==================== design 1
==> design_1/clk_routes.png <==
Drawn at 2 px/um.
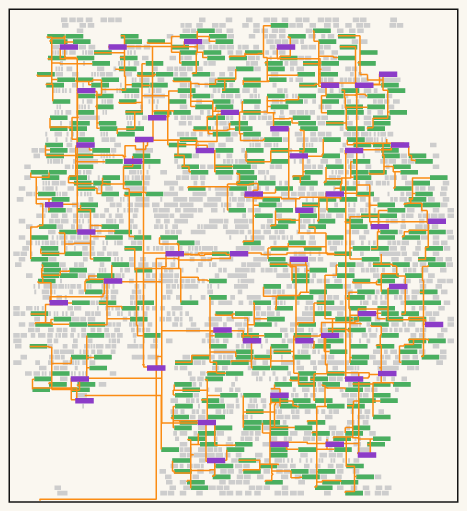

[src/rtl/alu_reservation_station_if.sv]
// ---------------------------------------------------------------------------
// alu_reservation_station_if
// Groups the dispatch, common-data-bus, back-pressure and issue signals of the
// ALU reservation station.
//   master : environment side (dispatch stage, CDB, CDB arbiter, ALU)
//   slave  : reservation station side
// Ports carried:
//   disp_valid/disp_ready handshake, disp_op, disp_dest_tag,
//   disp_src{1,2}_{rdy,tag,val}    dispatched instruction
//   cdb_valid, cdb_tag, cdb_data    result broadcast
//   alu_stall                       ALU must hold its current instruction
//   iss_valid, iss_op, iss_src1, iss_src2, iss_dest_tag  issue register
// ---------------------------------------------------------------------------
interface alu_reservation_station_if #(
  parameter int TAG_W = 6,
  parameter int OP_W  = 6
);
  logic             disp_valid;
  logic             disp_ready;
  logic [OP_W-1:0]  disp_op;
  logic [TAG_W-1:0] disp_dest_tag;
  logic             disp_src1_rdy;
  logic [TAG_W-1:0] disp_src1_tag;
  logic [31:0]      disp_src1_val;
  logic             disp_src2_rdy;
  logic [TAG_W-1:0] disp_src2_tag;
  logic [31:0]      disp_src2_val;
  logic             cdb_valid;
  logic [TAG_W-1:0] cdb_tag;
  logic [31:0]      cdb_data;
  logic             alu_stall;
  logic             iss_valid;
  logic [OP_W-1:0]  iss_op;
  logic [31:0]      iss_src1;
  logic [31:0]      iss_src2;
  logic [TAG_W-1:0] iss_dest_tag;

  modport master (
    output disp_valid, disp_op, disp_dest_tag,
    output disp_src1_rdy, disp_src1_tag, disp_src1_val,
    output disp_src2_rdy, disp_src2_tag, disp_src2_val,
    output cdb_valid, cdb_tag, cdb_data, alu_stall,
    input  disp_ready, iss_valid, iss_op, iss_src1, iss_src2, iss_dest_tag
  );

  modport slave (
    input  disp_valid, disp_op, disp_dest_tag,
    input  disp_src1_rdy, disp_src1_tag, disp_src1_val,
    input  disp_src2_rdy, disp_src2_tag, disp_src2_val,
    input  cdb_valid, cdb_tag, cdb_data, alu_stall,
    output disp_ready, iss_valid, iss_op, iss_src1, iss_src2, iss_dest_tag
  );
endinterface

[src/rtl/alu_reservation_station.sv]
// ---------------------------------------------------------------------------
// alu_reservation_station
// Buffers dispatched ALU instructions, snoops CDB broadcasts to capture
// missing operands and issues the lowest-index ready entry into a single
// issue register that holds while the CDB arbiter stalls the ALU.
// Ports:
//   clk    clock
//   rst_n  asynchronous active-low reset (clears entries and issue register)
//   flush  synchronous clear of entries and issue register
//   rs     alu_reservation_station_if.slave (dispatch, CDB, stall, issue)
// ---------------------------------------------------------------------------
module alu_reservation_station #(
  parameter int DEPTH = 4,
  parameter int TAG_W = 6,
  parameter int OP_W  = 6
) (
  input logic                      clk,
  input logic                      rst_n,
  input logic                      flush,
  alu_reservation_station_if.slave rs
);
  localparam int IDX_W  = $clog2(DEPTH);
  localparam int DATA_W = 32;

  logic [DEPTH-1:0]  busy;
  logic [DEPTH-1:0]  s1_rdy;
  logic [DEPTH-1:0]  s2_rdy;
  logic [OP_W-1:0]   op_q     [DEPTH];
  logic [TAG_W-1:0]  dest_q   [DEPTH];
  logic [TAG_W-1:0]  s1_tag   [DEPTH];
  logic [TAG_W-1:0]  s2_tag   [DEPTH];
  logic [DATA_W-1:0] s1_val   [DEPTH];
  logic [DATA_W-1:0] s2_val   [DEPTH];

  logic              vld_p1;
  logic [OP_W-1:0]   iss_op_p1;
  logic [TAG_W-1:0]  iss_dest_p1;
  logic [DATA_W-1:0] iss_src1_p1;
  logic [DATA_W-1:0] iss_src2_p1;

  logic [IDX_W-1:0]  free_idx;
  logic [IDX_W-1:0]  sel_idx;
  logic              any_free;
  logic              any_elig;
  logic              advance;
  logic              do_disp;
  logic              d_s1_wake;
  logic              d_s2_wake;

  // A source waits on a tag; a valid broadcast of that exact tag supplies it.
  function automatic logic wakes(input logic rdy, input logic [TAG_W-1:0] tag,
                                 input logic cv, input logic [TAG_W-1:0] ct);
    return !rdy && cv && (tag == ct);
  endfunction

  // Priority pick on registered state only: scanning from the top lets the
  // lowest index win, and an operand captured this cycle is not yet visible.
  always_comb begin
    free_idx = '0;
    any_free = 1'b0;
    sel_idx  = '0;
    any_elig = 1'b0;
    for (int i = DEPTH - 1; i >= 0; i--) begin
      if (!busy[i]) begin
        free_idx = IDX_W'(i);
        any_free = 1'b1;
      end
      if (busy[i] && s1_rdy[i] && s2_rdy[i]) begin
        sel_idx  = IDX_W'(i);
        any_elig = 1'b1;
      end
    end
  end

  assign advance   = !rs.alu_stall || !vld_p1;
  assign do_disp   = rs.disp_valid && any_free;
  assign d_s1_wake = wakes(rs.disp_src1_rdy, rs.disp_src1_tag, rs.cdb_valid, rs.cdb_tag);
  assign d_s2_wake = wakes(rs.disp_src2_rdy, rs.disp_src2_tag, rs.cdb_valid, rs.cdb_tag);

  // ---- stage p0: entry array (dispatch write, CDB capture) / stage p1: issue register
  always_ff @(posedge clk or negedge rst_n) begin
    if (!rst_n) begin
      busy        <= '0;
      s1_rdy      <= '0;
      s2_rdy      <= '0;
      vld_p1      <= 1'b0;
      iss_op_p1   <= '0;
      iss_dest_p1 <= '0;
      iss_src1_p1 <= '0;
      iss_src2_p1 <= '0;
      for (int i = 0; i < DEPTH; i++) begin
        op_q[i]   <= '0;
        dest_q[i] <= '0;
        s1_tag[i] <= '0;
        s2_tag[i] <= '0;
        s1_val[i] <= '0;
        s2_val[i] <= '0;
      end
    end else if (flush) begin
      busy        <= '0;
      s1_rdy      <= '0;
      s2_rdy      <= '0;
      vld_p1      <= 1'b0;
      iss_op_p1   <= '0;
      iss_dest_p1 <= '0;
      iss_src1_p1 <= '0;
      iss_src2_p1 <= '0;
    end else begin
      for (int i = 0; i < DEPTH; i++) begin
        if (busy[i] && wakes(s1_rdy[i], s1_tag[i], rs.cdb_valid, rs.cdb_tag)) begin
          s1_rdy[i] <= 1'b1;
          s1_val[i] <= rs.cdb_data;
        end
        if (busy[i] && wakes(s2_rdy[i], s2_tag[i], rs.cdb_valid, rs.cdb_tag)) begin
          s2_rdy[i] <= 1'b1;
          s2_val[i] <= rs.cdb_data;
        end
      end

      // The selected entry is busy and the dispatch target is free, so the
      // two writes below never touch the same slot.
      if (advance) begin
        vld_p1 <= any_elig;
        if (any_elig) begin
          busy[sel_idx] <= 1'b0;
          iss_op_p1     <= op_q[sel_idx];
          iss_dest_p1   <= dest_q[sel_idx];
          iss_src1_p1   <= s1_val[sel_idx];
          iss_src2_p1   <= s2_val[sel_idx];
        end
      end

      if (do_disp) begin
        busy[free_idx]   <= 1'b1;
        op_q[free_idx]   <= rs.disp_op;
        dest_q[free_idx] <= rs.disp_dest_tag;
        s1_tag[free_idx] <= rs.disp_src1_tag;
        s2_tag[free_idx] <= rs.disp_src2_tag;
        s1_rdy[free_idx] <= rs.disp_src1_rdy || d_s1_wake;
        s2_rdy[free_idx] <= rs.disp_src2_rdy || d_s2_wake;
        s1_val[free_idx] <= d_s1_wake ? rs.cdb_data : rs.disp_src1_val;
        s2_val[free_idx] <= d_s2_wake ? rs.cdb_data : rs.disp_src2_val;
      end
    end
  end

  assign rs.disp_ready   = any_free;
  assign rs.iss_valid    = vld_p1;
  assign rs.iss_op       = iss_op_p1;
  assign rs.iss_dest_tag = iss_dest_p1;
  assign rs.iss_src1     = iss_src1_p1;
  assign rs.iss_src2     = iss_src2_p1;

endmodule
[src/flat_wrapper.sv]
// flat-port wrapper written by rule: the top's interface ports become plain ports
module alu_reservation_station_flat 
#(
  parameter int DEPTH = 4,
  parameter int TAG_W = 6,
  parameter int OP_W  = 6
)
  (clk, rst_n, flush, rs_disp_valid, rs_disp_op, rs_disp_dest_tag, rs_disp_src1_rdy, rs_disp_src1_tag, rs_disp_src1_val, rs_disp_src2_rdy, rs_disp_src2_tag, rs_disp_src2_val, rs_cdb_valid, rs_cdb_tag, rs_cdb_data, rs_alu_stall, rs_disp_ready, rs_iss_valid, rs_iss_op, rs_iss_src1, rs_iss_src2, rs_iss_dest_tag);
  alu_reservation_station_if #(.TAG_W(TAG_W), .OP_W(OP_W)) rs_i ();
  input logic clk;
  input logic rst_n;
  input logic flush;
  input wire logic [$bits(rs_i.disp_valid)-1:0] rs_disp_valid;
  input wire logic [$bits(rs_i.disp_op)-1:0] rs_disp_op;
  input wire logic [$bits(rs_i.disp_dest_tag)-1:0] rs_disp_dest_tag;
  input wire logic [$bits(rs_i.disp_src1_rdy)-1:0] rs_disp_src1_rdy;
  input wire logic [$bits(rs_i.disp_src1_tag)-1:0] rs_disp_src1_tag;
  input wire logic [$bits(rs_i.disp_src1_val)-1:0] rs_disp_src1_val;
  input wire logic [$bits(rs_i.disp_src2_rdy)-1:0] rs_disp_src2_rdy;
  input wire logic [$bits(rs_i.disp_src2_tag)-1:0] rs_disp_src2_tag;
  input wire logic [$bits(rs_i.disp_src2_val)-1:0] rs_disp_src2_val;
  input wire logic [$bits(rs_i.cdb_valid)-1:0] rs_cdb_valid;
  input wire logic [$bits(rs_i.cdb_tag)-1:0] rs_cdb_tag;
  input wire logic [$bits(rs_i.cdb_data)-1:0] rs_cdb_data;
  input wire logic [$bits(rs_i.alu_stall)-1:0] rs_alu_stall;
  output wire logic [$bits(rs_i.disp_ready)-1:0] rs_disp_ready;
  output wire logic [$bits(rs_i.iss_valid)-1:0] rs_iss_valid;
  output wire logic [$bits(rs_i.iss_op)-1:0] rs_iss_op;
  output wire logic [$bits(rs_i.iss_src1)-1:0] rs_iss_src1;
  output wire logic [$bits(rs_i.iss_src2)-1:0] rs_iss_src2;
  output wire logic [$bits(rs_i.iss_dest_tag)-1:0] rs_iss_dest_tag;
  assign rs_i.disp_valid = rs_disp_valid;
  assign rs_i.disp_op = rs_disp_op;
  assign rs_i.disp_dest_tag = rs_disp_dest_tag;
  assign rs_i.disp_src1_rdy = rs_disp_src1_rdy;
  assign rs_i.disp_src1_tag = rs_disp_src1_tag;
  assign rs_i.disp_src1_val = rs_disp_src1_val;
  assign rs_i.disp_src2_rdy = rs_disp_src2_rdy;
  assign rs_i.disp_src2_tag = rs_disp_src2_tag;
  assign rs_i.disp_src2_val = rs_disp_src2_val;
  assign rs_i.cdb_valid = rs_cdb_valid;
  assign rs_i.cdb_tag = rs_cdb_tag;
  assign rs_i.cdb_data = rs_cdb_data;
  assign rs_i.alu_stall = rs_alu_stall;
  assign rs_disp_ready = rs_i.disp_ready;
  assign rs_iss_valid = rs_i.iss_valid;
  assign rs_iss_op = rs_i.iss_op;
  assign rs_iss_src1 = rs_i.iss_src1;
  assign rs_iss_src2 = rs_i.iss_src2;
  assign rs_iss_dest_tag = rs_i.iss_dest_tag;
  alu_reservation_station #(.DEPTH(DEPTH), .TAG_W(TAG_W), .OP_W(OP_W)) u_core (.clk(clk), .rst_n(rst_n), .flush(flush), .rs(rs_i));
endmodule
[config.mk]
export PLATFORM = sky130hd
export DESIGN_NAME = alu_reservation_station_flat
export DESIGN_NICKNAME = d
export VERILOG_FILES = /design/src/rtl/alu_reservation_station_if.sv /design/src/rtl/alu_reservation_station.sv /design/src/flat_wrapper.sv
export SDC_FILE = /design/constraint.sdc
export NUM_CORES = 1
export LEC_CHECK = 0
export CAP_MARGIN = 5
export CELL_PAD_IN_SITES_DETAIL_PLACEMENT = 0
export CELL_PAD_IN_SITES_GLOBAL_PLACEMENT = 2
export CORE_ASPECT_RATIO = 1.1
export CORE_UTILIZATION = 38
export DETAILED_ROUTE_END_ITERATION = 6
export PLACE_DENSITY = 0.92
export RECOVER_POWER = 50
export SLEW_MARGIN = 20
export SYNTH_ARGS = -nofsm -noshare
export SYNTH_HDL_FRONTEND = slang
export SYNTH_SLANG_ARGS = --single-unit
[constraint.sdc]
create_clock -name clk -period 2.6 [get_ports clk]
set_clock_uncertainty 0.2 [all_clocks]
set_input_delay 0.52 -clock clk [delete_from_list [all_inputs] [get_ports clk]]
set_output_delay 0.52 -clock clk [all_outputs]
set_load 0.05 [all_outputs]
==================== design 2
[config.mk]
export PLATFORM = sky130hd
export DESIGN_NAME = icache_fetch_responder
export DESIGN_NICKNAME = d
export VERILOG_FILES = /design/src/rtl/icache_fetch_responder.sv
export SDC_FILE = /design/constraint.sdc
export NUM_CORES = 2
export LEC_CHECK = 0
export CAP_MARGIN = 10
export CORE_MARGIN = 1
export CORE_UTILIZATION = 25
export CTS_CLUSTER_SIZE = 40
export DETAILED_ROUTE_END_ITERATION = 8
export GPL_TIMING_DRIVEN = 0
export HOLD_SLACK_MARGIN = 0.15
export PLACE_DENSITY = 0.5
export SKIP_CTS_REPAIR_TIMING = 1
export SYNTH_ARGS = -nofsm -noshare
export SYNTH_HDL_FRONTEND = slang
export SYNTH_SLANG_ARGS = --single-unit
[constraint.sdc]
create_clock -name clk -period 7.6 [get_ports clk]
set_input_delay 1.14 -clock clk [delete_from_list [all_inputs] [get_ports clk]]
set_output_delay 1.14 -clock clk [all_outputs]
set_load 0.005 [all_outputs]
[src/rtl/icache_fetch_responder.sv]
// Direct-mapped instruction cache fetch responder.
// Hit/fault in one cycle; misses refill a 4-word line.
module icache_fetch_responder #(
   parameter int ADDR_W     = 40,
   parameter int INDEX_BITS = 4
) (
   input  logic              clk,
   input  logic              rst,
   input  logic              fetch_req,
   input  logic [ADDR_W-1:0] fetch_addr,
   output logic              fetch_ready,
   output logic              fetch_valid,
   output logic [31:0]       fetch_inst,
   output logic              fetch_err,
   input  logic              fetch_cancel,
   input  logic              flush,
   output logic              mem_req,
   output logic [ADDR_W-1:0] mem_addr,
   input  logic              mem_ack,
   input  logic [31:0]       mem_rdata,
   input  logic              mem_err
);

   localparam int LINES = 1 << INDEX_BITS;
   localparam int TAG_W = ADDR_W - 4 - INDEX_BITS;

   typedef enum logic [1:0] {
      IDLE,
      REFILL,
      DRAIN
   } stateE;

   stateE state;
   stateE stateNext;

   logic [LINES-1:0] lineValid;
   logic [TAG_W-1:0] tagArr [LINES];
   logic [31:0]      dataArr [LINES*4];

   logic [INDEX_BITS-1:0] aIdx;
   logic [TAG_W-1:0]      aTag;
   logic [1:0]            aOff;

   logic [INDEX_BITS-1:0] reqIdx;
   logic [TAG_W-1:0]      reqTag;
   logic [1:0]            reqOff;
   logic [1:0]            beatCnt;
   logic                  cancelLat;
   logic                  flushLat;

   logic        accept;
   logic        misalign;
   logic        hit;
   logic        busy;
   logic        beatDone;
   logic        lastBeat;
   logic        errBeat;
   logic        cancelNow;
   logic [31:0] hitWord;
   logic [31:0] respWord;

   assign aOff = fetch_addr[3:2];
   assign aIdx = fetch_addr[3+INDEX_BITS:4];
   assign aTag = fetch_addr[ADDR_W-1:4+INDEX_BITS];

   assign fetch_ready = (state == IDLE) && !flush;
   assign accept      = fetch_req && fetch_ready;
   assign misalign    = (fetch_addr[1:0] != 2'b00);
   assign hit         = lineValid[aIdx] && (tagArr[aIdx] == aTag);
   assign hitWord     = dataArr[{aIdx, aOff}];

   assign busy      = (state != IDLE);
   assign beatDone  = busy && mem_req && mem_ack;
   assign errBeat   = beatDone && mem_err;
   assign lastBeat  = beatDone && !mem_err && (beatCnt == 2'd3);
   assign cancelNow = cancelLat || fetch_cancel;

   // The requested word may be arriving on this very beat.
   assign respWord = (beatCnt == reqOff) ? mem_rdata
                                         : dataArr[{reqIdx, reqOff}];

   // State register.
   always_ff @(posedge clk or posedge rst) begin
      if (rst) begin
         state <= IDLE;
      end else begin
         state <= stateNext;
      end
   end

   // Next-state: cancel during refill diverts to DRAIN.
   always_comb begin
      stateNext = state;
      unique case (state)
         IDLE: begin
            if (accept && !misalign && !hit) begin
               stateNext = REFILL;
            end
         end
         REFILL: begin
            if (errBeat || lastBeat) begin
               stateNext = IDLE;
            end else if (cancelNow) begin
               stateNext = DRAIN;
            end
         end
         DRAIN: begin
            if (errBeat || lastBeat) begin
               stateNext = IDLE;
            end
         end
         default: stateNext = IDLE;
      endcase
   end

   // Responses, refill sequencing and line valid bits.
   always_ff @(posedge clk or posedge rst) begin
      if (rst) begin
         fetch_valid <= 1'b0;
         fetch_err   <= 1'b0;
         fetch_inst  <= '0;
         mem_req     <= 1'b0;
         mem_addr    <= '0;
         lineValid   <= '0;
         cancelLat   <= 1'b0;
         flushLat    <= 1'b0;
         reqIdx      <= '0;
         reqTag      <= '0;
         reqOff      <= '0;
         beatCnt     <= '0;
      end else begin
         fetch_valid <= 1'b0;
         fetch_err   <= 1'b0;
         fetch_inst  <= '0;

         if (flush) begin
            lineValid <= '0;
         end

         if (accept) begin
            if (misalign) begin
               fetch_valid <= !fetch_cancel;
               fetch_err   <= 1'b1;
            end else if (hit) begin
               fetch_valid <= !fetch_cancel;
               fetch_inst  <= fetch_cancel ? 32'h0 : hitWord;
            end else begin
               reqIdx          <= aIdx;
               reqTag          <= aTag;
               reqOff          <= aOff;
               beatCnt         <= 2'd0;
               mem_req         <= 1'b1;
               mem_addr        <= {fetch_addr[ADDR_W-1:4], 4'b0000};
               cancelLat       <= fetch_cancel;
               flushLat        <= 1'b0;
               lineValid[aIdx] <= 1'b0;
            end
         end

         if (busy) begin
            if (fetch_cancel) begin
               cancelLat <= 1'b1;
            end
            if (flush) begin
               flushLat <= 1'b1;
            end
            if (errBeat) begin
               mem_req     <= 1'b0;
               cancelLat   <= 1'b0;
               fetch_valid <= !cancelNow;
               fetch_err   <= !cancelNow;
            end else if (lastBeat) begin
               mem_req     <= 1'b0;
               cancelLat   <= 1'b0;
               fetch_valid <= !cancelNow;
               fetch_inst  <= cancelNow ? 32'h0 : respWord;
               if (!flush && !flushLat) begin
                  lineValid[reqIdx] <= 1'b1;
               end
            end else if (beatDone) begin
               beatCnt  <= beatCnt + 2'd1;
               mem_addr <= mem_addr + ADDR_W'(4);
            end
         end
      end
   end

   // Tag and data arrays carry no reset; valid bits guard them.
   always_ff @(posedge clk) begin
      if (beatDone && !mem_err) begin
         dataArr[{reqIdx, beatCnt}] <= mem_rdata;
      end
      if (lastBeat) begin
         tagArr[reqIdx] <= reqTag;
      end
   end

endmodule

==> design_1/placement_by_type.png <==
Drawn at 1.5 px/um. Fill, decap, tap and diode cells in gray.
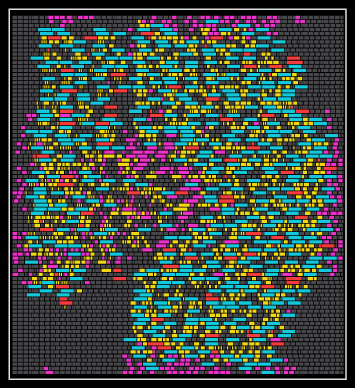
- clock drivers and dummy loads: red (cells 89)
- flops: cyan (cells 441)
- other buffers and delay cells: magenta (cells 370)
- combinational and other logic: yellow (cells 1217)

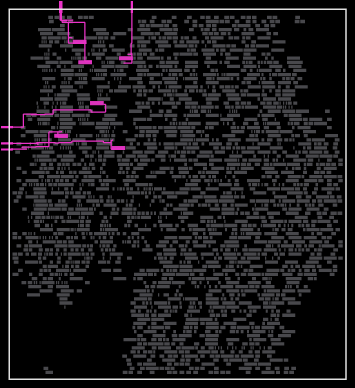
(design_1/io_fan.png)
Drawn at 1.5 px/um.
- rs_iss_op: magenta (direction output; end cells 6; buffers 6; wire 379 um)

About design_1/clk_routes.png:
- clock drivers: purple (count 48)
- clock wires: orange (length 6030 um)
- flip-flops: green (count 441)
- flops lie: spread over the die
- routed clock nets: 49

==> flow_summary_export.csv, design 1 <==
group,metric,value,unit
grt,met2_usage,42.7,%
run_status,outcome,"finished, final reports clean",
final_layout,drive_gt1_share,23.2,%
drt,ant_nets,0,
sta,tightest_slew,1.34,ns
power_and_ir_drop,pg_clk,7810,uW
worst_setup_path,worstPathRequired,1.88,ns
die,taps,675,
drt,dr_wl_met3,5510,um
final_layout,largestRegisters,"u_core.s1_val: 128 flops, u_core.s2_val: 128 flops",
worst_setup_path,rrSetupSlack,0.09,ns
drt,first_pass_iters,6,
sta,whs,0.233,ns
final_layout,combGateArea,8810,um2
worst_setup_path,endpoint_kind,"output port",
grt,use_met3,4.41,%
clock_network,cts_inserted_buffers,48,
grt,antenna_found_initial,3,
yosys,async_flop_share,100,%
yosys,common_cells,"441 x dfrtp_1, 227 x nand2_1, 186 x o221a_2",
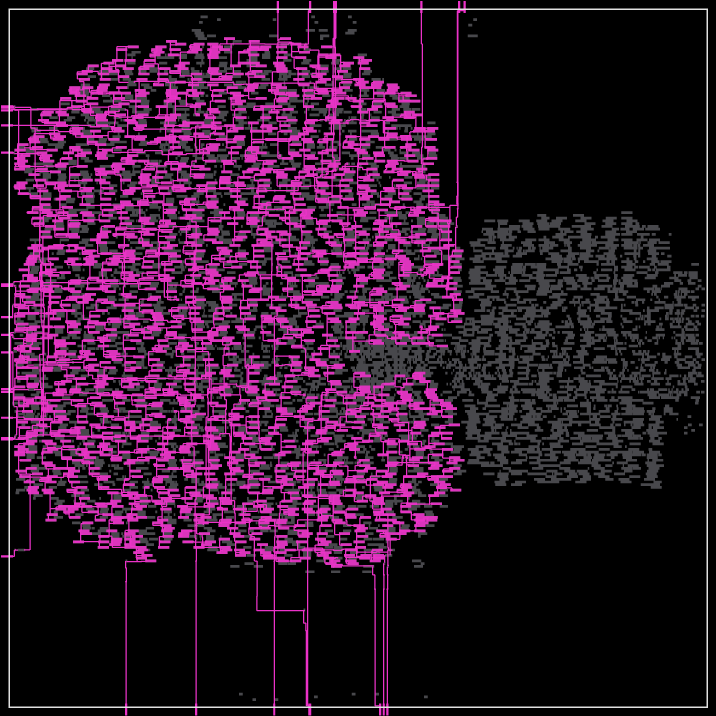
(design_2/io_fan.png)
Drawn at 1 px/um.
- mem_rdata: magenta (direction input; end cells 2080; buffers 56; wire 28.9 mm)

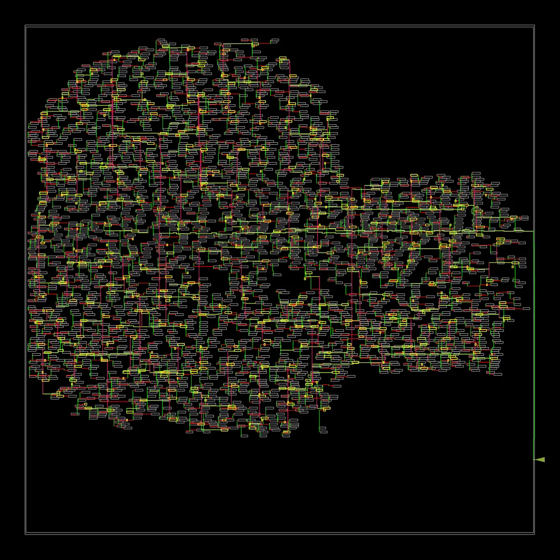
(design_2/clocks.png)
flip-flops: 2695
clk latency late pin: 1.01 ns

==> flow_summary_export.csv, design 2 <==
group,metric,value,unit
sta,setup_viol,31,
drt,dr_wl_met3,92200,um
clock_network,clkSinkCount,2695,
power_and_ir_drop,p_switching,16700,uW
worst_hold_path,holdPathStages,1,
yosys,fp_nets,6069,
worst_setup_path,critical_path_buf_inv_count,8,
worst_setup_path,path_class,"reg2reg",
run_status,violations,"capacitance limit, slew limit, setup timing",
final_layout,seq_share,54.8,%
final_layout,final_common_cell,"edfxtp_1",
sta,drv_slew,19,
power_and_ir_drop,power_leader,"sequential cells",
final_layout,largestRegisters,"dataArr: 2048 flops, tagArr: 512 flops, mem_addr: 40 flops",
worst_setup_path,cpPeakStageDelay,1.07,ns
sta,setup_slack,-0.0713,ns
run_status,outcome,"finished, violations left",
yosys,edf_count,2560,
yosys,syn-instance-count,5988,
yosys,flop_cell,"edfxtp_1",
final_layout,drive_gt1_share,35.8,%
grt,grt_pass1_wl,790000,um
yosys,syn_avg_cell_area,20.1,um2
yosys,post_synth_num_cell_types,82,
flow_run,maxCapViolCount,3,
worst_hold_path,hp-class,"in2reg",
placement,post-place-ws,-0.155,ns
power_and_ir_drop,vdd_drop_max,0.237,mV
die,die_h,696,um

==================== design 3
==> design_3/clocks.png <==
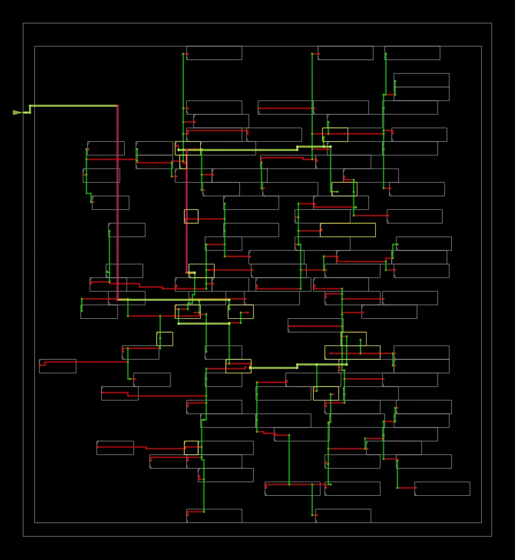

[src/rtl/imm_ctrl.sv]
// imm_ctrl: decode-stage immediate controller; classifies opcodes into generator select codes
// and holds up to two decoded entries between IF/ID and ID/EX.
module imm_ctrl #(
    parameter int DEPTH = 2,
    parameter int CNT_W = 16
) (
    input  logic             clk,
    input  logic             rst,
    input  logic             in_valid,
    input  logic [31:0]      in_instr,
    output logic             in_ready,
    input  logic             flush,
    output logic             out_valid,
    input  logic             out_ready,
    output logic [31:0]      out_instr,
    output logic [24:0]      out_imm_val,
    output logic [2:0]       out_imm_sel,
    output logic             out_uses_imm,
    output logic             out_illegal,
    output logic [CNT_W-1:0] stall_cnt
);
    localparam logic [1:0] FULL = 2'(DEPTH);
    logic [31:0]      instr_q [2];
    logic [2:0]       sel_q [2];
    logic [1:0]       uses_q, ill_q;
    logic             wr_q, rd_q;
    logic [1:0]       count_q, count_d;
    logic [CNT_W-1:0] stall_q;
    logic [2:0]       dec_sel, f3;
    logic             dec_uses, dec_ill, push, pop, hd;

    always_comb begin
        dec_sel  = 3'd0;
        dec_uses = 1'b0;
        dec_ill  = 1'b0;
        f3       = in_instr[14:12];
        case (in_instr[6:0])
            7'b0000011: dec_uses = 1'b1;
            7'b0010011: begin
                dec_sel  = (f3 == 3'b001 || f3 == 3'b101) ? 3'd1 : 3'd0;
                dec_uses = 1'b1;
            end
            7'b0100011: begin
                dec_sel  = 3'd2;
                dec_uses = 1'b1;
            end
            7'b1100011: dec_sel = 3'd3;
            7'b0110111, 7'b0010111: begin
                dec_sel  = 3'd4;
                dec_uses = 1'b1;
            end
            // link address PC+4: the generator returns constant 4 for this select
            7'b1101111, 7'b1100111: begin
                dec_sel  = 3'd5;
                dec_uses = 1'b1;
            end
            7'b0110011, 7'b0001111, 7'b1110011: dec_uses = 1'b0;
            default: dec_ill = 1'b1;
        endcase
    end

    assign in_ready  = rst && (count_q != FULL);
    assign out_valid = (count_q != 2'd0);
    assign push      = in_valid && in_ready && !flush;
    assign pop       = out_valid && out_ready && !flush;
    assign count_d   = flush ? 2'd0 : count_q + 2'(push) - 2'(pop);
    // when empty, keep showing the most recently popped slot
    assign hd        = out_valid ? rd_q : ~rd_q;

    assign out_instr    = instr_q[hd];
    assign out_imm_val  = instr_q[hd][31:7];
    assign out_imm_sel  = sel_q[hd];
    assign out_uses_imm = uses_q[hd];
    assign out_illegal  = ill_q[hd];
    assign stall_cnt    = stall_q;

    always_ff @(posedge clk) begin
        if (!rst) begin
            count_q    <= 2'd0;
            wr_q       <= 1'b0;
            rd_q       <= 1'b0;
            stall_q    <= '0;
            instr_q[0] <= '0;
            instr_q[1] <= '0;
            sel_q[0]   <= '0;
            sel_q[1]   <= '0;
            uses_q     <= '0;
            ill_q      <= '0;
        end else begin
            count_q <= count_d;
            wr_q    <= flush ? 1'b0 : wr_q ^ push;
            rd_q    <= flush ? 1'b0 : rd_q ^ pop;
            if (push) begin
                instr_q[wr_q] <= in_instr;
                sel_q[wr_q]   <= dec_sel;
                uses_q[wr_q]  <= dec_uses;
                ill_q[wr_q]   <= dec_ill;
            end
            if (out_valid && !out_ready && !flush && stall_q != '1)
                stall_q <= stall_q + CNT_W'(1);
        end
    end
endmodule

[config.mk]
export PLATFORM = sky130hd
export DESIGN_NAME = imm_ctrl
export DESIGN_NICKNAME = d
export VERILOG_FILES = /design/src/rtl/imm_ctrl.sv
export SDC_FILE = /design/constraint.sdc
export NUM_CORES = 1
export LEC_CHECK = 0
export ABC_AREA = 1
export CAP_MARGIN = 15
export CORE_ASPECT_RATIO = 1.1
export CORE_MARGIN = 2
export CORE_UTILIZATION = 53
export CTS_CLUSTER_SIZE = 24
export DETAILED_ROUTE_END_ITERATION = 7
export GPL_ROUTABILITY_DRIVEN = 0
export HOLD_SLACK_MARGIN = 0.05
export PLACE_DENSITY = 0.85
export SLEW_MARGIN = 20
export SYNTH_ARGS = -nofsm -noshare
export SYNTH_HDL_FRONTEND = slang
export SYNTH_SLANG_ARGS = --single-unit
[constraint.sdc]
create_clock -name clk -period 4.6 [get_ports clk]
set_input_delay 0.92 -clock clk [delete_from_list [all_inputs] [get_ports clk]]
set_output_delay 0.92 -clock clk [all_outputs]
set_load 0.05 [all_outputs]
==================== design 4
## src/rtl/vec_data_mem_sequencer_if.sv

```systemverilog
// Avalon-MM data-memory master bus between the vector memory sequencer and memory.
`timescale 1ns/1ps
interface vec_data_mem_sequencer_if;
    logic [31:0] avm_address;
    logic        avm_read;
    logic        avm_write;
    logic [31:0] avm_writedata;
    logic [3:0]  avm_byteenable;
    logic [31:0] avm_readdata;
    logic        avm_waitrequest;
    logic        avm_readdatavalid;

    modport master (
        output avm_address, avm_read, avm_write, avm_writedata, avm_byteenable,
        input  avm_readdata, avm_waitrequest, avm_readdatavalid
    );

    modport slave (
        input  avm_address, avm_read, avm_write, avm_writedata, avm_byteenable,
        output avm_readdata, avm_waitrequest, avm_readdatavalid
    );
endinterface

```

## src/rtl/vec_data_mem_sequencer.sv

```systemverilog
// Splits scalar/128-bit memory-stage accesses into 32-bit Avalon-MM beats and stalls the pipeline meanwhile.
`timescale 1ns/1ps
module vec_data_mem_sequencer #(
    parameter int VEC_BEATS      = 4,
    parameter int TIMEOUT_CYCLES = 1023
) (
    input  logic                      clk,
    input  logic                      reset,
    input  logic                      i_mem_read,
    input  logic                      i_mem_write,
    input  logic                      i_mem_vector_op,
    input  logic [31:0]               i_mem_addr,
    input  logic [32*VEC_BEATS-1:0]   i_mem_wdata,
    output logic [32*VEC_BEATS-1:0]   o_mem_rdata,
    output logic                      o_stall_all,
    output logic                      o_err_timeout,
    input  logic                      i_err_clear,
    vec_data_mem_sequencer_if.master  avm
);
    localparam int BW = (VEC_BEATS > 1) ? $clog2(VEC_BEATS) : 1;
    localparam int TW = $clog2(TIMEOUT_CYCLES + 1);
    localparam logic [BW-1:0] LAST_VEC = BW'(VEC_BEATS - 1);
    localparam logic [TW-1:0] TMO_LAST = TW'(TIMEOUT_CYCLES - 1);

    localparam logic [1:0] S_IDLE    = 2'd0;
    localparam logic [1:0] S_ISSUE   = 2'd1;
    localparam logic [1:0] S_WAIT_RD = 2'd2;
    localparam logic [1:0] S_DONE    = 2'd3;

    logic [1:0]               r_state;
    logic [BW-1:0]            r_beat;
    logic [TW-1:0]            r_tmo;
    logic                     r_vec;
    logic                     r_is_write;
    logic [32*VEC_BEATS-1:0]  r_wdata;
    logic [32*VEC_BEATS-1:0]  r_rdata;
    logic                     r_err;
    logic [31:0]              r_avm_address;
    logic                     r_avm_read;
    logic                     r_avm_write;
    logic [31:0]              r_avm_writedata;

    logic                     w_req;
    logic                     w_last;
    logic [BW-1:0]            w_beat_nxt;
    logic                     w_timeout;

    assign w_req      = i_mem_read | i_mem_write;
    assign w_last     = r_vec ? (r_beat == LAST_VEC) : (r_beat == {BW{1'b0}});
    assign w_beat_nxt = r_beat + 1'b1;
    // A beat is abandoned only on its final allowed cycle if it made no progress then.
    assign w_timeout  = (r_tmo == TMO_LAST) &
                        (((r_state == S_ISSUE) & avm.avm_waitrequest) |
                         ((r_state == S_WAIT_RD) & ~avm.avm_readdatavalid));

    assign o_stall_all = reset & (((r_state == S_IDLE) & w_req) |
                                  (r_state == S_ISSUE) | (r_state == S_WAIT_RD));
    assign o_mem_rdata        = r_rdata;
    assign o_err_timeout      = r_err;
    assign avm.avm_address    = r_avm_address;
    assign avm.avm_read       = r_avm_read;
    assign avm.avm_write      = r_avm_write;
    assign avm.avm_writedata  = r_avm_writedata;
    assign avm.avm_byteenable = 4'b1111;

    // Access sequencing, beat/timeout counters, registered bus command and sticky error.
    always_ff @(posedge clk or negedge reset) begin
        if (!reset) begin
            r_state         <= S_IDLE;
            r_beat          <= {BW{1'b0}};
            r_tmo           <= {TW{1'b0}};
            r_vec           <= 1'b0;
            r_is_write      <= 1'b0;
            r_wdata         <= {(32*VEC_BEATS){1'b0}};
            r_rdata         <= {(32*VEC_BEATS){1'b0}};
            r_err           <= 1'b0;
            r_avm_address   <= 32'd0;
            r_avm_read      <= 1'b0;
            r_avm_write     <= 1'b0;
            r_avm_writedata <= 32'd0;
        end else begin
            if (w_timeout) begin
                r_err <= 1'b1;
            end else if (i_err_clear) begin
                r_err <= 1'b0;
            end

            case (r_state)
                S_IDLE: begin
                    if (w_req) begin
                        r_state         <= S_ISSUE;
                        r_beat          <= {BW{1'b0}};
                        r_tmo           <= {TW{1'b0}};
                        r_vec           <= i_mem_vector_op;
                        r_is_write      <= i_mem_write;
                        r_wdata         <= i_mem_wdata;
                        r_rdata         <= {(32*VEC_BEATS){1'b0}};
                        r_avm_address   <= i_mem_addr & 32'hFFFF_FFFC;
                        r_avm_writedata <= i_mem_wdata[31:0];
                        r_avm_write     <= i_mem_write;
                        r_avm_read      <= ~i_mem_write;
                    end
                end
                S_ISSUE: begin
                    if (!avm.avm_waitrequest) begin
                        r_tmo <= {TW{1'b0}};
                        if (!r_is_write) begin
                            r_avm_read <= 1'b0;
                            r_state    <= S_WAIT_RD;
                        end else if (w_last) begin
                            r_avm_write <= 1'b0;
                            r_state     <= S_DONE;
                        end else begin
                            r_beat          <= w_beat_nxt;
                            r_avm_address   <= r_avm_address + 32'd4;
                            r_avm_writedata <= r_wdata[{w_beat_nxt, 5'd0} +: 32];
                        end
                    end else if (w_timeout) begin
                        r_avm_read  <= 1'b0;
                        r_avm_write <= 1'b0;
                        r_state     <= S_DONE;
                    end else begin
                        r_tmo <= r_tmo + 1'b1;
                    end
                end
                S_WAIT_RD: begin
                    if (avm.avm_readdatavalid) begin
                        r_rdata[{r_beat, 5'd0} +: 32] <= avm.avm_readdata;
                        r_tmo <= {TW{1'b0}};
                        if (w_last) begin
                            r_state <= S_DONE;
                        end else begin
                            r_beat        <= w_beat_nxt;
                            r_avm_address <= r_avm_address + 32'd4;
                            r_avm_read    <= 1'b1;
                            r_state       <= S_ISSUE;
                        end
                    end else if (w_timeout) begin
                        r_state <= S_DONE;
                    end else begin
                        r_tmo <= r_tmo + 1'b1;
                    end
                end
                S_DONE: begin
                    r_tmo   <= {TW{1'b0}};
                    r_state <= S_IDLE;
                end
                default: begin
                    r_avm_read  <= 1'b0;
                    r_avm_write <= 1'b0;
                    r_state     <= S_IDLE;
                end
            endcase
        end
    end
endmodule

```

## src/flat_wrapper.sv

```systemverilog
// flat-port wrapper written by rule: the top's interface ports become plain ports
module vec_data_mem_sequencer_flat 
#(
    parameter int VEC_BEATS      = 4,
    parameter int TIMEOUT_CYCLES = 1023
)
  (clk, reset, i_mem_read, i_mem_write, i_mem_vector_op, i_mem_addr, i_mem_wdata, o_mem_rdata, o_stall_all, o_err_timeout, i_err_clear, avm_avm_address, avm_avm_read, avm_avm_write, avm_avm_writedata, avm_avm_byteenable, avm_avm_readdata, avm_avm_waitrequest, avm_avm_readdatavalid);
  vec_data_mem_sequencer_if avm_i ();
  input  logic clk;
  input  logic reset;
  input  logic i_mem_read;
  input  logic i_mem_write;
  input  logic i_mem_vector_op;
  input  logic [31:0] i_mem_addr;
  input  logic [32*VEC_BEATS-1:0] i_mem_wdata;
  output logic [32*VEC_BEATS-1:0] o_mem_rdata;
  output logic o_stall_all;
  output logic o_err_timeout;
  input  logic i_err_clear;
  output wire logic [$bits(avm_i.avm_address)-1:0] avm_avm_address;
  output wire logic [$bits(avm_i.avm_read)-1:0] avm_avm_read;
  output wire logic [$bits(avm_i.avm_write)-1:0] avm_avm_write;
  output wire logic [$bits(avm_i.avm_writedata)-1:0] avm_avm_writedata;
  output wire logic [$bits(avm_i.avm_byteenable)-1:0] avm_avm_byteenable;
  input wire logic [$bits(avm_i.avm_readdata)-1:0] avm_avm_readdata;
  input wire logic [$bits(avm_i.avm_waitrequest)-1:0] avm_avm_waitrequest;
  input wire logic [$bits(avm_i.avm_readdatavalid)-1:0] avm_avm_readdatavalid;
  assign avm_avm_address = avm_i.avm_address;
  assign avm_avm_read = avm_i.avm_read;
  assign avm_avm_write = avm_i.avm_write;
  assign avm_avm_writedata = avm_i.avm_writedata;
  assign avm_avm_byteenable = avm_i.avm_byteenable;
  assign avm_i.avm_readdata = avm_avm_readdata;
  assign avm_i.avm_waitrequest = avm_avm_waitrequest;
  assign avm_i.avm_readdatavalid = avm_avm_readdatavalid;
  vec_data_mem_sequencer #(.VEC_BEATS(VEC_BEATS), .TIMEOUT_CYCLES(TIMEOUT_CYCLES)) u_core (.clk(clk), .reset(reset), .i_mem_read(i_mem_read), .i_mem_write(i_mem_write), .i_mem_vector_op(i_mem_vector_op), .i_mem_addr(i_mem_addr), .i_mem_wdata(i_mem_wdata), .o_mem_rdata(o_mem_rdata), .o_stall_all(o_stall_all), .o_err_timeout(o_err_timeout), .i_err_clear(i_err_clear), .avm(avm_i));
endmodule
```

## config.mk

```make
export PLATFORM = sky130hd
export DESIGN_NAME = vec_data_mem_sequencer_flat
export DESIGN_NICKNAME = d
export VERILOG_FILES = /design/src/rtl/vec_data_mem_sequencer_if.sv /design/src/rtl/vec_data_mem_sequencer.sv /design/src/flat_wrapper.sv
export SDC_FILE = /design/constraint.sdc
export NUM_CORES = 1
export LEC_CHECK = 0
export CORE_MARGIN = 2
export CORE_UTILIZATION = 44
export DETAILED_ROUTE_END_ITERATION = 8
export MAX_ROUTING_LAYER = met4
export PLACE_DENSITY = 0.83
export SLEW_MARGIN = 25
export SYNTH_ARGS = -nofsm -noshare
export SYNTH_HDL_FRONTEND = slang
export SYNTH_SLANG_ARGS = --single-unit
```

## constraint.sdc

```tcl
create_clock -name clk -period 2.5 [get_ports clk]
set_input_delay 0.625 -clock clk [delete_from_list [all_inputs] [get_ports clk]]
set_output_delay 0.625 -clock clk [all_outputs]
set_load 0.02 [all_outputs]
```

==================== design 5
[config.mk]
export PLATFORM = sky130hd
export DESIGN_NAME = ingress_requester
export DESIGN_NICKNAME = d
export VERILOG_FILES = /design/src/rtl/ingress_requester.sv
export SDC_FILE = /design/constraint.sdc
export NUM_CORES = 1
export LEC_CHECK = 0
export CAP_MARGIN = 40
export CORE_ASPECT_RATIO = 1.75
export CORE_MARGIN = 3
export CORE_UTILIZATION = 45
export CTS_CLUSTER_DIAMETER = 120
export DETAILED_ROUTE_END_ITERATION = 16
export PLACE_DENSITY = 0.72
export SYNTH_ARGS = -nofsm -noshare
export SYNTH_HDL_FRONTEND = slang
export SYNTH_SLANG_ARGS = --single-unit
[constraint.sdc]
create_clock -name clk -period 5.4 [get_ports clk]
set_input_delay 0.54 -clock clk [delete_from_list [all_inputs] [get_ports clk]]
set_output_delay 0.54 -clock clk [all_outputs]
set_load 0.1 [all_outputs]
[src/rtl/ingress_requester.sv]
// Ingress requester: buffers packet words in a FIFO, presents the header's
// destination mask to the arbiter, streams payload beats on grant, discards bad packets.
module ingress_requester #(
  parameter int dst_size   = 4,
  parameter int DATA_W     = 32,
  parameter int DEPTH      = 16,
  parameter int STARVE_LIM = 64
) (
  input  logic                clk,
  input  logic                rst_n,
  input  logic                in_valid,
  output logic                in_ready,
  input  logic [DATA_W-1:0]   in_data,
  input  logic                in_last,
  output logic [dst_size-1:0] port_dst,
  input  logic                grant,
  output logic                out_valid,
  output logic [DATA_W-1:0]   out_data,
  output logic                out_last,
  output logic [7:0]          drop_cnt,
  output logic                starve
);
  localparam int AW = $clog2(DEPTH);

  typedef struct packed {
    logic              last;
    logic [DATA_W-1:0] data;
  } word_t;

  typedef enum logic [1:0] {IDLE, SEND, DROP} state_t;

  word_t               mem [DEPTH];
  word_t               head;
  logic [AW-1:0]       wr_ptr, rd_ptr;
  logic [AW:0]         count;
  logic                full, empty, push, pop, drop_inc;
  logic [dst_size-1:0] hdr_mask, dst_reg, dst_nx;
  state_t              state, state_nx;
  logic [15:0]         starve_cnt;

  assign full     = (count == (AW+1)'(DEPTH));
  assign empty    = (count == '0);
  assign in_ready = !full;
  assign push     = in_valid && in_ready;
  assign head     = mem[rd_ptr];
  assign hdr_mask = head.data[dst_size-1:0];

  // Storage carries no reset; reads are only observed through valid-qualified paths.
  always_ff @(posedge clk)
    if (push) mem[wr_ptr] <= word_t'({in_last, in_data});

  always_ff @(posedge clk or negedge rst_n) begin
    if (!rst_n) begin
      wr_ptr <= '0;
      rd_ptr <= '0;
      count  <= '0;
    end else begin
      if (push) wr_ptr <= wr_ptr + AW'(1);
      if (pop)  rd_ptr <= rd_ptr + AW'(1);
      case ({push, pop})
        2'b10:   count <= count + (AW+1)'(1);
        2'b01:   count <= count - (AW+1)'(1);
        default: ;
      endcase
    end
  end

  always_ff @(posedge clk or negedge rst_n) begin
    if (!rst_n) begin
      state   <= IDLE;
      dst_reg <= '0;
    end else begin
      state   <= state_nx;
      dst_reg <= dst_nx;
    end
  end

  // Requests only go out while a payload word sits at the head, so grant is a per-beat ready.
  always_comb begin
    state_nx  = state;
    dst_nx    = dst_reg;
    pop       = 1'b0;
    drop_inc  = 1'b0;
    port_dst  = '0;
    out_valid = 1'b0;
    case (state)
      IDLE: if (!empty) begin
        pop = 1'b1;
        if (hdr_mask == '0 || head.last) drop_inc = 1'b1;
        if (!head.last) begin
          if (hdr_mask == '0) state_nx = DROP;
          else begin
            dst_nx   = hdr_mask;
            state_nx = SEND;
          end
        end
      end
      SEND: if (!empty) begin
        port_dst = dst_reg;
        if (grant) begin
          out_valid = 1'b1;
          pop       = 1'b1;
          if (head.last) begin
            state_nx = IDLE;
            dst_nx   = '0;
          end
        end
      end
      DROP: if (!empty) begin
        pop = 1'b1;
        if (head.last) state_nx = IDLE;
      end
      default: state_nx = IDLE;
    endcase
  end

  assign out_data = out_valid ? head.data : '0;
  assign out_last = out_valid && head.last;

  always_ff @(posedge clk or negedge rst_n) begin
    if (!rst_n) begin
      drop_cnt   <= '0;
      starve_cnt <= '0;
    end else begin
      if (drop_inc && drop_cnt != 8'hFF) drop_cnt <= drop_cnt + 8'd1;
      if (port_dst != '0 && !grant) begin
        if (starve_cnt != 16'hFFFF) starve_cnt <= starve_cnt + 16'd1;
      end else begin
        starve_cnt <= '0;
      end
    end
  end

  assign starve = (starve_cnt >= 16'(STARVE_LIM));

endmodule

==================== design 6
--- src/rtl/dyn_branch_predictor_if.sv ---
// Fetch/decode-side signal bundle for dyn_branch_predictor: fetch read port plus decode-stage update port.
interface dyn_branch_predictor_if #(
    parameter int unsigned PC_W = 16
);
    logic [PC_W-1:0] PC_curr;
    logic [PC_W-1:0] IF_ID_PC_curr;
    logic [1:0]      IF_ID_prediction;
    logic            enable;
    logic            was_branch;
    logic            actual_taken;
    logic [PC_W-1:0] actual_target;
    logic            branch_mispredicted;
    logic [1:0]      prediction;
    logic [PC_W-1:0] predicted_target;

    modport master (
        output PC_curr, IF_ID_PC_curr, IF_ID_prediction, enable, was_branch,
               actual_taken, actual_target, branch_mispredicted,
        input  prediction, predicted_target
    );

    modport slave (
        input  PC_curr, IF_ID_PC_curr, IF_ID_prediction, enable, was_branch,
               actual_taken, actual_target, branch_mispredicted,
        output prediction, predicted_target
    );
endinterface

--- src/rtl/dyn_branch_predictor.sv ---
// Direct-mapped 2-bit BHT + BTB branch predictor; combinational fetch read, decode-stage update.
// Optional macro DBP_BTB_TAG_EN adds BTB tags so aliased PCs miss instead of sharing an entry.
module dyn_branch_predictor #(
    parameter int unsigned IDX_W = 3,
    parameter int unsigned PC_W  = 16
) (
    input logic                  clk,
    input logic                  rst,
    dyn_branch_predictor_if.slave bus
);
    localparam int unsigned DEPTH = 2 ** IDX_W;

    logic [1:0]       bht        [DEPTH];
    logic [PC_W-1:0]  btb_target [DEPTH];
    logic [DEPTH-1:0] btb_valid;
`ifdef DBP_BTB_TAG_EN
    localparam int unsigned TAG_W = PC_W - IDX_W - 1;
    logic [TAG_W-1:0] btb_tag    [DEPTH];
`endif

    logic [IDX_W-1:0] r_idx;
    logic [IDX_W-1:0] u_idx;
    logic             bht_we;
    logic             btb_we;
    logic [1:0]       next_ctr;
    logic             unused_pc_bits;

    assign r_idx  = bus.PC_curr[IDX_W:1];
    assign u_idx  = bus.IF_ID_PC_curr[IDX_W:1];
    assign bht_we = bus.enable & bus.was_branch;
    assign btb_we = bht_we & bus.actual_taken & bus.branch_mispredicted;

    // Halfword bit and (untagged) upper PC bits do not take part in indexing.
    assign unused_pc_bits = ^{bus.PC_curr[0], bus.PC_curr[PC_W-1:IDX_W+1],
                              bus.IF_ID_PC_curr[0], bus.IF_ID_PC_curr[PC_W-1:IDX_W+1]};

    // Counter update uses the prediction carried down the pipe, not a table re-read.
    always_comb begin
        next_ctr = bus.IF_ID_prediction;
        if (bus.actual_taken) begin
            if (bus.IF_ID_prediction != 2'b11) next_ctr = bus.IF_ID_prediction + 2'b01;
        end else begin
            if (bus.IF_ID_prediction != 2'b00) next_ctr = bus.IF_ID_prediction - 2'b01;
        end
    end

    always_ff @(posedge clk) begin
        if (rst) begin
            for (int unsigned i = 0; i < DEPTH; i++) begin
                bht[i]        <= '0;
                btb_target[i] <= '0;
`ifdef DBP_BTB_TAG_EN
                btb_tag[i]    <= '0;
`endif
            end
            btb_valid <= '0;
        end else begin
            if (bht_we) bht[u_idx] <= next_ctr;
            if (btb_we) begin
                btb_target[u_idx] <= bus.actual_target;
                btb_valid[u_idx]  <= 1'b1;
`ifdef DBP_BTB_TAG_EN
                btb_tag[u_idx]    <= bus.IF_ID_PC_curr[PC_W-1:IDX_W+1];
`endif
            end
        end
    end

    always_comb begin
        bus.prediction       = bht[r_idx];
        bus.predicted_target = btb_valid[r_idx] ? btb_target[r_idx] : '0;
`ifdef DBP_BTB_TAG_EN
        if (!(btb_valid[r_idx] && (btb_tag[r_idx] == bus.PC_curr[PC_W-1:IDX_W+1]))) begin
            bus.prediction       = 2'b00;
            bus.predicted_target = '0;
        end
`endif
    end
endmodule

--- src/flat_wrapper.sv ---
// flat-port wrapper written by rule: the top's interface ports become plain ports
module dyn_branch_predictor_flat 
#(
    parameter int unsigned IDX_W = 3,
    parameter int unsigned PC_W  = 16
)
  (clk, rst, bus_PC_curr, bus_IF_ID_PC_curr, bus_IF_ID_prediction, bus_enable, bus_was_branch, bus_actual_taken, bus_actual_target, bus_branch_mispredicted, bus_prediction, bus_predicted_target);
  dyn_branch_predictor_if #(.PC_W(PC_W)) bus_i ();
  input logic clk;
  input logic rst;
  input wire logic [$bits(bus_i.PC_curr)-1:0] bus_PC_curr;
  input wire logic [$bits(bus_i.IF_ID_PC_curr)-1:0] bus_IF_ID_PC_curr;
  input wire logic [$bits(bus_i.IF_ID_prediction)-1:0] bus_IF_ID_prediction;
  input wire logic [$bits(bus_i.enable)-1:0] bus_enable;
  input wire logic [$bits(bus_i.was_branch)-1:0] bus_was_branch;
  input wire logic [$bits(bus_i.actual_taken)-1:0] bus_actual_taken;
  input wire logic [$bits(bus_i.actual_target)-1:0] bus_actual_target;
  input wire logic [$bits(bus_i.branch_mispredicted)-1:0] bus_branch_mispredicted;
  output wire logic [$bits(bus_i.prediction)-1:0] bus_prediction;
  output wire logic [$bits(bus_i.predicted_target)-1:0] bus_predicted_target;
  assign bus_i.PC_curr = bus_PC_curr;
  assign bus_i.IF_ID_PC_curr = bus_IF_ID_PC_curr;
  assign bus_i.IF_ID_prediction = bus_IF_ID_prediction;
  assign bus_i.enable = bus_enable;
  assign bus_i.was_branch = bus_was_branch;
  assign bus_i.actual_taken = bus_actual_taken;
  assign bus_i.actual_target = bus_actual_target;
  assign bus_i.branch_mispredicted = bus_branch_mispredicted;
  assign bus_prediction = bus_i.prediction;
  assign bus_predicted_target = bus_i.predicted_target;
  dyn_branch_predictor #(.IDX_W(IDX_W), .PC_W(PC_W)) u_core (.clk(clk), .rst(rst), .bus(bus_i));
endmodule
--- config.mk ---
export PLATFORM = sky130hd
export DESIGN_NAME = dyn_branch_predictor_flat
export DESIGN_NICKNAME = d
export VERILOG_FILES = /design/src/rtl/dyn_branch_predictor_if.sv /design/src/rtl/dyn_branch_predictor.sv /design/src/flat_wrapper.sv
export SDC_FILE = /design/constraint.sdc
export NUM_CORES = 1
export LEC_CHECK = 0
export CAP_MARGIN = 30
export CORE_UTILIZATION = 45
export CTS_BUF_LIST = sky130_fd_sc_hd__clkbuf_8
export DETAILED_ROUTE_END_ITERATION = 7
export PLACE_DENSITY = 0.76
export RECOVER_POWER = 25
export SETUP_SLACK_MARGIN = 0.15
export SYNTH_ARGS = -nofsm -noshare
export SYNTH_HDL_FRONTEND = slang
export SYNTH_SLANG_ARGS = --single-unit
--- constraint.sdc ---
create_clock -name clk -period 3.21 [get_ports clk]
set_input_delay 0.963 -clock clk [delete_from_list [all_inputs] [get_ports clk]]
set_output_delay 0.963 -clock clk [all_outputs]
set_load 0.02 [all_outputs]
==> design_3/io_fan.png <==
Drawn at 4 px/um.
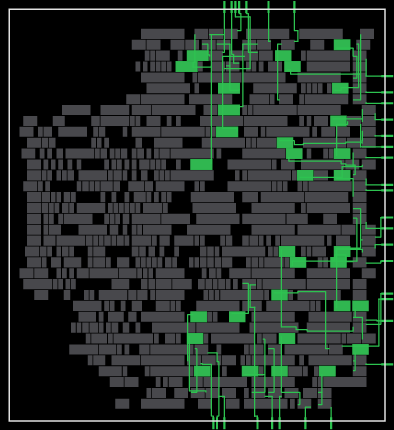
- out_instr: green (direction output; end cells 32; buffers 32; wire 891 um)

Notes on design_3/clocks.png above:
clock group power: 587 uW
skew final: 0.00619 ns
clkbuf count: 10

==> flow_summary_export.csv, design 3 <==
group,metric,value,unit
worst_setup_path,path_class,"in2out",
die,die_x,93.6,um
final_layout,final_common_cell,"clkdlybuf4s50_1",
final_layout,n_sequential_cell,94,
power_and_ir_drop,p_comb,302,uW
worst_setup_path,timing.rr.start,"count_q[1]",
die,core,8500,um2
yosys,synth.area.mux_share,9.31,%
placement,placedCellCount,669,
worst_setup_path,cp_max_fo,13,
sta,drv_slew,0,
grt,use_met3,3.87,%
yosys,top_logic_kind,"simple AND/OR/NAND/NOR gates",
final_layout,finish.instance_area,5950,um2
grt,grt_usage,21.1,%
worst_setup_path,cp_num_cells,5,
worst_setup_path,arrival,2.74,ns
final_layout,num-multi-input-gates,285,
clock_network,cts_inserted_buffers,9,
yosys,top_cell_area_share,44.9,%
yosys,fp_nets,517,
final_layout,combGateArea,1600,um2
worst_setup_path,path_delay_family,"buffers and inverters",
grt,grt_use_met1,25.5,%
run_status,outcome,"finished, final reports clean",
clock_network,postCtsSetupBuffers,0,
grt,grt_pass1_vias,3486,
drt,route.detailed.drc,0,
yosys,yosysTopAreaCell,"edfxtp_1",
sta,hold_viol_final,0,
die,die_h,103,um
yosys,aoi_share,3.21,%
worst_setup_path,slowest_stage,"clkdlybuf4s50_1",
final_layout,final_cells,684,
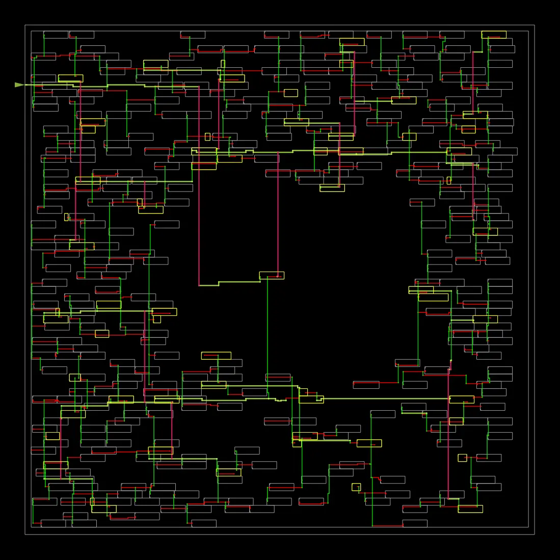
(design_4/clocks.png)
sinks on the clock net: 337
TritonCTS Buffers: 37
clkbuf count: 53
flip-flops: 337
clk latency late pin: 0.53 ns

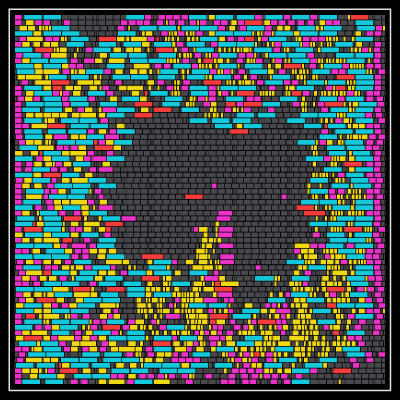
(design_4/placement_by_type.png)
Drawn at 2 px/um. Fill, decap, tap and diode cells in gray.
- flops: cyan (cells 337)
- clock drivers and dummy loads: red (cells 63)
- other buffers and delay cells: magenta (cells 460)
- combinational and other logic: yellow (cells 913)

==> flow_summary_export.csv, design 4 <==
group,metric,value,unit
worst_setup_path,slowest_stage,"clkdlybuf4s50_1",
power_and_ir_drop,pg_clk,5570,uW
sta,whs,0.186,ns
clock_network,cts_hold_buf,0,
worst_setup_path,worstPathRequired,1.88,ns
grt,grt_pass1_wl,73400,um
placement,place_hpwl,32300,um
final_layout,comb-cell-share,29.8,%
yosys,fa_ha_area_share,0.987,%
die,die_x,190,um
drt,route.detailed.drc,0,
final_layout,syn_to_final_growth,40.5,%
power_and_ir_drop,p_leak,0.00942,uW
drt,dr_wl_met3,4790,um
grt,grt_max_degree,153,
die,die_h,190,um
yosys,edf_count,0,
drt,ant_nets,0,
worst_setup_path,endpoint,"o_stall_all",
worst_setup_path,endpoint_kind,"output port",
worst_setup_path,cp-startpoint,"i_mem_write",
yosys,top_cell_area_share,55.4,%
yosys,top_logic_kind,"multiplexers",
power_and_ir_drop,comb_power_share,48.1,%
run_status,outcome,"finished, final reports clean",
yosys,ys_area,15200,um2
grt,grt_use_met1,31.0,%
sta,drv_slew,0,
power_and_ir_drop,vdd_drop_max,0.878,mV
die,die-area,36100,um2
yosys,syn_avg_cell_area,11.3,um2
grt,antenna_found_initial,2,
worst_setup_path,start_kind,"primary input",
placement,placedCellCount,2163,
yosys,flop_cell,"dfrtp_1",
sta,hold_viol_final,0,
final_layout,final_cells,2230,
power_and_ir_drop,seq_power,8530,uW
worst_setup_path,cpPeakStageDelay,0.44,ns
die,taps,455,
worst_setup_path,rrSetupSlack,0.14,ns
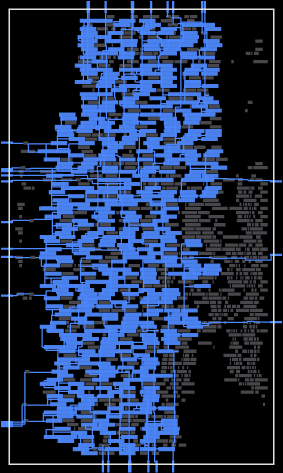
(design_5/io_fan.png)
Drawn at 1.5 px/um.
- in_data: blue (direction input; end cells 512; buffers 32; wire 5440 um)

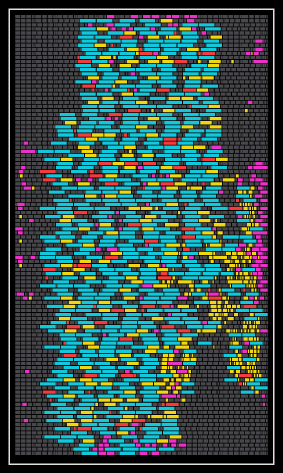
(design_5/placement_by_type.png)
Drawn at 1.5 px/um. Fill, decap, tap and diode cells in gray.
- flops: cyan (cells 571)
- combinational and other logic: yellow (cells 431)
- other buffers and delay cells: magenta (cells 164)
- clock drivers and dummy loads: red (cells 89)

==> flow_summary_export.csv, design 5 <==
group,metric,value,unit
run_status,outcome,"finished, final reports clean",
die,die-area,53000,um2
power_and_ir_drop,intPower,9580,uW
sta,setup_slack,1.10,ns
placement,dpl_cell_area,25200,um2
die,die_x,175,um
die,core,49600,um2
drt,routedWlPerCell,25.1,um
final_layout,syn_to_final_growth,18.3,%
flow_run,tool_warnings,35,
worst_setup_path,critical_path_buf_inv_count,3,
final_layout,n_sequential_cell,571,
power_and_ir_drop,p_seq_share,39.5,%
yosys,synth.area.mux_share,16.6,%
final_layout,nonClkBufAreaFrac,7.35,%
power_and_ir_drop,power,14500,uW
sta,fin_tns_setup,0,ns
final_layout,nClkBuffers,59,
yosys,aoi_share,1.31,%
worst_setup_path,endpoint,"out_data[18]",
clock_network,tritoncts,"done",
worst_hold_path,hp-class,"in2async",
worst_setup_path,path_common_cell,"mux4_2",
yosys,top_cell_area_share,70.2,%
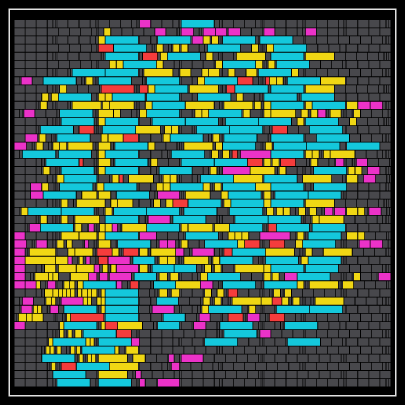
(design_6/placement_by_type.png)
Drawn at 3 px/um. Fill, decap, tap and diode cells in gray.
- combinational and other logic: yellow (cells 275)
- other buffers and delay cells: magenta (cells 80)
- clock drivers and dummy loads: red (cells 32)
- flops: cyan (cells 152)

==> flow_summary_export.csv, design 6 <==
group,metric,value,unit
worst_setup_path,cp_max_fo,7,
placement,placedCellCount,714,
flow_run,tool_warnings,54,
worst_setup_path,timing.rr.start,"u_core.btb_valid[6]",
yosys,area_leaders,"edfxtp_1 60%, mux4_1 12%, and2_1 11%",
yosys,ys_warn_count,0,
sta,setup_slack,-0.00900,ns
run_status,violations,"setup timing",
sta,setup_viol,11,
clock_network,cts_root_buf,"clkbuf_8",
grt,antenna_found_initial,0,
drt,ant_nets,0,
run_status,outcome,"finished, violations left",
yosys,ys_area,7180,um2
yosys,common_cells,"144 x edfxtp_1, 128 x and2_1, 33 x nor2_1",
power_and_ir_drop,comb_power_share,9.0,%
power_and_ir_drop,intPower,3130,uW
grt,grt_usage,20.1,%
final_layout,largest_register_ffs,128,
final_layout,drive_gt1_share,24.5,%
power_and_ir_drop,power_frac_clock,34.8,%

==> layout pictures side by side <==
Clock network drawn from the DEF.
Plate I
Drawn at 4 px/um.
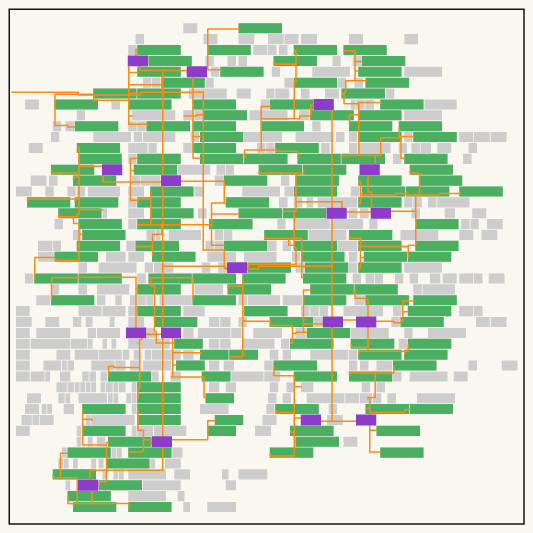
Plate II
Drawn at 2 px/um.
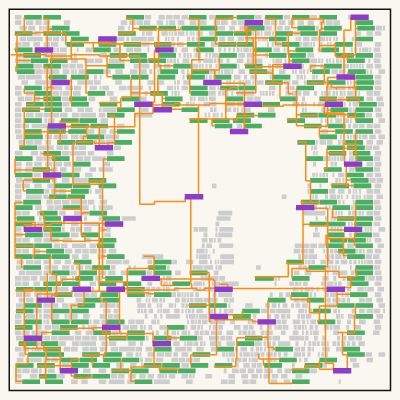
Plate III
Drawn at 2 px/um.
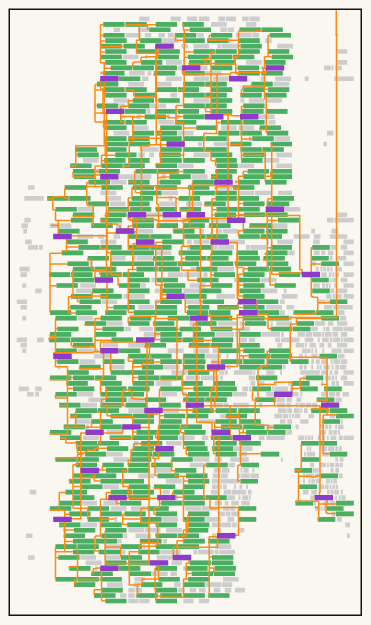
Plate IV
Drawn at 4 px/um.
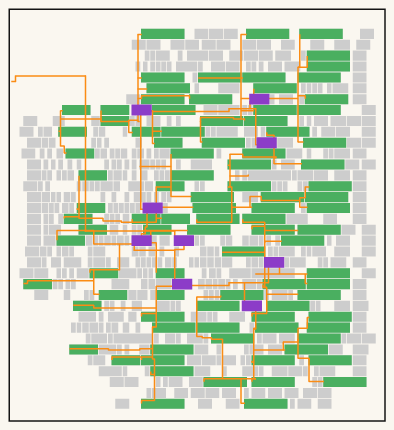
Design 6 is Plate I.
Design 5 is Plate III.
Design 3 is Plate IV.
Design 4 is Plate II.
Of these, most sequential cells: Plate III
Of these, fewest sequential cells: Plate IV

Key to Plate II:
- flip-flops: green (count 337)
- clock wires: orange (length 4280 um)
- clock drivers: purple (count 37)
- flops lie: spread over the die


==================== design 7
==> design_7/clk_routes.png <==
Drawn at 4 px/um.
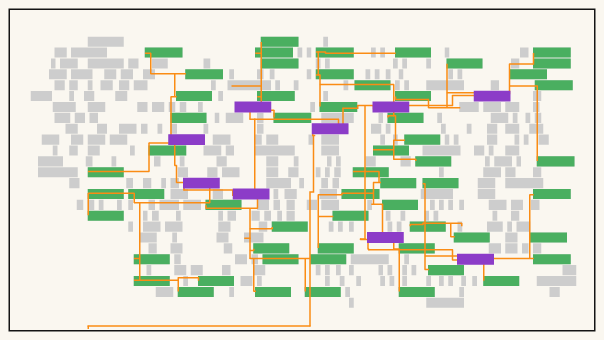

## config.mk

```make
export PLATFORM = sky130hd
export DESIGN_NAME = seg7_scan_flat
export DESIGN_NICKNAME = d
export VERILOG_FILES = /design/src/rtl/seg7_pkg.sv /design/src/rtl/seg7_scan_if.sv /design/src/rtl/seg7_hex_decode.sv /design/src/rtl/seg7_scan.sv /design/src/flat_wrapper.sv
export SDC_FILE = /design/constraint.sdc
export NUM_CORES = 1
export LEC_CHECK = 0
export CAP_MARGIN = 30
export CELL_PAD_IN_SITES_DETAIL_PLACEMENT = 1
export CELL_PAD_IN_SITES_GLOBAL_PLACEMENT = 1
export CORE_AREA = 4 4 142 76
export CTS_CLUSTER_DIAMETER = 60
export DETAILED_ROUTE_END_ITERATION = 10
export DIE_AREA = 0 0 146 80
export DONT_BUFFER_PORTS = 1
export PLACE_DENSITY_LB_ADDON = 0.1
export SLEW_MARGIN = 20
export SYNTH_ARGS = -nofsm -noshare
export SYNTH_HDL_FRONTEND = slang
export SYNTH_HIERARCHICAL = 1
export SYNTH_SLANG_ARGS = --single-unit
```

## constraint.sdc

```tcl
create_clock -name clk -period 2.4 [get_ports clk]
set_input_delay 0.48 -clock clk [delete_from_list [all_inputs] [get_ports clk]]
set_output_delay 0.48 -clock clk [all_outputs]
set_load 0.1 [all_outputs]
```

## src/rtl/seg7_pkg.sv

```systemverilog
// Shared types and constants for the seven-segment scanner: active-low hex
// glyph table, segment bit order and all-off values for segments and anodes.
package seg7_pkg;

  typedef logic [6:0] seg_t;

  // Bit position of each segment inside seg_t (bit0 = a ... bit6 = g).
  localparam int SEG_A = 0;
  localparam int SEG_B = 1;
  localparam int SEG_C = 2;
  localparam int SEG_D = 3;
  localparam int SEG_E = 4;
  localparam int SEG_F = 5;
  localparam int SEG_G = 6;

  localparam int MAX_DIGITS = 8;

  localparam seg_t            SEG_OFF = 7'h7F;
  localparam logic [MAX_DIGITS-1:0] AN_OFF = '1;

  // Active-low glyphs for 0..F; a cleared bit lights that segment.
  localparam seg_t HEX_SEG [16] = '{
    7'h40, 7'h79, 7'h24, 7'h30, 7'h19, 7'h12, 7'h02, 7'h78,
    7'h00, 7'h10, 7'h08, 7'h03, 7'h46, 7'h21, 7'h06, 7'h0E
  };

endpackage

```

## src/rtl/seg7_scan_if.sv

```systemverilog
// Board-side bundle of the scanner: digit data and controls in, active-low
// segment/anode pins and the frame snapshot pulse out.
interface seg7_scan_if #(
  parameter int DIGITS   = 4,
  parameter int BRIGHT_W = 4
);
  logic [4*DIGITS-1:0]  data;
  logic [DIGITS-1:0]    dp_in;
  logic [DIGITS-1:0]    blank;
  logic [BRIGHT_W-1:0]  bright;
  seg7_pkg::seg_t       seg;
  logic                 dp;
  logic [DIGITS-1:0]    an;
  logic                 frame_tick;

  modport master (
    output data, dp_in, blank, bright,
    input  seg, dp, an, frame_tick
  );

  modport slave (
    input  data, dp_in, blank, bright,
    output seg, dp, an, frame_tick
  );
endinterface

```

## src/rtl/seg7_hex_decode.sv

```systemverilog
// Combinational nibble to active-low seven-segment glyph lookup.
module seg7_hex_decode
  import seg7_pkg::*;
(
  input  logic [3:0] i_nibble,
  output seg_t       o_seg
);

  assign o_seg = HEX_SEG[i_nibble];

endmodule

```

## src/rtl/seg7_scan.sv

```systemverilog
// Time-multiplexed, PWM-dimmed seven-segment scanner with per-frame input
// snapshot. Define SEG7_LZ_BLANK_EN to enable leading-zero suppression.
module seg7_scan
  import seg7_pkg::*;
#(
  parameter int DIGITS   = 4,
  parameter int DIV      = 400,
  parameter int BRIGHT_W = 4
) (
  input  logic       clk,
  input  logic       rst_n,
  seg7_scan_if.slave bus
);

  localparam int CNT_W = $clog2(DIV);
  localparam int IDX_W = (DIGITS > 1) ? $clog2(DIGITS) : 1;
  localparam int ON_W  = $clog2(DIV + 1);

  logic [CNT_W-1:0]    r_cnt;
  logic [IDX_W-1:0]    r_idx;

  logic [4*DIGITS-1:0] r_sh_data;
  logic [DIGITS-1:0]   r_sh_dp;
  logic [DIGITS-1:0]   r_sh_blank;
  logic [ON_W-1:0]     r_sh_on;

  seg_t                r_seg;
  logic                r_dp;
  logic [DIGITS-1:0]   r_an;
  logic                r_frame_tick;

  logic                w_last_cnt;
  logic                w_snap;
  logic [DIGITS-1:0]   w_lz;
  logic [ON_W-1:0]     w_on_next;
  logic [3:0]          w_nibble;
  seg_t                w_dec_seg;
  logic                w_lit;
  logic [DIGITS-1:0]   w_an_next;

  assign w_last_cnt = (r_cnt == CNT_W'(DIV - 1));
  assign w_snap     = w_last_cnt && (r_idx == IDX_W'(DIGITS - 1));

  // Slot counter and digit index.
  // NOTE: sequential state uses non-blocking assignments so every register
  // samples pre-edge values, independent of process ordering.
  always_ff @(posedge clk or negedge rst_n) begin
    if (!rst_n) begin
      r_cnt <= '0;
      r_idx <= '0;
    end else if (w_last_cnt) begin
      r_cnt <= '0;
      r_idx <= (r_idx == IDX_W'(DIGITS - 1)) ? '0 : r_idx + 1'b1;
    end else begin
      r_cnt <= r_cnt + 1'b1;
    end
  end

`ifdef SEG7_LZ_BLANK_EN
  logic w_lead;

  // Digit 0 is excluded from the walk so a zero value still shows "0".
  // NOTE: every variable in always_comb gets a default first so no path can
  // leave it unassigned and infer a latch; w_lead is a blocking scratch flag.
  always_comb begin
    w_lz   = '0;
    w_lead = 1'b1;
    for (int i = DIGITS - 1; i > 0; i--) begin
      if (w_lead && (bus.data[4*i +: 4] == 4'h0)) w_lz[i] = 1'b1;
      else                                         w_lead = 1'b0;
    end
  end
`else
  assign w_lz = '0;
`endif

  assign w_on_next = ON_W'(((int'(bus.bright) + 1) * DIV) >> BRIGHT_W);

  // Frame snapshot; suppression is folded into the stored blank/dp masks.
  // NOTE: shadows reset to "all blank" so the display stays dark until the
  // first snapshot rather than showing power-up garbage.
  always_ff @(posedge clk or negedge rst_n) begin
    if (!rst_n) begin
      r_sh_data  <= '0;
      r_sh_dp    <= '0;
      r_sh_blank <= '1;
      r_sh_on    <= ON_W'(DIV);
    end else if (w_snap) begin
      r_sh_data  <= bus.data;
      r_sh_dp    <= bus.dp_in & ~w_lz;
      r_sh_blank <= bus.blank | w_lz;
      r_sh_on    <= w_on_next;
    end
  end

  assign w_nibble = r_sh_data[{r_idx, 2'b00} +: 4];

  seg7_hex_decode u_dec (
    .i_nibble (w_nibble),
    .o_seg    (w_dec_seg)
  );

  // cnt = 0 is kept dark so the new segment pattern settles before the anode.
  assign w_lit = !r_sh_blank[r_idx] && (r_cnt != '0) && (ON_W'(r_cnt) < r_sh_on);

  always_comb begin
    w_an_next = AN_OFF[DIGITS-1:0];
    if (w_lit) w_an_next[r_idx] = 1'b0;
  end

  always_ff @(posedge clk or negedge rst_n) begin
    if (!rst_n) begin
      r_an         <= AN_OFF[DIGITS-1:0];
      r_seg        <= SEG_OFF;
      r_dp         <= 1'b1;
      r_frame_tick <= 1'b0;
    end else begin
      r_an         <= w_an_next;
      r_seg        <= r_sh_blank[r_idx] ? SEG_OFF : w_dec_seg;
      r_dp         <= r_sh_blank[r_idx] | ~r_sh_dp[r_idx];
      r_frame_tick <= w_snap;
    end
  end

  assign bus.an         = r_an;
  assign bus.seg        = r_seg;
  assign bus.dp         = r_dp;
  assign bus.frame_tick = r_frame_tick;

endmodule

```

## src/flat_wrapper.sv

```systemverilog
// flat-port wrapper written by rule: the top's interface ports become plain ports
module seg7_scan_flat import seg7_pkg::*;
#(
  parameter int DIGITS   = 4,
  parameter int DIV      = 400,
  parameter int BRIGHT_W = 4
)
  (clk, rst_n, bus_data, bus_dp_in, bus_blank, bus_bright, bus_seg, bus_dp, bus_an, bus_frame_tick);
  seg7_scan_if #(.DIGITS(DIGITS), .BRIGHT_W(BRIGHT_W)) bus_i ();
  input  logic clk;
  input  logic rst_n;
  input wire logic [$bits(bus_i.data)-1:0] bus_data;
  input wire logic [$bits(bus_i.dp_in)-1:0] bus_dp_in;
  input wire logic [$bits(bus_i.blank)-1:0] bus_blank;
  input wire logic [$bits(bus_i.bright)-1:0] bus_bright;
  output wire logic [$bits(bus_i.seg)-1:0] bus_seg;
  output wire logic [$bits(bus_i.dp)-1:0] bus_dp;
  output wire logic [$bits(bus_i.an)-1:0] bus_an;
  output wire logic [$bits(bus_i.frame_tick)-1:0] bus_frame_tick;
  assign bus_i.data = bus_data;
  assign bus_i.dp_in = bus_dp_in;
  assign bus_i.blank = bus_blank;
  assign bus_i.bright = bus_bright;
  assign bus_seg = bus_i.seg;
  assign bus_dp = bus_i.dp;
  assign bus_an = bus_i.an;
  assign bus_frame_tick = bus_i.frame_tick;
  seg7_scan #(.DIGITS(DIGITS), .DIV(DIV), .BRIGHT_W(BRIGHT_W)) u_core (.clk(clk), .rst_n(rst_n), .bus(bus_i));
endmodule
```

==================== design 8
==> src/rtl/print_arbiter_pkg.sv <==
// rtl/print_arbiter_pkg.sv - shared types and constants for the print arbiter
package print_arb_pkg;

    localparam int NUM_REQ_DEF = 4;
    localparam int ID_W_DEF    = 2;

    localparam logic [1:0] PRINTER_IDLE = 2'd0;

    typedef enum logic [1:0] {
        IDLE       = 2'd0,
        WAIT_START = 2'd1,
        WAIT_DONE  = 2'd2
    } arb_state_t;

endpackage

==> src/rtl/print_arbiter_if.sv <==
// rtl/print_arbiter_if.sv - requester and printer signal bundle for the print arbiter
interface print_arbiter_if
    import print_arb_pkg::*;
#(
    parameter int NUM_REQ = NUM_REQ_DEF,
    parameter int ID_W    = ID_W_DEF,
    parameter int GIDX_W  = 2
);

    logic [NUM_REQ-1:0]      req_valid;
    logic [NUM_REQ*ID_W-1:0] req_str_id;
    logic [NUM_REQ-1:0]      req_pending;
    logic [NUM_REQ-1:0]      req_done;
    logic [NUM_REQ-1:0]      req_drop;
    logic [1:0]              printer_state;
    logic                    printer_done;
    logic [ID_W-1:0]         str_id;
    logic                    printer_enable;
    logic                    busy;
    logic [GIDX_W-1:0]       grant_idx;

    modport master (
        input  req_valid, req_str_id, printer_state, printer_done,
        output req_pending, req_done, req_drop, str_id, printer_enable, busy, grant_idx
    );

    modport slave (
        output req_valid, req_str_id, printer_state, printer_done,
        input  req_pending, req_done, req_drop, str_id, printer_enable, busy, grant_idx
    );

endinterface

==> src/rtl/print_arbiter_rr_pick.sv <==
// rtl/print_arbiter_rr_pick.sv - round-robin scan: first pending bit after last_grant, wrapping
module rr_pick #(
    parameter int NUM_REQ = 4,
    parameter int GIDX_W  = 2
) (
    input  logic [NUM_REQ-1:0] pending,
    input  logic [GIDX_W-1:0]  last_grant,
    output logic               found,
    output logic [GIDX_W-1:0]  grant
);

    always_comb begin
        int               idx;
        logic [GIDX_W-1:0] sel;
        found = 1'b0;
        grant = '0;
        idx   = 0;
        sel   = '0;
        for (int k = 1; k <= NUM_REQ; k++) begin
            idx = (int'(last_grant) + k) % NUM_REQ;
            sel = GIDX_W'(idx);
            if (!found && pending[sel]) begin
                found = 1'b1;
                grant = sel;
            end
        end
    end

endmodule

==> src/rtl/print_arbiter.sv <==
// rtl/print_arbiter.sv - round-robin sharing of the string printer among NUM_REQ requesters
module print_arbiter
    import print_arb_pkg::*;
#(
    parameter int NUM_REQ = NUM_REQ_DEF,
    parameter int ID_W    = ID_W_DEF,
    parameter int GIDX_W  = 2
) (
    input  logic            clk,
    input  logic            rst,
    print_arbiter_if.master bus
);

    arb_state_t state, state_n;

    logic [NUM_REQ-1:0] pending_q, pending_n;
    logic [NUM_REQ-1:0] done_q, drop_q, drop_n, clr_vec;
    logic [ID_W-1:0]    id_q [NUM_REQ];
    logic [ID_W-1:0]    str_id_q, str_id_n;
    logic               enable_q, enable_n, busy_q, complete;
    logic [GIDX_W-1:0]  grant_q, grant_n, last_grant;
    logic               pick_found;
    logic [GIDX_W-1:0]  pick_idx;

    rr_pick #(
        .NUM_REQ (NUM_REQ),
        .GIDX_W  (GIDX_W)
    ) u_pick (
        .pending    (pending_q),
        .last_grant (last_grant),
        .found      (pick_found),
        .grant      (pick_idx)
    );

    always_ff @(posedge clk) begin
        if (rst) state <= IDLE;
        else     state <= state_n;
    end

    // The cycle carrying req_done is skipped so the printer has a full cycle to settle back to idle.
    always_comb begin
        state_n  = state;
        grant_n  = grant_q;
        str_id_n = str_id_q;
        enable_n = 1'b0;
        complete = 1'b0;
        case (state)
            IDLE: begin
                if (pick_found && bus.printer_state == PRINTER_IDLE && done_q == '0) begin
                    grant_n  = pick_idx;
                    str_id_n = id_q[pick_idx];
                    enable_n = 1'b1;
                    state_n  = WAIT_START;
                end
            end
            WAIT_START: begin
                if (bus.printer_state != PRINTER_IDLE) state_n = WAIT_DONE;
            end
            WAIT_DONE: begin
                if (bus.printer_done) begin
                    complete = 1'b1;
                    state_n  = IDLE;
                end
            end
            default: state_n = IDLE;
        endcase
    end

    always_comb begin
        clr_vec = '0;
        if (complete) clr_vec[grant_q] = 1'b1;
    end

    // A re-request landing in the requester's own done cycle replaces the finished one.
    always_comb begin
        pending_n = pending_q;
        drop_n    = '0;
        for (int i = 0; i < NUM_REQ; i++) begin
            if (bus.req_valid[i]) begin
                if (!pending_q[i] || clr_vec[i]) pending_n[i] = 1'b1;
                else                             drop_n[i]    = 1'b1;
            end else if (clr_vec[i]) begin
                pending_n[i] = 1'b0;
            end
        end
    end

    always_ff @(posedge clk) begin
        if (rst) begin
            pending_q  <= '0;
            done_q     <= '0;
            drop_q     <= '0;
            str_id_q   <= '0;
            enable_q   <= 1'b0;
            busy_q     <= 1'b0;
            grant_q    <= '0;
            last_grant <= GIDX_W'(NUM_REQ - 1);
            for (int i = 0; i < NUM_REQ; i++) id_q[i] <= '0;
        end else begin
            pending_q <= pending_n;
            done_q    <= clr_vec;
            drop_q    <= drop_n;
            str_id_q  <= str_id_n;
            enable_q  <= enable_n;
            busy_q    <= (state_n != IDLE);
            grant_q   <= grant_n;
            if (complete) last_grant <= grant_q;
            for (int i = 0; i < NUM_REQ; i++) begin
                if (bus.req_valid[i] && (!pending_q[i] || clr_vec[i]))
                    id_q[i] <= bus.req_str_id[i*ID_W +: ID_W];
            end
        end
    end

    assign bus.req_pending    = pending_q;
    assign bus.req_done       = done_q;
    assign bus.req_drop       = drop_q;
    assign bus.str_id         = str_id_q;
    assign bus.printer_enable = enable_q;
    assign bus.busy           = busy_q;
    assign bus.grant_idx      = grant_q;

endmodule

==> src/flat_wrapper.sv <==
// flat-port wrapper written by rule: the top's interface ports become plain ports
module print_arbiter_flat import print_arb_pkg::*;
#(
    parameter int NUM_REQ = NUM_REQ_DEF,
    parameter int ID_W    = ID_W_DEF,
    parameter int GIDX_W  = 2
)
  (clk, rst, bus_req_valid, bus_req_str_id, bus_printer_state, bus_printer_done, bus_req_pending, bus_req_done, bus_req_drop, bus_str_id, bus_printer_enable, bus_busy, bus_grant_idx);
  print_arbiter_if #(.NUM_REQ(NUM_REQ), .ID_W(ID_W), .GIDX_W(GIDX_W)) bus_i ();
  input  logic clk;
  input  logic rst;
  input wire logic [$bits(bus_i.req_valid)-1:0] bus_req_valid;
  input wire logic [$bits(bus_i.req_str_id)-1:0] bus_req_str_id;
  input wire logic [$bits(bus_i.printer_state)-1:0] bus_printer_state;
  input wire logic [$bits(bus_i.printer_done)-1:0] bus_printer_done;
  output wire logic [$bits(bus_i.req_pending)-1:0] bus_req_pending;
  output wire logic [$bits(bus_i.req_done)-1:0] bus_req_done;
  output wire logic [$bits(bus_i.req_drop)-1:0] bus_req_drop;
  output wire logic [$bits(bus_i.str_id)-1:0] bus_str_id;
  output wire logic [$bits(bus_i.printer_enable)-1:0] bus_printer_enable;
  output wire logic [$bits(bus_i.busy)-1:0] bus_busy;
  output wire logic [$bits(bus_i.grant_idx)-1:0] bus_grant_idx;
  assign bus_i.req_valid = bus_req_valid;
  assign bus_i.req_str_id = bus_req_str_id;
  assign bus_i.printer_state = bus_printer_state;
  assign bus_i.printer_done = bus_printer_done;
  assign bus_req_pending = bus_i.req_pending;
  assign bus_req_done = bus_i.req_done;
  assign bus_req_drop = bus_i.req_drop;
  assign bus_str_id = bus_i.str_id;
  assign bus_printer_enable = bus_i.printer_enable;
  assign bus_busy = bus_i.busy;
  assign bus_grant_idx = bus_i.grant_idx;
  print_arbiter #(.NUM_REQ(NUM_REQ), .ID_W(ID_W), .GIDX_W(GIDX_W)) u_core (.clk(clk), .rst(rst), .bus(bus_i));
endmodule
==> config.mk <==
export PLATFORM = sky130hd
export DESIGN_NAME = print_arbiter_flat
export DESIGN_NICKNAME = d
export VERILOG_FILES = /design/src/rtl/print_arbiter_pkg.sv /design/src/rtl/print_arbiter_if.sv /design/src/rtl/print_arbiter_rr_pick.sv /design/src/rtl/print_arbiter.sv /design/src/flat_wrapper.sv
export SDC_FILE = /design/constraint.sdc
export NUM_CORES = 1
export LEC_CHECK = 0
export CAP_MARGIN = 20
export CORE_UTILIZATION = 49
export CTS_BUF_LIST = sky130_fd_sc_hd__clkbuf_4 sky130_fd_sc_hd__clkbuf_8
export DETAILED_ROUTE_END_ITERATION = 8
export PLACE_DENSITY = 0.91
export SLEW_MARGIN = 20
export SYNTH_ARGS = -nofsm -noshare
export SYNTH_HDL_FRONTEND = slang
export SYNTH_SLANG_ARGS = --single-unit
==> constraint.sdc <==
create_clock -name clk -period 1.53 [get_ports clk]
set_input_delay 0.306 -clock clk [delete_from_list [all_inputs] [get_ports clk]]
set_output_delay 0.306 -clock clk [all_outputs]
set_load 0.03 [all_outputs]
==================== design 9
$ cat config.mk
export PLATFORM = sky130hd
export DESIGN_NAME = ctrl_pipe_unit
export DESIGN_NICKNAME = d
export VERILOG_FILES = /design/src/rtl/mips_pkg.sv /design/src/rtl/ctrl_decode.sv /design/src/rtl/ctrl_pipe_unit.sv
export SDC_FILE = /design/constraint.sdc
export NUM_CORES = 1
export LEC_CHECK = 0
export CORE_UTILIZATION = 49
export DETAILED_ROUTE_END_ITERATION = 16
export PLACE_DENSITY = 0.85
export SYNTH_ARGS = -nofsm -noshare
export SYNTH_HDL_FRONTEND = slang
export SYNTH_SLANG_ARGS = --single-unit
$ cat constraint.sdc
create_clock -name clk_i -period 7.2 [get_ports clk_i]
set_input_delay 2.16 -clock clk_i [delete_from_list [all_inputs] [get_ports clk_i]]
set_output_delay 2.16 -clock clk_i [all_outputs]
set_load 0.05 [all_outputs]
$ cat src/rtl/mips_pkg.sv
// Shared definitions for the MIPS main control: opcodes, ALU operation classes
// and the control bundle carried down the pipeline.
package mips_pkg;

    localparam logic [5:0] OP_RTYPE = 6'b000000;
    localparam logic [5:0] OP_J     = 6'b000010;
    localparam logic [5:0] OP_JAL   = 6'b000011;
    localparam logic [5:0] OP_BEQ   = 6'b000100;
    localparam logic [5:0] OP_BNE   = 6'b000101;
    localparam logic [5:0] OP_ADDI  = 6'b001000;
    localparam logic [5:0] OP_SLTI  = 6'b001010;
    localparam logic [5:0] OP_ANDI  = 6'b001100;
    localparam logic [5:0] OP_ORI   = 6'b001101;
    localparam logic [5:0] OP_LW    = 6'b100011;
    localparam logic [5:0] OP_SW    = 6'b101011;

    typedef enum logic [1:0] {
        AluAdd    = 2'b00,
        AluBranch = 2'b01,
        AluRtype  = 2'b10,
        AluImm    = 2'b11
    } alu_op_e;

    typedef struct packed {
        logic    reg_dst;
        logic    alu_src;
        alu_op_e alu_op;
        logic    mem_read;
        logic    mem_write;
        logic    reg_write;
        logic    memto_reg;
        logic    link;
        logic    jump;
        logic    branch;
        logic    br_ne;     // branch sense: 1 = bne, 0 = beq
    } ctrl_t;

endpackage

$ cat src/rtl/ctrl_decode.sv
// Combinational ID-stage opcode decode into a control bundle, plus the
// rt-usage and illegal-opcode indications.
module ctrl_decode
    import mips_pkg::*;
#(
    parameter int unsigned EXT_OPS = 0
) (
    input  logic [5:0] opcode_i,
    output ctrl_t      ctrl_o,
    output logic       uses_rt_o,
    output logic       illegal_o
);

    always_comb begin
        ctrl_o    = '0;
        uses_rt_o = 1'b0;
        illegal_o = 1'b0;
        unique case (opcode_i)
            OP_RTYPE: begin
                ctrl_o.reg_dst   = 1'b1;
                ctrl_o.memto_reg = 1'b1;
                ctrl_o.reg_write = 1'b1;
                ctrl_o.alu_op    = AluRtype;
                uses_rt_o        = 1'b1;
            end
            OP_ADDI, OP_ANDI: begin
                ctrl_o.alu_src   = 1'b1;
                ctrl_o.memto_reg = 1'b1;
                ctrl_o.reg_write = 1'b1;
            end
            OP_LW: begin
                ctrl_o.mem_read  = 1'b1;
                ctrl_o.alu_src   = 1'b1;
                ctrl_o.reg_write = 1'b1;
            end
            OP_SW: begin
                ctrl_o.mem_write = 1'b1;
                ctrl_o.alu_src   = 1'b1;
                uses_rt_o        = 1'b1;
            end
            OP_BEQ, OP_BNE: begin
                ctrl_o.alu_op = AluBranch;
                ctrl_o.branch = 1'b1;
                ctrl_o.br_ne  = (opcode_i == OP_BNE);
                uses_rt_o     = 1'b1;
            end
            OP_J: ctrl_o.jump = 1'b1;
            OP_ORI, OP_SLTI: begin
                if (EXT_OPS != 0) begin
                    ctrl_o.alu_src   = 1'b1;
                    ctrl_o.memto_reg = 1'b1;
                    ctrl_o.reg_write = 1'b1;
                    ctrl_o.alu_op    = AluImm;
                end else begin
                    illegal_o = 1'b1;
                end
            end
            OP_JAL: begin
                if (EXT_OPS != 0) begin
                    ctrl_o.jump      = 1'b1;
                    ctrl_o.reg_write = 1'b1;
                    ctrl_o.link      = 1'b1;
                end else begin
                    illegal_o = 1'b1;
                end
            end
            default: illegal_o = 1'b1;
        endcase
    end

endmodule

$ cat src/rtl/ctrl_pipe_unit.sv
// Main pipeline control: carries the decoded bundle through ID/EX, EX/MEM and
// MEM/WB, detects load-use hazards and drives PC redirect / flush controls.
module ctrl_pipe_unit
    import mips_pkg::*;
#(
    parameter int unsigned RA_W     = 5,
    parameter int unsigned BR_STAGE = 0,
    parameter int unsigned EXT_OPS  = 0,
    parameter int unsigned CNT_W    = 16
) (
    input  logic             clk_i,
    input  logic             rst_ni,
    input  logic [5:0]       opcode_i,
    input  logic [RA_W-1:0]  id_rs_i,
    input  logic [RA_W-1:0]  id_rt_i,
    input  logic             br_eq_i,
    output logic             ex_reg_dst_o,
    output logic             ex_alu_src_o,
    output logic [1:0]       ex_alu_op_o,
    output logic [RA_W-1:0]  ex_rt_o,
    output logic             mem_mem_read_o,
    output logic             mem_mem_write_o,
    output logic             wb_reg_write_o,
    output logic             wb_memto_reg_o,
    output logic             wb_link_o,
    output logic             pc_write_o,
    output logic             ifid_write_o,
    output logic             jump_sel_o,
    output logic             br_sel_o,
    output logic             if_flush_o,
    output logic             id_flush_o,
    output logic             illegal_op_o,
    output logic [CNT_W-1:0] stall_cnt_o
);

    ctrl_t             id_ctrl, ex_d, ex_q, mem_q, wb_q;
    logic [RA_W-1:0]   ex_rt_d, ex_rt_q;
    logic              illegal_d, illegal_q;
    logic [CNT_W-1:0]  cnt_d, cnt_q;
    logic              id_uses_rt, id_illegal;
    logic              hz, ex_taken, id_taken, stall;

    ctrl_decode #(
        .EXT_OPS(EXT_OPS)
    ) u_decode (
        .opcode_i (opcode_i),
        .ctrl_o   (id_ctrl),
        .uses_rt_o(id_uses_rt),
        .illegal_o(id_illegal)
    );

    always_comb begin
        hz = ex_q.mem_read && (ex_rt_q != '0) &&
             ((ex_rt_q == id_rs_i) || (id_uses_rt && (ex_rt_q == id_rt_i)));
        ex_taken = (BR_STAGE != 0) && ex_q.branch && (ex_q.br_ne ? !br_eq_i : br_eq_i);
        id_taken = (BR_STAGE == 0) && id_ctrl.branch && (id_ctrl.br_ne ? !br_eq_i : br_eq_i);
        // A taken EX branch squashes the consumer, so its hazard is moot.
        stall = hz && !ex_taken;
    end

    always_comb begin
        pc_write_o   = !stall;
        ifid_write_o = !stall;
        jump_sel_o   = 1'b0;
        br_sel_o     = 1'b0;
        if_flush_o   = 1'b0;
        id_flush_o   = 1'b0;
        // A stalled branch or jump waits in ID and is re-evaluated next cycle.
        if (rst_ni && !stall) begin
            if (ex_taken) begin
                br_sel_o   = 1'b1;
                if_flush_o = 1'b1;
                id_flush_o = 1'b1;
            end else begin
                br_sel_o   = id_taken;
                jump_sel_o = id_ctrl.jump;
                if_flush_o = id_taken || id_ctrl.jump;
            end
        end
    end

    always_comb begin
        ex_d      = id_ctrl;
        ex_rt_d   = id_rt_i;
        illegal_d = illegal_q || id_illegal;
        cnt_d     = cnt_q;
        if (stall || ex_taken) begin
            ex_d    = '0;
            ex_rt_d = '0;
        end
        if (stall && (cnt_q != {CNT_W{1'b1}})) begin
            cnt_d = cnt_q + 1'b1;
        end
    end

    always_ff @(posedge clk_i or negedge rst_ni) begin
        if (!rst_ni) begin
            ex_q      <= '0;
            mem_q     <= '0;
            wb_q      <= '0;
            ex_rt_q   <= '0;
            illegal_q <= 1'b0;
            cnt_q     <= '0;
        end else begin
            ex_q      <= ex_d;
            mem_q     <= ex_q;
            wb_q      <= mem_q;
            ex_rt_q   <= ex_rt_d;
            illegal_q <= illegal_d;
            cnt_q     <= cnt_d;
        end
    end

    assign ex_reg_dst_o    = ex_q.reg_dst;
    assign ex_alu_src_o    = ex_q.alu_src;
    assign ex_alu_op_o     = ex_q.alu_op;
    assign ex_rt_o         = ex_rt_q;
    assign mem_mem_read_o  = mem_q.mem_read;
    assign mem_mem_write_o = mem_q.mem_write;
    assign wb_reg_write_o  = wb_q.reg_write;
    assign wb_memto_reg_o  = wb_q.memto_reg;
    assign wb_link_o       = wb_q.link;
    assign illegal_op_o    = illegal_q;
    assign stall_cnt_o     = cnt_q;

endmodule


==> gallery <==
Clock wiring as the flow saved it.
(a)
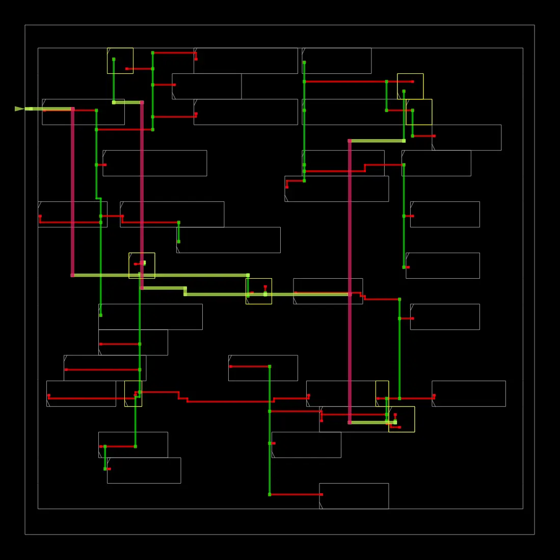
(b)
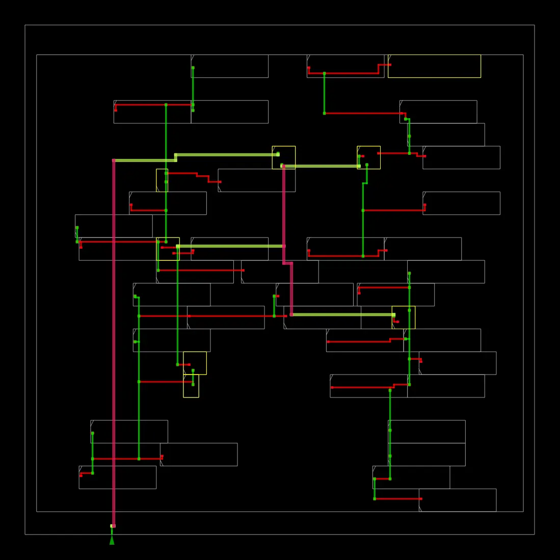
(c)
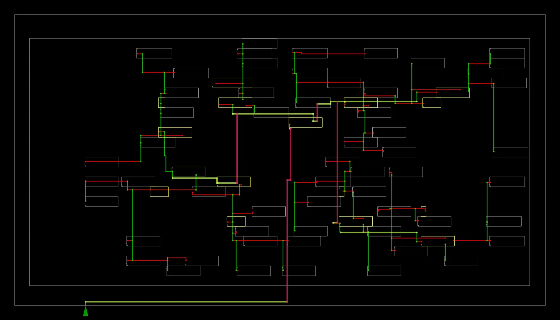
| picture | from |
|---|---|
| (c) | design 7 |
| (b) | design 9 |
| (a) | design 8 |
Of these, most sequential cells: (c)
Of these, most clock buffers: (c)

==> design_8/io_fan.png <==
Drawn at 6 px/um.
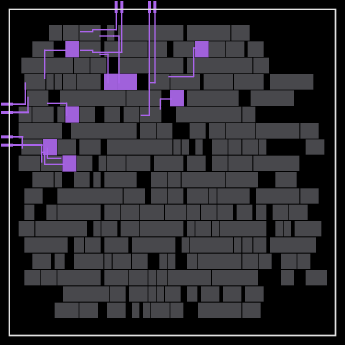
- bus_req_str_id: purple (direction input; end cells 8; buffers 8; wire 130 um)

==> flow_summary_export.csv, design 8 <==
group,metric,value,unit
run_status,violations,"setup timing",
yosys,simple_gate_share,26.2,%
worst_hold_path,hp-class,"in2reg",
grt,grt_pass1_vias,1167,
run_status,outcome,"finished, violations left",
power_and_ir_drop,comb_power_share,21.0,%
sta,setup_viol,1,
yosys,yosysTopAreaCell,"dfxtp_1",
placement,io_buffers,34,
final_layout,nonClkBufAreaFrac,25.5,%
yosys,top_logic_kind,"simple AND/OR/NAND/NOR gates",
grt,grt_max_degree,14,
placement,place_hpwl,2340,um
final_layout,finish.instance_area,1980,um2
final_layout,n_sequential_cell,30,
sta,setup_slack,-0.0107,ns
worst_setup_path,endpoint,"u_core.bus.grant_idx[1]",
grt,met2_usage,45.3,%
flow_run,tool_warnings,27,
die,rows,18,
drt,initialDrtViolationCount,28,
grt,grt-busiest-layer,"met2",
yosys,synth.area.mux_share,4.51,%
worst_setup_path,slowest_stage,"or4_4",
yosys,ys_seq_elements,30,
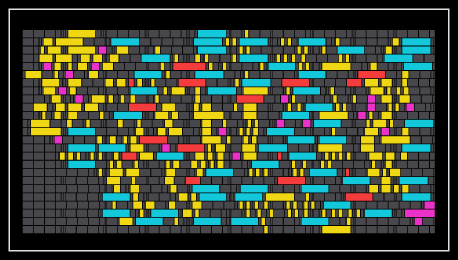
(design_7/placement_by_type.png)
Drawn at 3 px/um. Fill, decap, tap and diode cells in gray.
- combinational and other logic: yellow (cells 249)
- clock drivers and dummy loads: red (cells 16)
- flops: cyan (cells 57)
- other buffers and delay cells: magenta (cells 21)

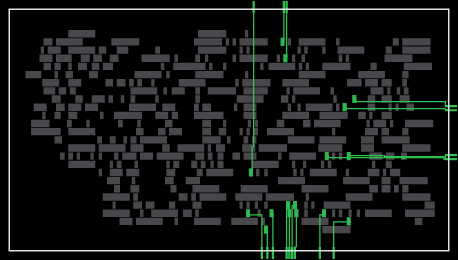
(design_7/io_fan.png)
Drawn at 3 px/um.
- bus_data: green (direction input; end cells 16; buffers 0; wire 343 um)

## Picture notes: design_7/clk_routes.png
- clock drivers: purple (count 9)
- clock wires: orange (length 885 um)
- flip-flops: green (count 57)
- routed clock nets: 10
- flops lie: spread over the die

==> flow_summary_export.csv, design 7 <==
group,metric,value,unit
run_status,outcome,"finished, final reports clean",
power_and_ir_drop,p_seq_share,39.5,%
final_layout,fillers,1038,
yosys,fp_nets,384,
worst_setup_path,cp-startpoint,"bus_bright[0]",
yosys,syn_avg_cell_area,10.1,um2
final_layout,largest_register_ffs,16,
yosys,simple_gate_share,17.0,%
die,core,9350,um2
placement,gp_congestion,0.724,
clock_network,cts_inserted_buffers,9,
final_layout,seq_area,1450,um2
worst_setup_path,worstPathRequired,2.65,ns
worst_setup_path,timing.rr.start,"u_core/r_idx[0]",
grt,grt_usage,13.5,%
worst_setup_path,reg2reg_to,"u_core/bus.seg[3]",
placement,place_hpwl,5200,um
worst_setup_path,start_kind,"primary input",
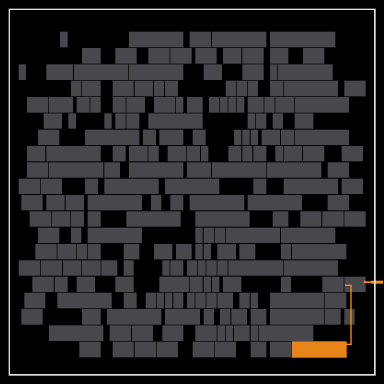
(design_9/io_fan.png)
Drawn at 6 px/um.
- ex_reg_dst_o: orange (direction output; end cells 1; buffers 1; wire 13.0 um)

==> flow_summary_export.csv, design 9 <==
group,metric,value,unit
yosys,synth.area.mux_share,1.34,%
worst_setup_path,cpPeakStageDelay,0.59,ns
clock_network,tritoncts,"done",
power_and_ir_drop,comb_power_share,11.7,%
placement,placedCellCount,250,
die,io-pin-count,56,
worst_hold_path,hp-class,"reg2reg",
final_layout,n_all_buffers,55,
power_and_ir_drop,vdd_drop_max,0.131,mV
yosys,ys_cells,160,
yosys,ys_warn_count,0,
worst_setup_path,critical_path_buf_inv_count,3,
final_layout,num-multi-input-gates,113,
drt,route.detailed.drc,0,
final_layout,final_common_cell,"clkdlybuf4s50_1",
sta,max_freq,160,MHz
grt,grt-busiest-layer,"met2",
final_layout,final_cell_mix,"47 x clkdlybuf4s50_1, 36 x dfrtp_1, 21 x xnor2_1, 14 x nor2_1, 13 x nand3_1",
final_layout,nonClkBufAreaFrac,23.1,%
run_status,outcome,"finished, final reports clean",
sta,whs,0.357,ns
yosys,common_cells,"36 x dfrtp_1, 21 x xnor2_1, 14 x nor2_1",

==================== design 10
==> design_10/placement_by_type.png <==
Drawn at 3 px/um. Fill, decap, tap and diode cells in gray.
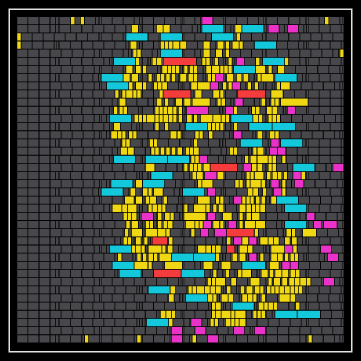

==> src/rtl/slime_pkg.sv <==
// rtl/slime_pkg.sv - shared slime state encoding, sprite and screen geometry
package slime_pkg;

    typedef enum logic [2:0] {
        ST_IDLE    = 3'd0,
        ST_WALK_R  = 3'd1,
        ST_PAUSE_R = 3'd2,
        ST_WALK_L  = 3'd3,
        ST_PAUSE_L = 3'd4
    } state_e;

    localparam int SLIME_W  = 62;
    localparam int SLIME_H  = 36;
    localparam int SCREEN_W = 640;
    localparam int SCREEN_H = 480;

    function automatic logic facing_right(input state_e s);
        return !((s == ST_WALK_L) || (s == ST_PAUSE_L));
    endfunction

    function automatic logic is_walking(input state_e s);
        return (s == ST_WALK_R) || (s == ST_WALK_L);
    endfunction

endpackage

==> src/rtl/slime_patrol_tick_gen.sv <==
// rtl/slime_patrol_tick_gen.sv - motion tick divider, counts only while enabled
module tick_gen #(
    parameter int DIV = 4
) (
    input  logic clk,
    input  logic rst_n,
    input  logic en,
    input  logic clr,
    output logic tick
);

    localparam int W = $clog2(DIV);
    localparam logic [W-1:0] LAST = W'(DIV - 1);

    logic [W-1:0] cnt_q, cnt_d;

    assign tick = en && (cnt_q == LAST);

    always_comb begin
        cnt_d = cnt_q;
        if (clr) begin
            cnt_d = '0;
        end else if (en) begin
            cnt_d = tick ? '0 : cnt_q + 1'b1;
        end
    end

    always_ff @(posedge clk) begin
        if (!rst_n) begin
            cnt_q <= '0;
        end else begin
            cnt_q <= cnt_d;
        end
    end

endmodule

==> src/rtl/slime_patrol.sv <==
// rtl/slime_patrol.sv - one slime walking between X_LEFT and X_RIGHT, pausing at each end
module slime_patrol
    import slime_pkg::*;
#(
    parameter logic [9:0] X_LEFT      = 10'd100,
    parameter logic [9:0] X_RIGHT     = 10'd400,
    parameter logic [8:0] Y_FLOOR     = 9'd300,
    parameter int         STEP_DIV    = 2_000_000,
    parameter logic [3:0] STEP_PX     = 4'd2,
    parameter logic [7:0] PAUSE_TICKS = 8'd25
) (
    input  logic       clk,
    input  logic       rst_n,
    input  logic       enable,
    input  logic       respawn,
    output logic [9:0] x_slim,
    output logic [8:0] y_slim,
    output logic       dir,
    output logic       moving,
    output logic [1:0] anim
);

    localparam logic [7:0]  PAUSE_LAST = PAUSE_TICKS - 8'd1;
    localparam logic [10:0] STEP_11    = {7'd0, STEP_PX};
    localparam logic [10:0] LEFT_LIM   = {1'b0, X_LEFT} + STEP_11;

    state_e     state_q, state_d;
    logic [9:0] x_q, x_d;
    logic       dir_q, dir_d;
    logic       moving_q, moving_d;
    logic [1:0] anim_q, anim_d;
    logic [7:0] pause_q, pause_d;
    logic       tick;
    logic [10:0] sum_r;

    tick_gen #(
        .DIV (STEP_DIV)
    ) u_tick (
        .clk   (clk),
        .rst_n (rst_n),
        .en    (enable),
        .clr   (respawn),
        .tick  (tick)
    );

    // 11-bit sum so the right clamp can never be fooled by a 10-bit wrap
    assign sum_r = {1'b0, x_q} + STEP_11;

    always_comb begin
        state_d = state_q;
        x_d     = x_q;
        anim_d  = anim_q;
        pause_d = pause_q;
        if (respawn) begin
            x_d     = X_LEFT;
            state_d = enable ? ST_WALK_R : ST_IDLE;
            anim_d  = 2'd0;
            pause_d = 8'd0;
        end else if (enable) begin
            case (state_q)
                ST_IDLE: state_d = ST_WALK_R;
                ST_WALK_R: begin
                    if (tick) begin
                        anim_d = anim_q + 2'd1;
                        if (sum_r >= {1'b0, X_RIGHT}) begin
                            x_d     = X_RIGHT;
                            state_d = ST_PAUSE_R;
                            pause_d = 8'd0;
                        end else begin
                            x_d = sum_r[9:0];
                        end
                    end
                end
                ST_WALK_L: begin
                    if (tick) begin
                        anim_d = anim_q + 2'd1;
                        if ({1'b0, x_q} <= LEFT_LIM) begin
                            x_d     = X_LEFT;
                            state_d = ST_PAUSE_L;
                            pause_d = 8'd0;
                        end else begin
                            x_d = x_q - {6'd0, STEP_PX};
                        end
                    end
                end
                ST_PAUSE_R, ST_PAUSE_L: begin
                    if (tick) begin
                        if (pause_q == PAUSE_LAST) begin
                            pause_d = 8'd0;
                            state_d = (state_q == ST_PAUSE_R) ? ST_WALK_L : ST_WALK_R;
                        end else begin
                            pause_d = pause_q + 8'd1;
                        end
                    end
                end
                default: state_d = ST_IDLE;
            endcase
        end
        dir_d    = facing_right(state_d);
        moving_d = is_walking(state_d);
    end

    always_ff @(posedge clk) begin
        if (!rst_n) begin
            state_q  <= ST_IDLE;
            x_q      <= X_LEFT;
            dir_q    <= 1'b1;
            moving_q <= 1'b0;
            anim_q   <= 2'd0;
            pause_q  <= 8'd0;
        end else begin
            state_q  <= state_d;
            x_q      <= x_d;
            dir_q    <= dir_d;
            moving_q <= moving_d;
            anim_q   <= anim_d;
            pause_q  <= pause_d;
        end
    end

    assign x_slim = x_q;
    assign y_slim = Y_FLOOR;
    assign dir    = dir_q;
    assign moving = moving_q;
    assign anim   = anim_q;

endmodule

==> config.mk <==
export PLATFORM = sky130hd
export DESIGN_NAME = slime_patrol
export DESIGN_NICKNAME = d
export VERILOG_FILES = /design/src/rtl/slime_pkg.sv /design/src/rtl/slime_patrol_tick_gen.sv /design/src/rtl/slime_patrol.sv
export SDC_FILE = /design/constraint.sdc
export NUM_CORES = 1
export LEC_CHECK = 0
export ABC_AREA = 1
export CORE_MARGIN = 2
export CORE_UTILIZATION = 25
export DETAILED_ROUTE_END_ITERATION = 12
export PLACE_DENSITY = 0.51
export SETUP_SLACK_MARGIN = 0.2
export SYNTH_ARGS = -nofsm -noshare
export SYNTH_HDL_FRONTEND = slang
export SYNTH_HIERARCHICAL = 1
export SYNTH_SLANG_ARGS = --single-unit
==> constraint.sdc <==
create_clock -name clk -period 2.2 [get_ports clk]
set_clock_uncertainty 0.05 [all_clocks]
set_input_delay 0.55 -clock clk [delete_from_list [all_inputs] [get_ports clk]]
set_output_delay 0.55 -clock clk [all_outputs]
set_load 0.01 [all_outputs]
==================== design 11
[src/rtl/axil_intr_pkg.sv]
// Shared constants for the AXI4-Lite interrupt responder: register offsets,
// response code and the largest supported number of interrupt sources.
package axil_intr_pkg;

  localparam int MAX_NUM_INTR = 32;

  localparam logic [1:0] RESP_OKAY = 2'b00;

  localparam logic [4:0] ADDR_GIE = 5'h00;
  localparam logic [4:0] ADDR_IER = 5'h04;
  localparam logic [4:0] ADDR_ISR = 5'h08;
  localparam logic [4:0] ADDR_IAR = 5'h0C;
  localparam logic [4:0] ADDR_IPR = 5'h10;

endpackage

[src/rtl/intr_src_detect.sv]
// Per-source event detection. Define INTR_EDGE_DETECT_EN for rising-edge
// events; otherwise a source held high raises an event on every cycle.
module intr_src_detect #(
  parameter int N = 1
) (
  input  logic         clock,
  input  logic         reset,
  input  logic [N-1:0] src,
  output logic [N-1:0] src_event
);

`ifdef INTR_EDGE_DETECT_EN
  logic [N-1:0] src_d;

  always_ff @(posedge clock) begin
    if (reset) begin
      src_d <= '0;
    end else begin
      src_d <= src;
    end
  end

  assign src_event = src & ~src_d;
`else
  logic unused_ctrl;

  assign unused_ctrl = clock ^ reset;
  assign src_event   = src;
`endif

endmodule

[src/rtl/axil_intr_responder.sv]
// AXI4-Lite slave exposing GIE/IER/ISR/IAR/IPR with a registered combined irq.
// Source event style is selected by INTR_EDGE_DETECT_EN (see intr_src_detect).
module axil_intr_responder
  import axil_intr_pkg::*;
#(
  parameter int   C_S_AXI_ADDR_WIDTH = 5,
  parameter int   C_S_AXI_DATA_WIDTH = 32,
  parameter int   C_NUM_OF_INTR      = 1,
  parameter logic C_IRQ_ACTIVE_STATE = 1'b1
) (
  input  logic                            ACLK,
  input  logic                            ARESET,
  input  logic [C_S_AXI_ADDR_WIDTH-1:0]   S_AXI_AWADDR,
  input  logic [2:0]                      S_AXI_AWPROT,
  input  logic                            S_AXI_AWVALID,
  output logic                            S_AXI_AWREADY,
  input  logic [C_S_AXI_DATA_WIDTH-1:0]   S_AXI_WDATA,
  input  logic [C_S_AXI_DATA_WIDTH/8-1:0] S_AXI_WSTRB,
  input  logic                            S_AXI_WVALID,
  output logic                            S_AXI_WREADY,
  output logic [1:0]                      S_AXI_BRESP,
  output logic                            S_AXI_BVALID,
  input  logic                            S_AXI_BREADY,
  input  logic [C_S_AXI_ADDR_WIDTH-1:0]   S_AXI_ARADDR,
  input  logic [2:0]                      S_AXI_ARPROT,
  input  logic                            S_AXI_ARVALID,
  output logic                            S_AXI_ARREADY,
  output logic [C_S_AXI_DATA_WIDTH-1:0]   S_AXI_RDATA,
  output logic [1:0]                      S_AXI_RRESP,
  output logic                            S_AXI_RVALID,
  input  logic                            S_AXI_RREADY,
  input  logic [C_NUM_OF_INTR-1:0]        intr_src,
  output logic                            irq
);

  localparam int N  = C_NUM_OF_INTR;
  localparam int DW = C_S_AXI_DATA_WIDTH;

  logic          aw_ready_q;
  logic          bvalid_q;
  logic          ar_ready_q;
  logic          rvalid_q;
  logic [DW-1:0] rdata_q;
  logic          gie_q;
  logic [N-1:0]  ier_q;
  logic [N-1:0]  isr_q;
  logic          irq_q;

  logic          wr_fire;
  logic          rd_fire;
  logic [4:0]    wr_off;
  logic [4:0]    rd_off;
  logic [N-1:0]  byte_mask;
  logic [N-1:0]  ack_bits;
  logic [N-1:0]  src_event;
  logic [DW-1:0] rd_mux;
  logic          unused_bits;

  intr_src_detect #(
    .N(N)
  ) u_detect (
    .clock    (ACLK),
    .reset    (ARESET),
    .src      (intr_src),
    .src_event(src_event)
  );

  assign wr_fire = aw_ready_q & S_AXI_AWVALID & S_AXI_WVALID;
  assign rd_fire = ar_ready_q & S_AXI_ARVALID;
  assign wr_off  = {S_AXI_AWADDR[4:2], 2'b00};
  assign rd_off  = {S_AXI_ARADDR[4:2], 2'b00};

  // Each interrupt bit is owned by the write strobe of the byte it lives in.
  always_comb begin
    byte_mask = '0;
    for (int i = 0; i < N; i++) begin
      byte_mask[i] = S_AXI_WSTRB[i/8];
    end
  end

  assign ack_bits = (wr_fire && (wr_off == ADDR_IAR)) ? (S_AXI_WDATA[N-1:0] & byte_mask) : '0;

  always_comb begin
    rd_mux = '0;
    case (rd_off)
      ADDR_GIE: rd_mux[0]   = gie_q;
      ADDR_IER: rd_mux[N-1:0] = ier_q;
      ADDR_ISR: rd_mux[N-1:0] = isr_q;
      ADDR_IPR: rd_mux[N-1:0] = isr_q & ier_q;
      default:  rd_mux = '0;
    endcase
  end

  // Ready pulses are one cycle wide; a response still pending blocks the next accept.
  always_ff @(posedge ACLK) begin
    if (ARESET) begin
      aw_ready_q <= 1'b0;
      bvalid_q   <= 1'b0;
      ar_ready_q <= 1'b0;
      rvalid_q   <= 1'b0;
      rdata_q    <= '0;
    end else begin
      aw_ready_q <= !aw_ready_q && S_AXI_AWVALID && S_AXI_WVALID && !bvalid_q;
      if (wr_fire) begin
        bvalid_q <= 1'b1;
      end else if (S_AXI_BREADY) begin
        bvalid_q <= 1'b0;
      end
      ar_ready_q <= !ar_ready_q && S_AXI_ARVALID && !rvalid_q;
      if (rd_fire) begin
        rvalid_q <= 1'b1;
        rdata_q  <= rd_mux;
      end else if (S_AXI_RREADY) begin
        rvalid_q <= 1'b0;
      end
    end
  end

  // A new event wins over an acknowledge of the same bit in the same cycle.
  always_ff @(posedge ACLK) begin
    if (ARESET) begin
      gie_q <= 1'b0;
      ier_q <= '0;
      isr_q <= '0;
      irq_q <= ~C_IRQ_ACTIVE_STATE;
    end else begin
      if (wr_fire && (wr_off == ADDR_GIE) && S_AXI_WSTRB[0]) begin
        gie_q <= S_AXI_WDATA[0];
      end
      if (wr_fire && (wr_off == ADDR_IER)) begin
        ier_q <= (ier_q & ~byte_mask) | (S_AXI_WDATA[N-1:0] & byte_mask);
      end
      isr_q <= (isr_q & ~ack_bits) | src_event;
      irq_q <= (gie_q && |(isr_q & ier_q)) ? C_IRQ_ACTIVE_STATE : ~C_IRQ_ACTIVE_STATE;
    end
  end

  assign S_AXI_AWREADY = aw_ready_q;
  assign S_AXI_WREADY  = aw_ready_q;
  assign S_AXI_BVALID  = bvalid_q;
  assign S_AXI_BRESP   = RESP_OKAY;
  assign S_AXI_ARREADY = ar_ready_q;
  assign S_AXI_RVALID  = rvalid_q;
  assign S_AXI_RDATA   = rdata_q;
  assign S_AXI_RRESP   = RESP_OKAY;
  assign irq           = irq_q;

  assign unused_bits = ^{S_AXI_AWPROT, S_AXI_ARPROT, S_AXI_AWADDR, S_AXI_ARADDR, S_AXI_WDATA};

endmodule
[config.mk]
export PLATFORM = sky130hd
export DESIGN_NAME = axil_intr_responder
export DESIGN_NICKNAME = d
export VERILOG_FILES = /design/src/rtl/axil_intr_pkg.sv /design/src/rtl/intr_src_detect.sv /design/src/rtl/axil_intr_responder.sv
export SDC_FILE = /design/constraint.sdc
export NUM_CORES = 1
export LEC_CHECK = 0
export CORE_ASPECT_RATIO = 0.75
export CORE_UTILIZATION = 21
export DETAILED_ROUTE_END_ITERATION = 7
export PLACE_DENSITY = 0.77
export SYNTH_ARGS = -nofsm -noshare
export SYNTH_HDL_FRONTEND = slang
export SYNTH_HIERARCHICAL = 1
export SYNTH_SLANG_ARGS = --single-unit
[constraint.sdc]
create_clock -name ACLK -period 0.96 [get_ports ACLK]
set_input_delay 0.192 -clock ACLK [delete_from_list [all_inputs] [get_ports ACLK]]
set_output_delay 0.192 -clock ACLK [all_outputs]
set_load 0.1 [all_outputs]

==> screenshots <==
Port wiring.
picture 1
Drawn at 3 px/um.
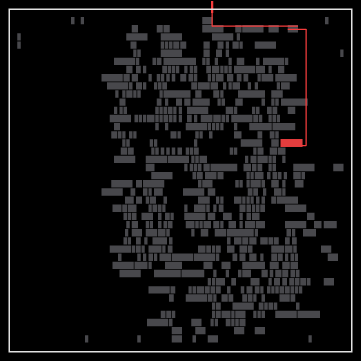
picture 2
Drawn at 6 px/um.
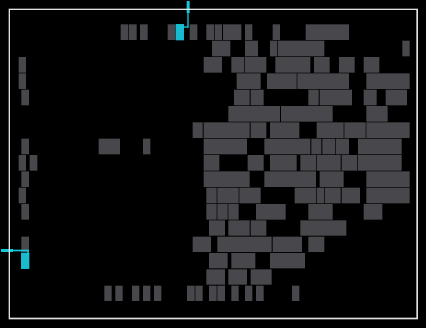
- most cells: picture 1
picture 1: design 10
picture 2: design 11

==> design_11/clocks.png <==
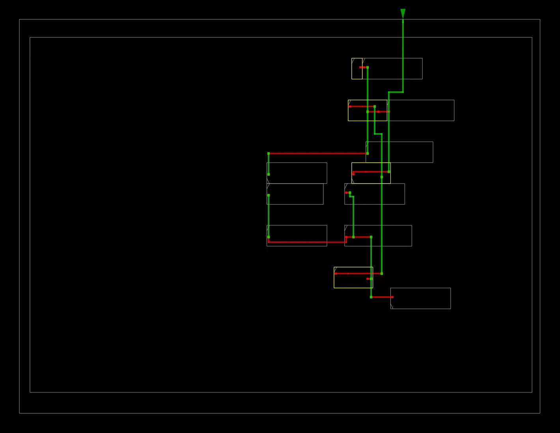
sinks on the clock net: 9
skew final: 0.00313 ns
clkbuf count: 4

==> flow_summary_export.csv, design 11 <==
group,metric,value,unit
final_layout,syn_to_final_growth,63.1,%
power_and_ir_drop,pg_clk,427,uW
yosys,ys_area,681,um2
clock_network,postCtsSetupBuffers,2,
worst_setup_path,worstPathCellList,"buf_6 > buf_12",
die,taps,38,
worst_setup_path,cp-startpoint,"S_AXI_AWREADY",
placement,dpl_cell_area,980,um2
clock_network,htreeDepth,1,
die,die-area,3480,um2
die,die_h,51.3,um
worst_setup_path,path_class,"reg2out",
yosys,yosysTopAreaCell,"buf_4",
sta,max_freq,951,MHz
sta,whs,0.326,ns
final_layout,fillers,309,
worst_setup_path,cpPeakStageDelay,0.35,ns
sta,setup_slack,-0.0920,ns
power_and_ir_drop,seq_power,392,uW
grt,grt_use_met1,7.20,%
worst_hold_path,min_from,"ARESET",
final_layout,final_common_cell,"conb_1",
drt,dr_wl_met3,112,um
run_status,violations,"setup timing",
drt,viasPerCell,3.52,
final_layout,num-multi-input-gates,65,
placement,place_hpwl,1070,um
final_layout,finish.instance_area,1110,um2
yosys,async_flop_share,0,%
clock_network,cts_inserted_buffers,3,
sta,setup_viol,4,
yosys,aoi_share,11.4,%
yosys,syn-instance-count,79,
worst_setup_path,endpoint_kind,"output port",
die,die_x,67.7,um
worst_setup_path,path_delay_family,"flip-flops",
final_layout,final_cells,153,
run_status,outcome,"finished, violations left",
worst_setup_path,critical_path_buf_inv_count,2,
power_and_ir_drop,comb_power_share,51.1,%
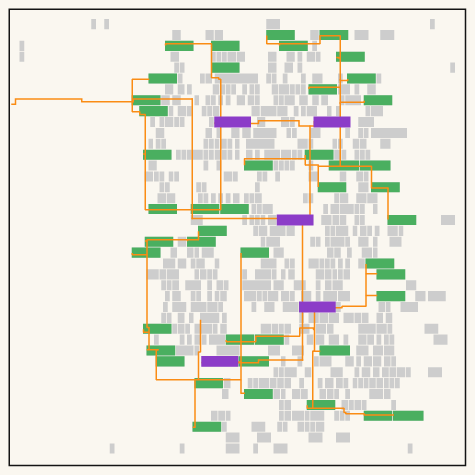
(design_10/clk_routes.png)
Drawn at 4 px/um.
- clock wires: orange (length 719 um)
- clock drivers: purple (count 5)
- flip-flops: green (count 45)
- routed clock nets: 6

About design_10/placement_by_type.png:
- other buffers and delay cells: magenta (cells 50)
- combinational and other logic: yellow (cells 425)
- flops: cyan (cells 45)
- clock drivers and dummy loads: red (cells 8)

==> flow_summary_export.csv, design 10 <==
group,metric,value,unit
drt,vias,2998,
power_and_ir_drop,p_leak,0.00163,uW
yosys,simple_gate_share,39.9,%
yosys,ys_warn_count,6,
yosys,post_synth_num_cell_types,30,
yosys,syn-instance-count,478,
worst_setup_path,endpoint_kind,"register",
grt,grt_max_degree,16,
sta,setup_slack,0.262,ns
clock_network,ctsLongestPathBuffers,2,
die,taps,147,
worst_hold_path,holdPathStages,2,
drt,ant_nets,0,
yosys,yosysTopAreaCell,"dfxtp_1",
yosys,fa_ha_area_share,2.08,%
die,die-area,12900,um2
placement,post-place-ws,-0.335,ns
yosys,seq_area_frac_synth,30.0,%
drt,wl_met2,3600,um
final_layout,finish.instance_area,3850,um2
drt,wl_met1,3580,um
final_layout,final_cell_mix,"101 x nand2_1, 67 x nor2_1, 56 x inv_1, 40 x dfxtp_1, 31 x nand3_1",
worst_setup_path,timing.rr.start,"x_slim[1]",
worst_setup_path,arrival,2.11,ns
final_layout,nonClkBufAreaFrac,11.4,%
yosys,top_logic_kind,"simple AND/OR/NAND/NOR gates",
yosys,area_leaders,"dfxtp_1 30%, nand2_1 14%, nor2_1 8.7%",
final_layout,post-route-util,32.5,%
power_and_ir_drop,power_leader,"clock",
yosys,syn_avg_cell_area,6.29,um2
sta,whs,0.412,ns
final_layout,inverters_excl_clock,70,
placement,dpl_cell_area,3450,um2
sta,rsz0062_at_grt,"yes",
final_layout,top_area_cell_class,"multi-input combinational cells",
worst_hold_path,min_to,"anim[1]",
power_and_ir_drop,pg_clk,896,uW
yosys,top_cell_area_share,30.0,%
flow_run,tool_warnings,31,
final_layout,syn_to_final_growth,28.2,%
worst_setup_path,reg2reg_depth,12,
run_status,outcome,"finished, final reports clean",
clock_network,cts_inserted_buffers,5,
placement,gp_congestion,0.859,


==> layout pictures side by side <==
Clock network drawn from the DEF.
image #1
Drawn at 6 px/um.
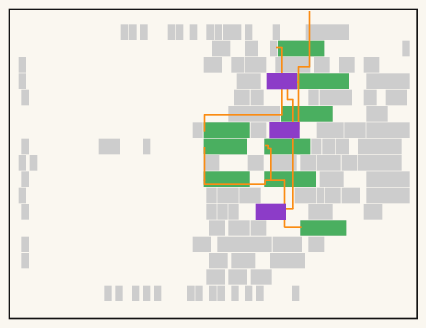
image #2
Drawn at 8 px/um.
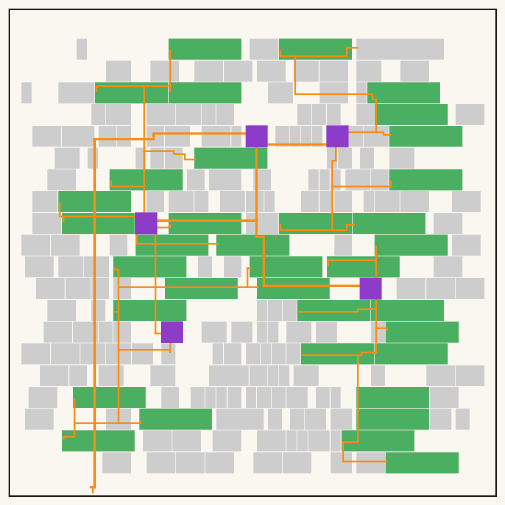
image #3
Drawn at 1 px/um.
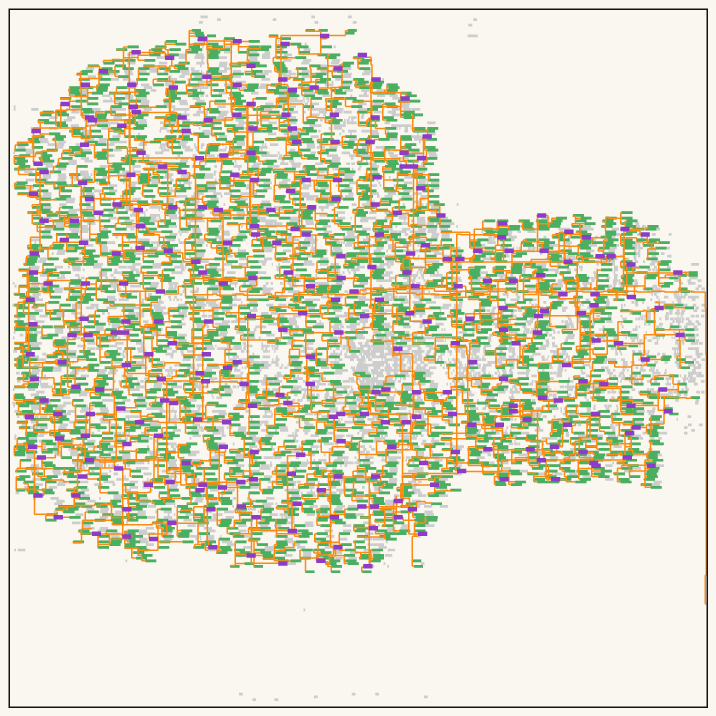
image #4
Drawn at 8 px/um.
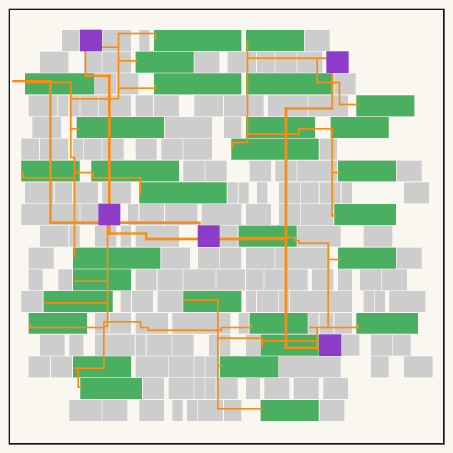
Image #4 comes from design 8.
Image #3 comes from design 2.
Image #2 comes from design 9.
Image #1 comes from design 11.
- smallest die: image #4
- largest die: image #3


## Gallery

Placement by cell class.
shot_01.png
Drawn at 4 px/um. Fill, decap, tap and diode cells in gray.
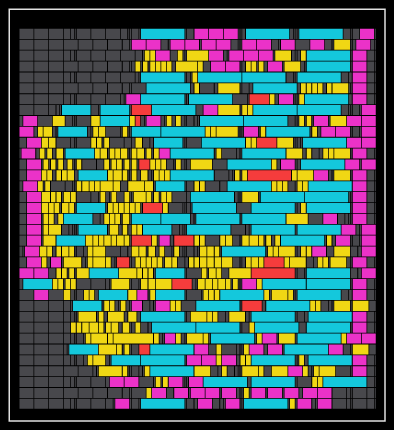
shot_02.png
Drawn at 6 px/um. Fill, decap, tap and diode cells in gray.
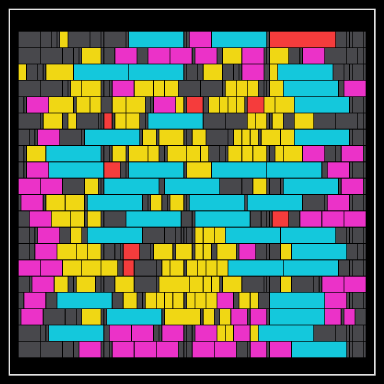
shot_03.png
Drawn at 6 px/um. Fill, decap, tap and diode cells in gray.
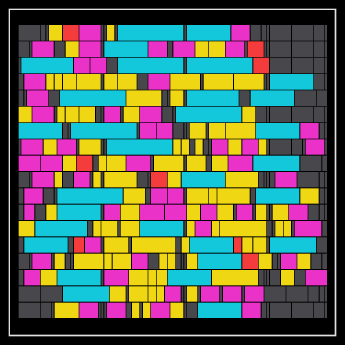
shot_04.png
Drawn at 6 px/um. Fill, decap, tap and diode cells in gray.
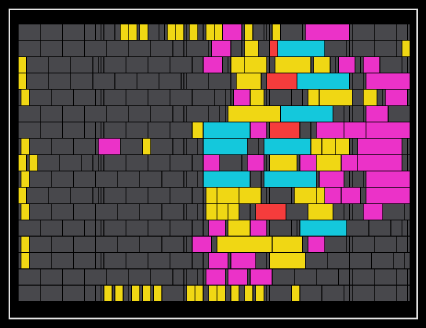
shot_05.png
Drawn at 1 px/um. Fill, decap, tap and diode cells in gray.
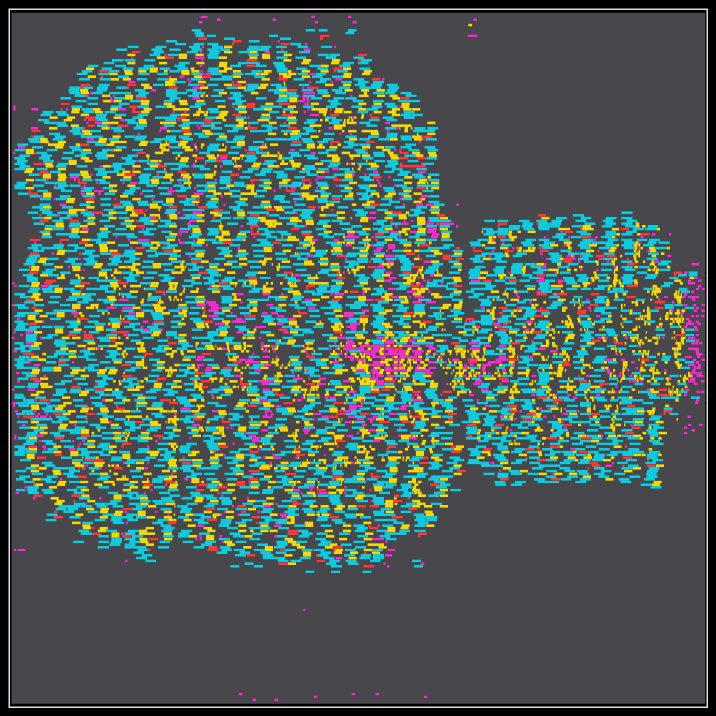
| picture | from |
|---|---|
| shot_03.png | design 8 |
| shot_04.png | design 11 |
| shot_05.png | design 2 |
| shot_01.png | design 3 |
| shot_02.png | design 9 |
The one with the smallest die is shot_03.png.
The one with the fewest cells is shot_04.png.

No activity file was given, so power comes from the tool's default toggle rates.
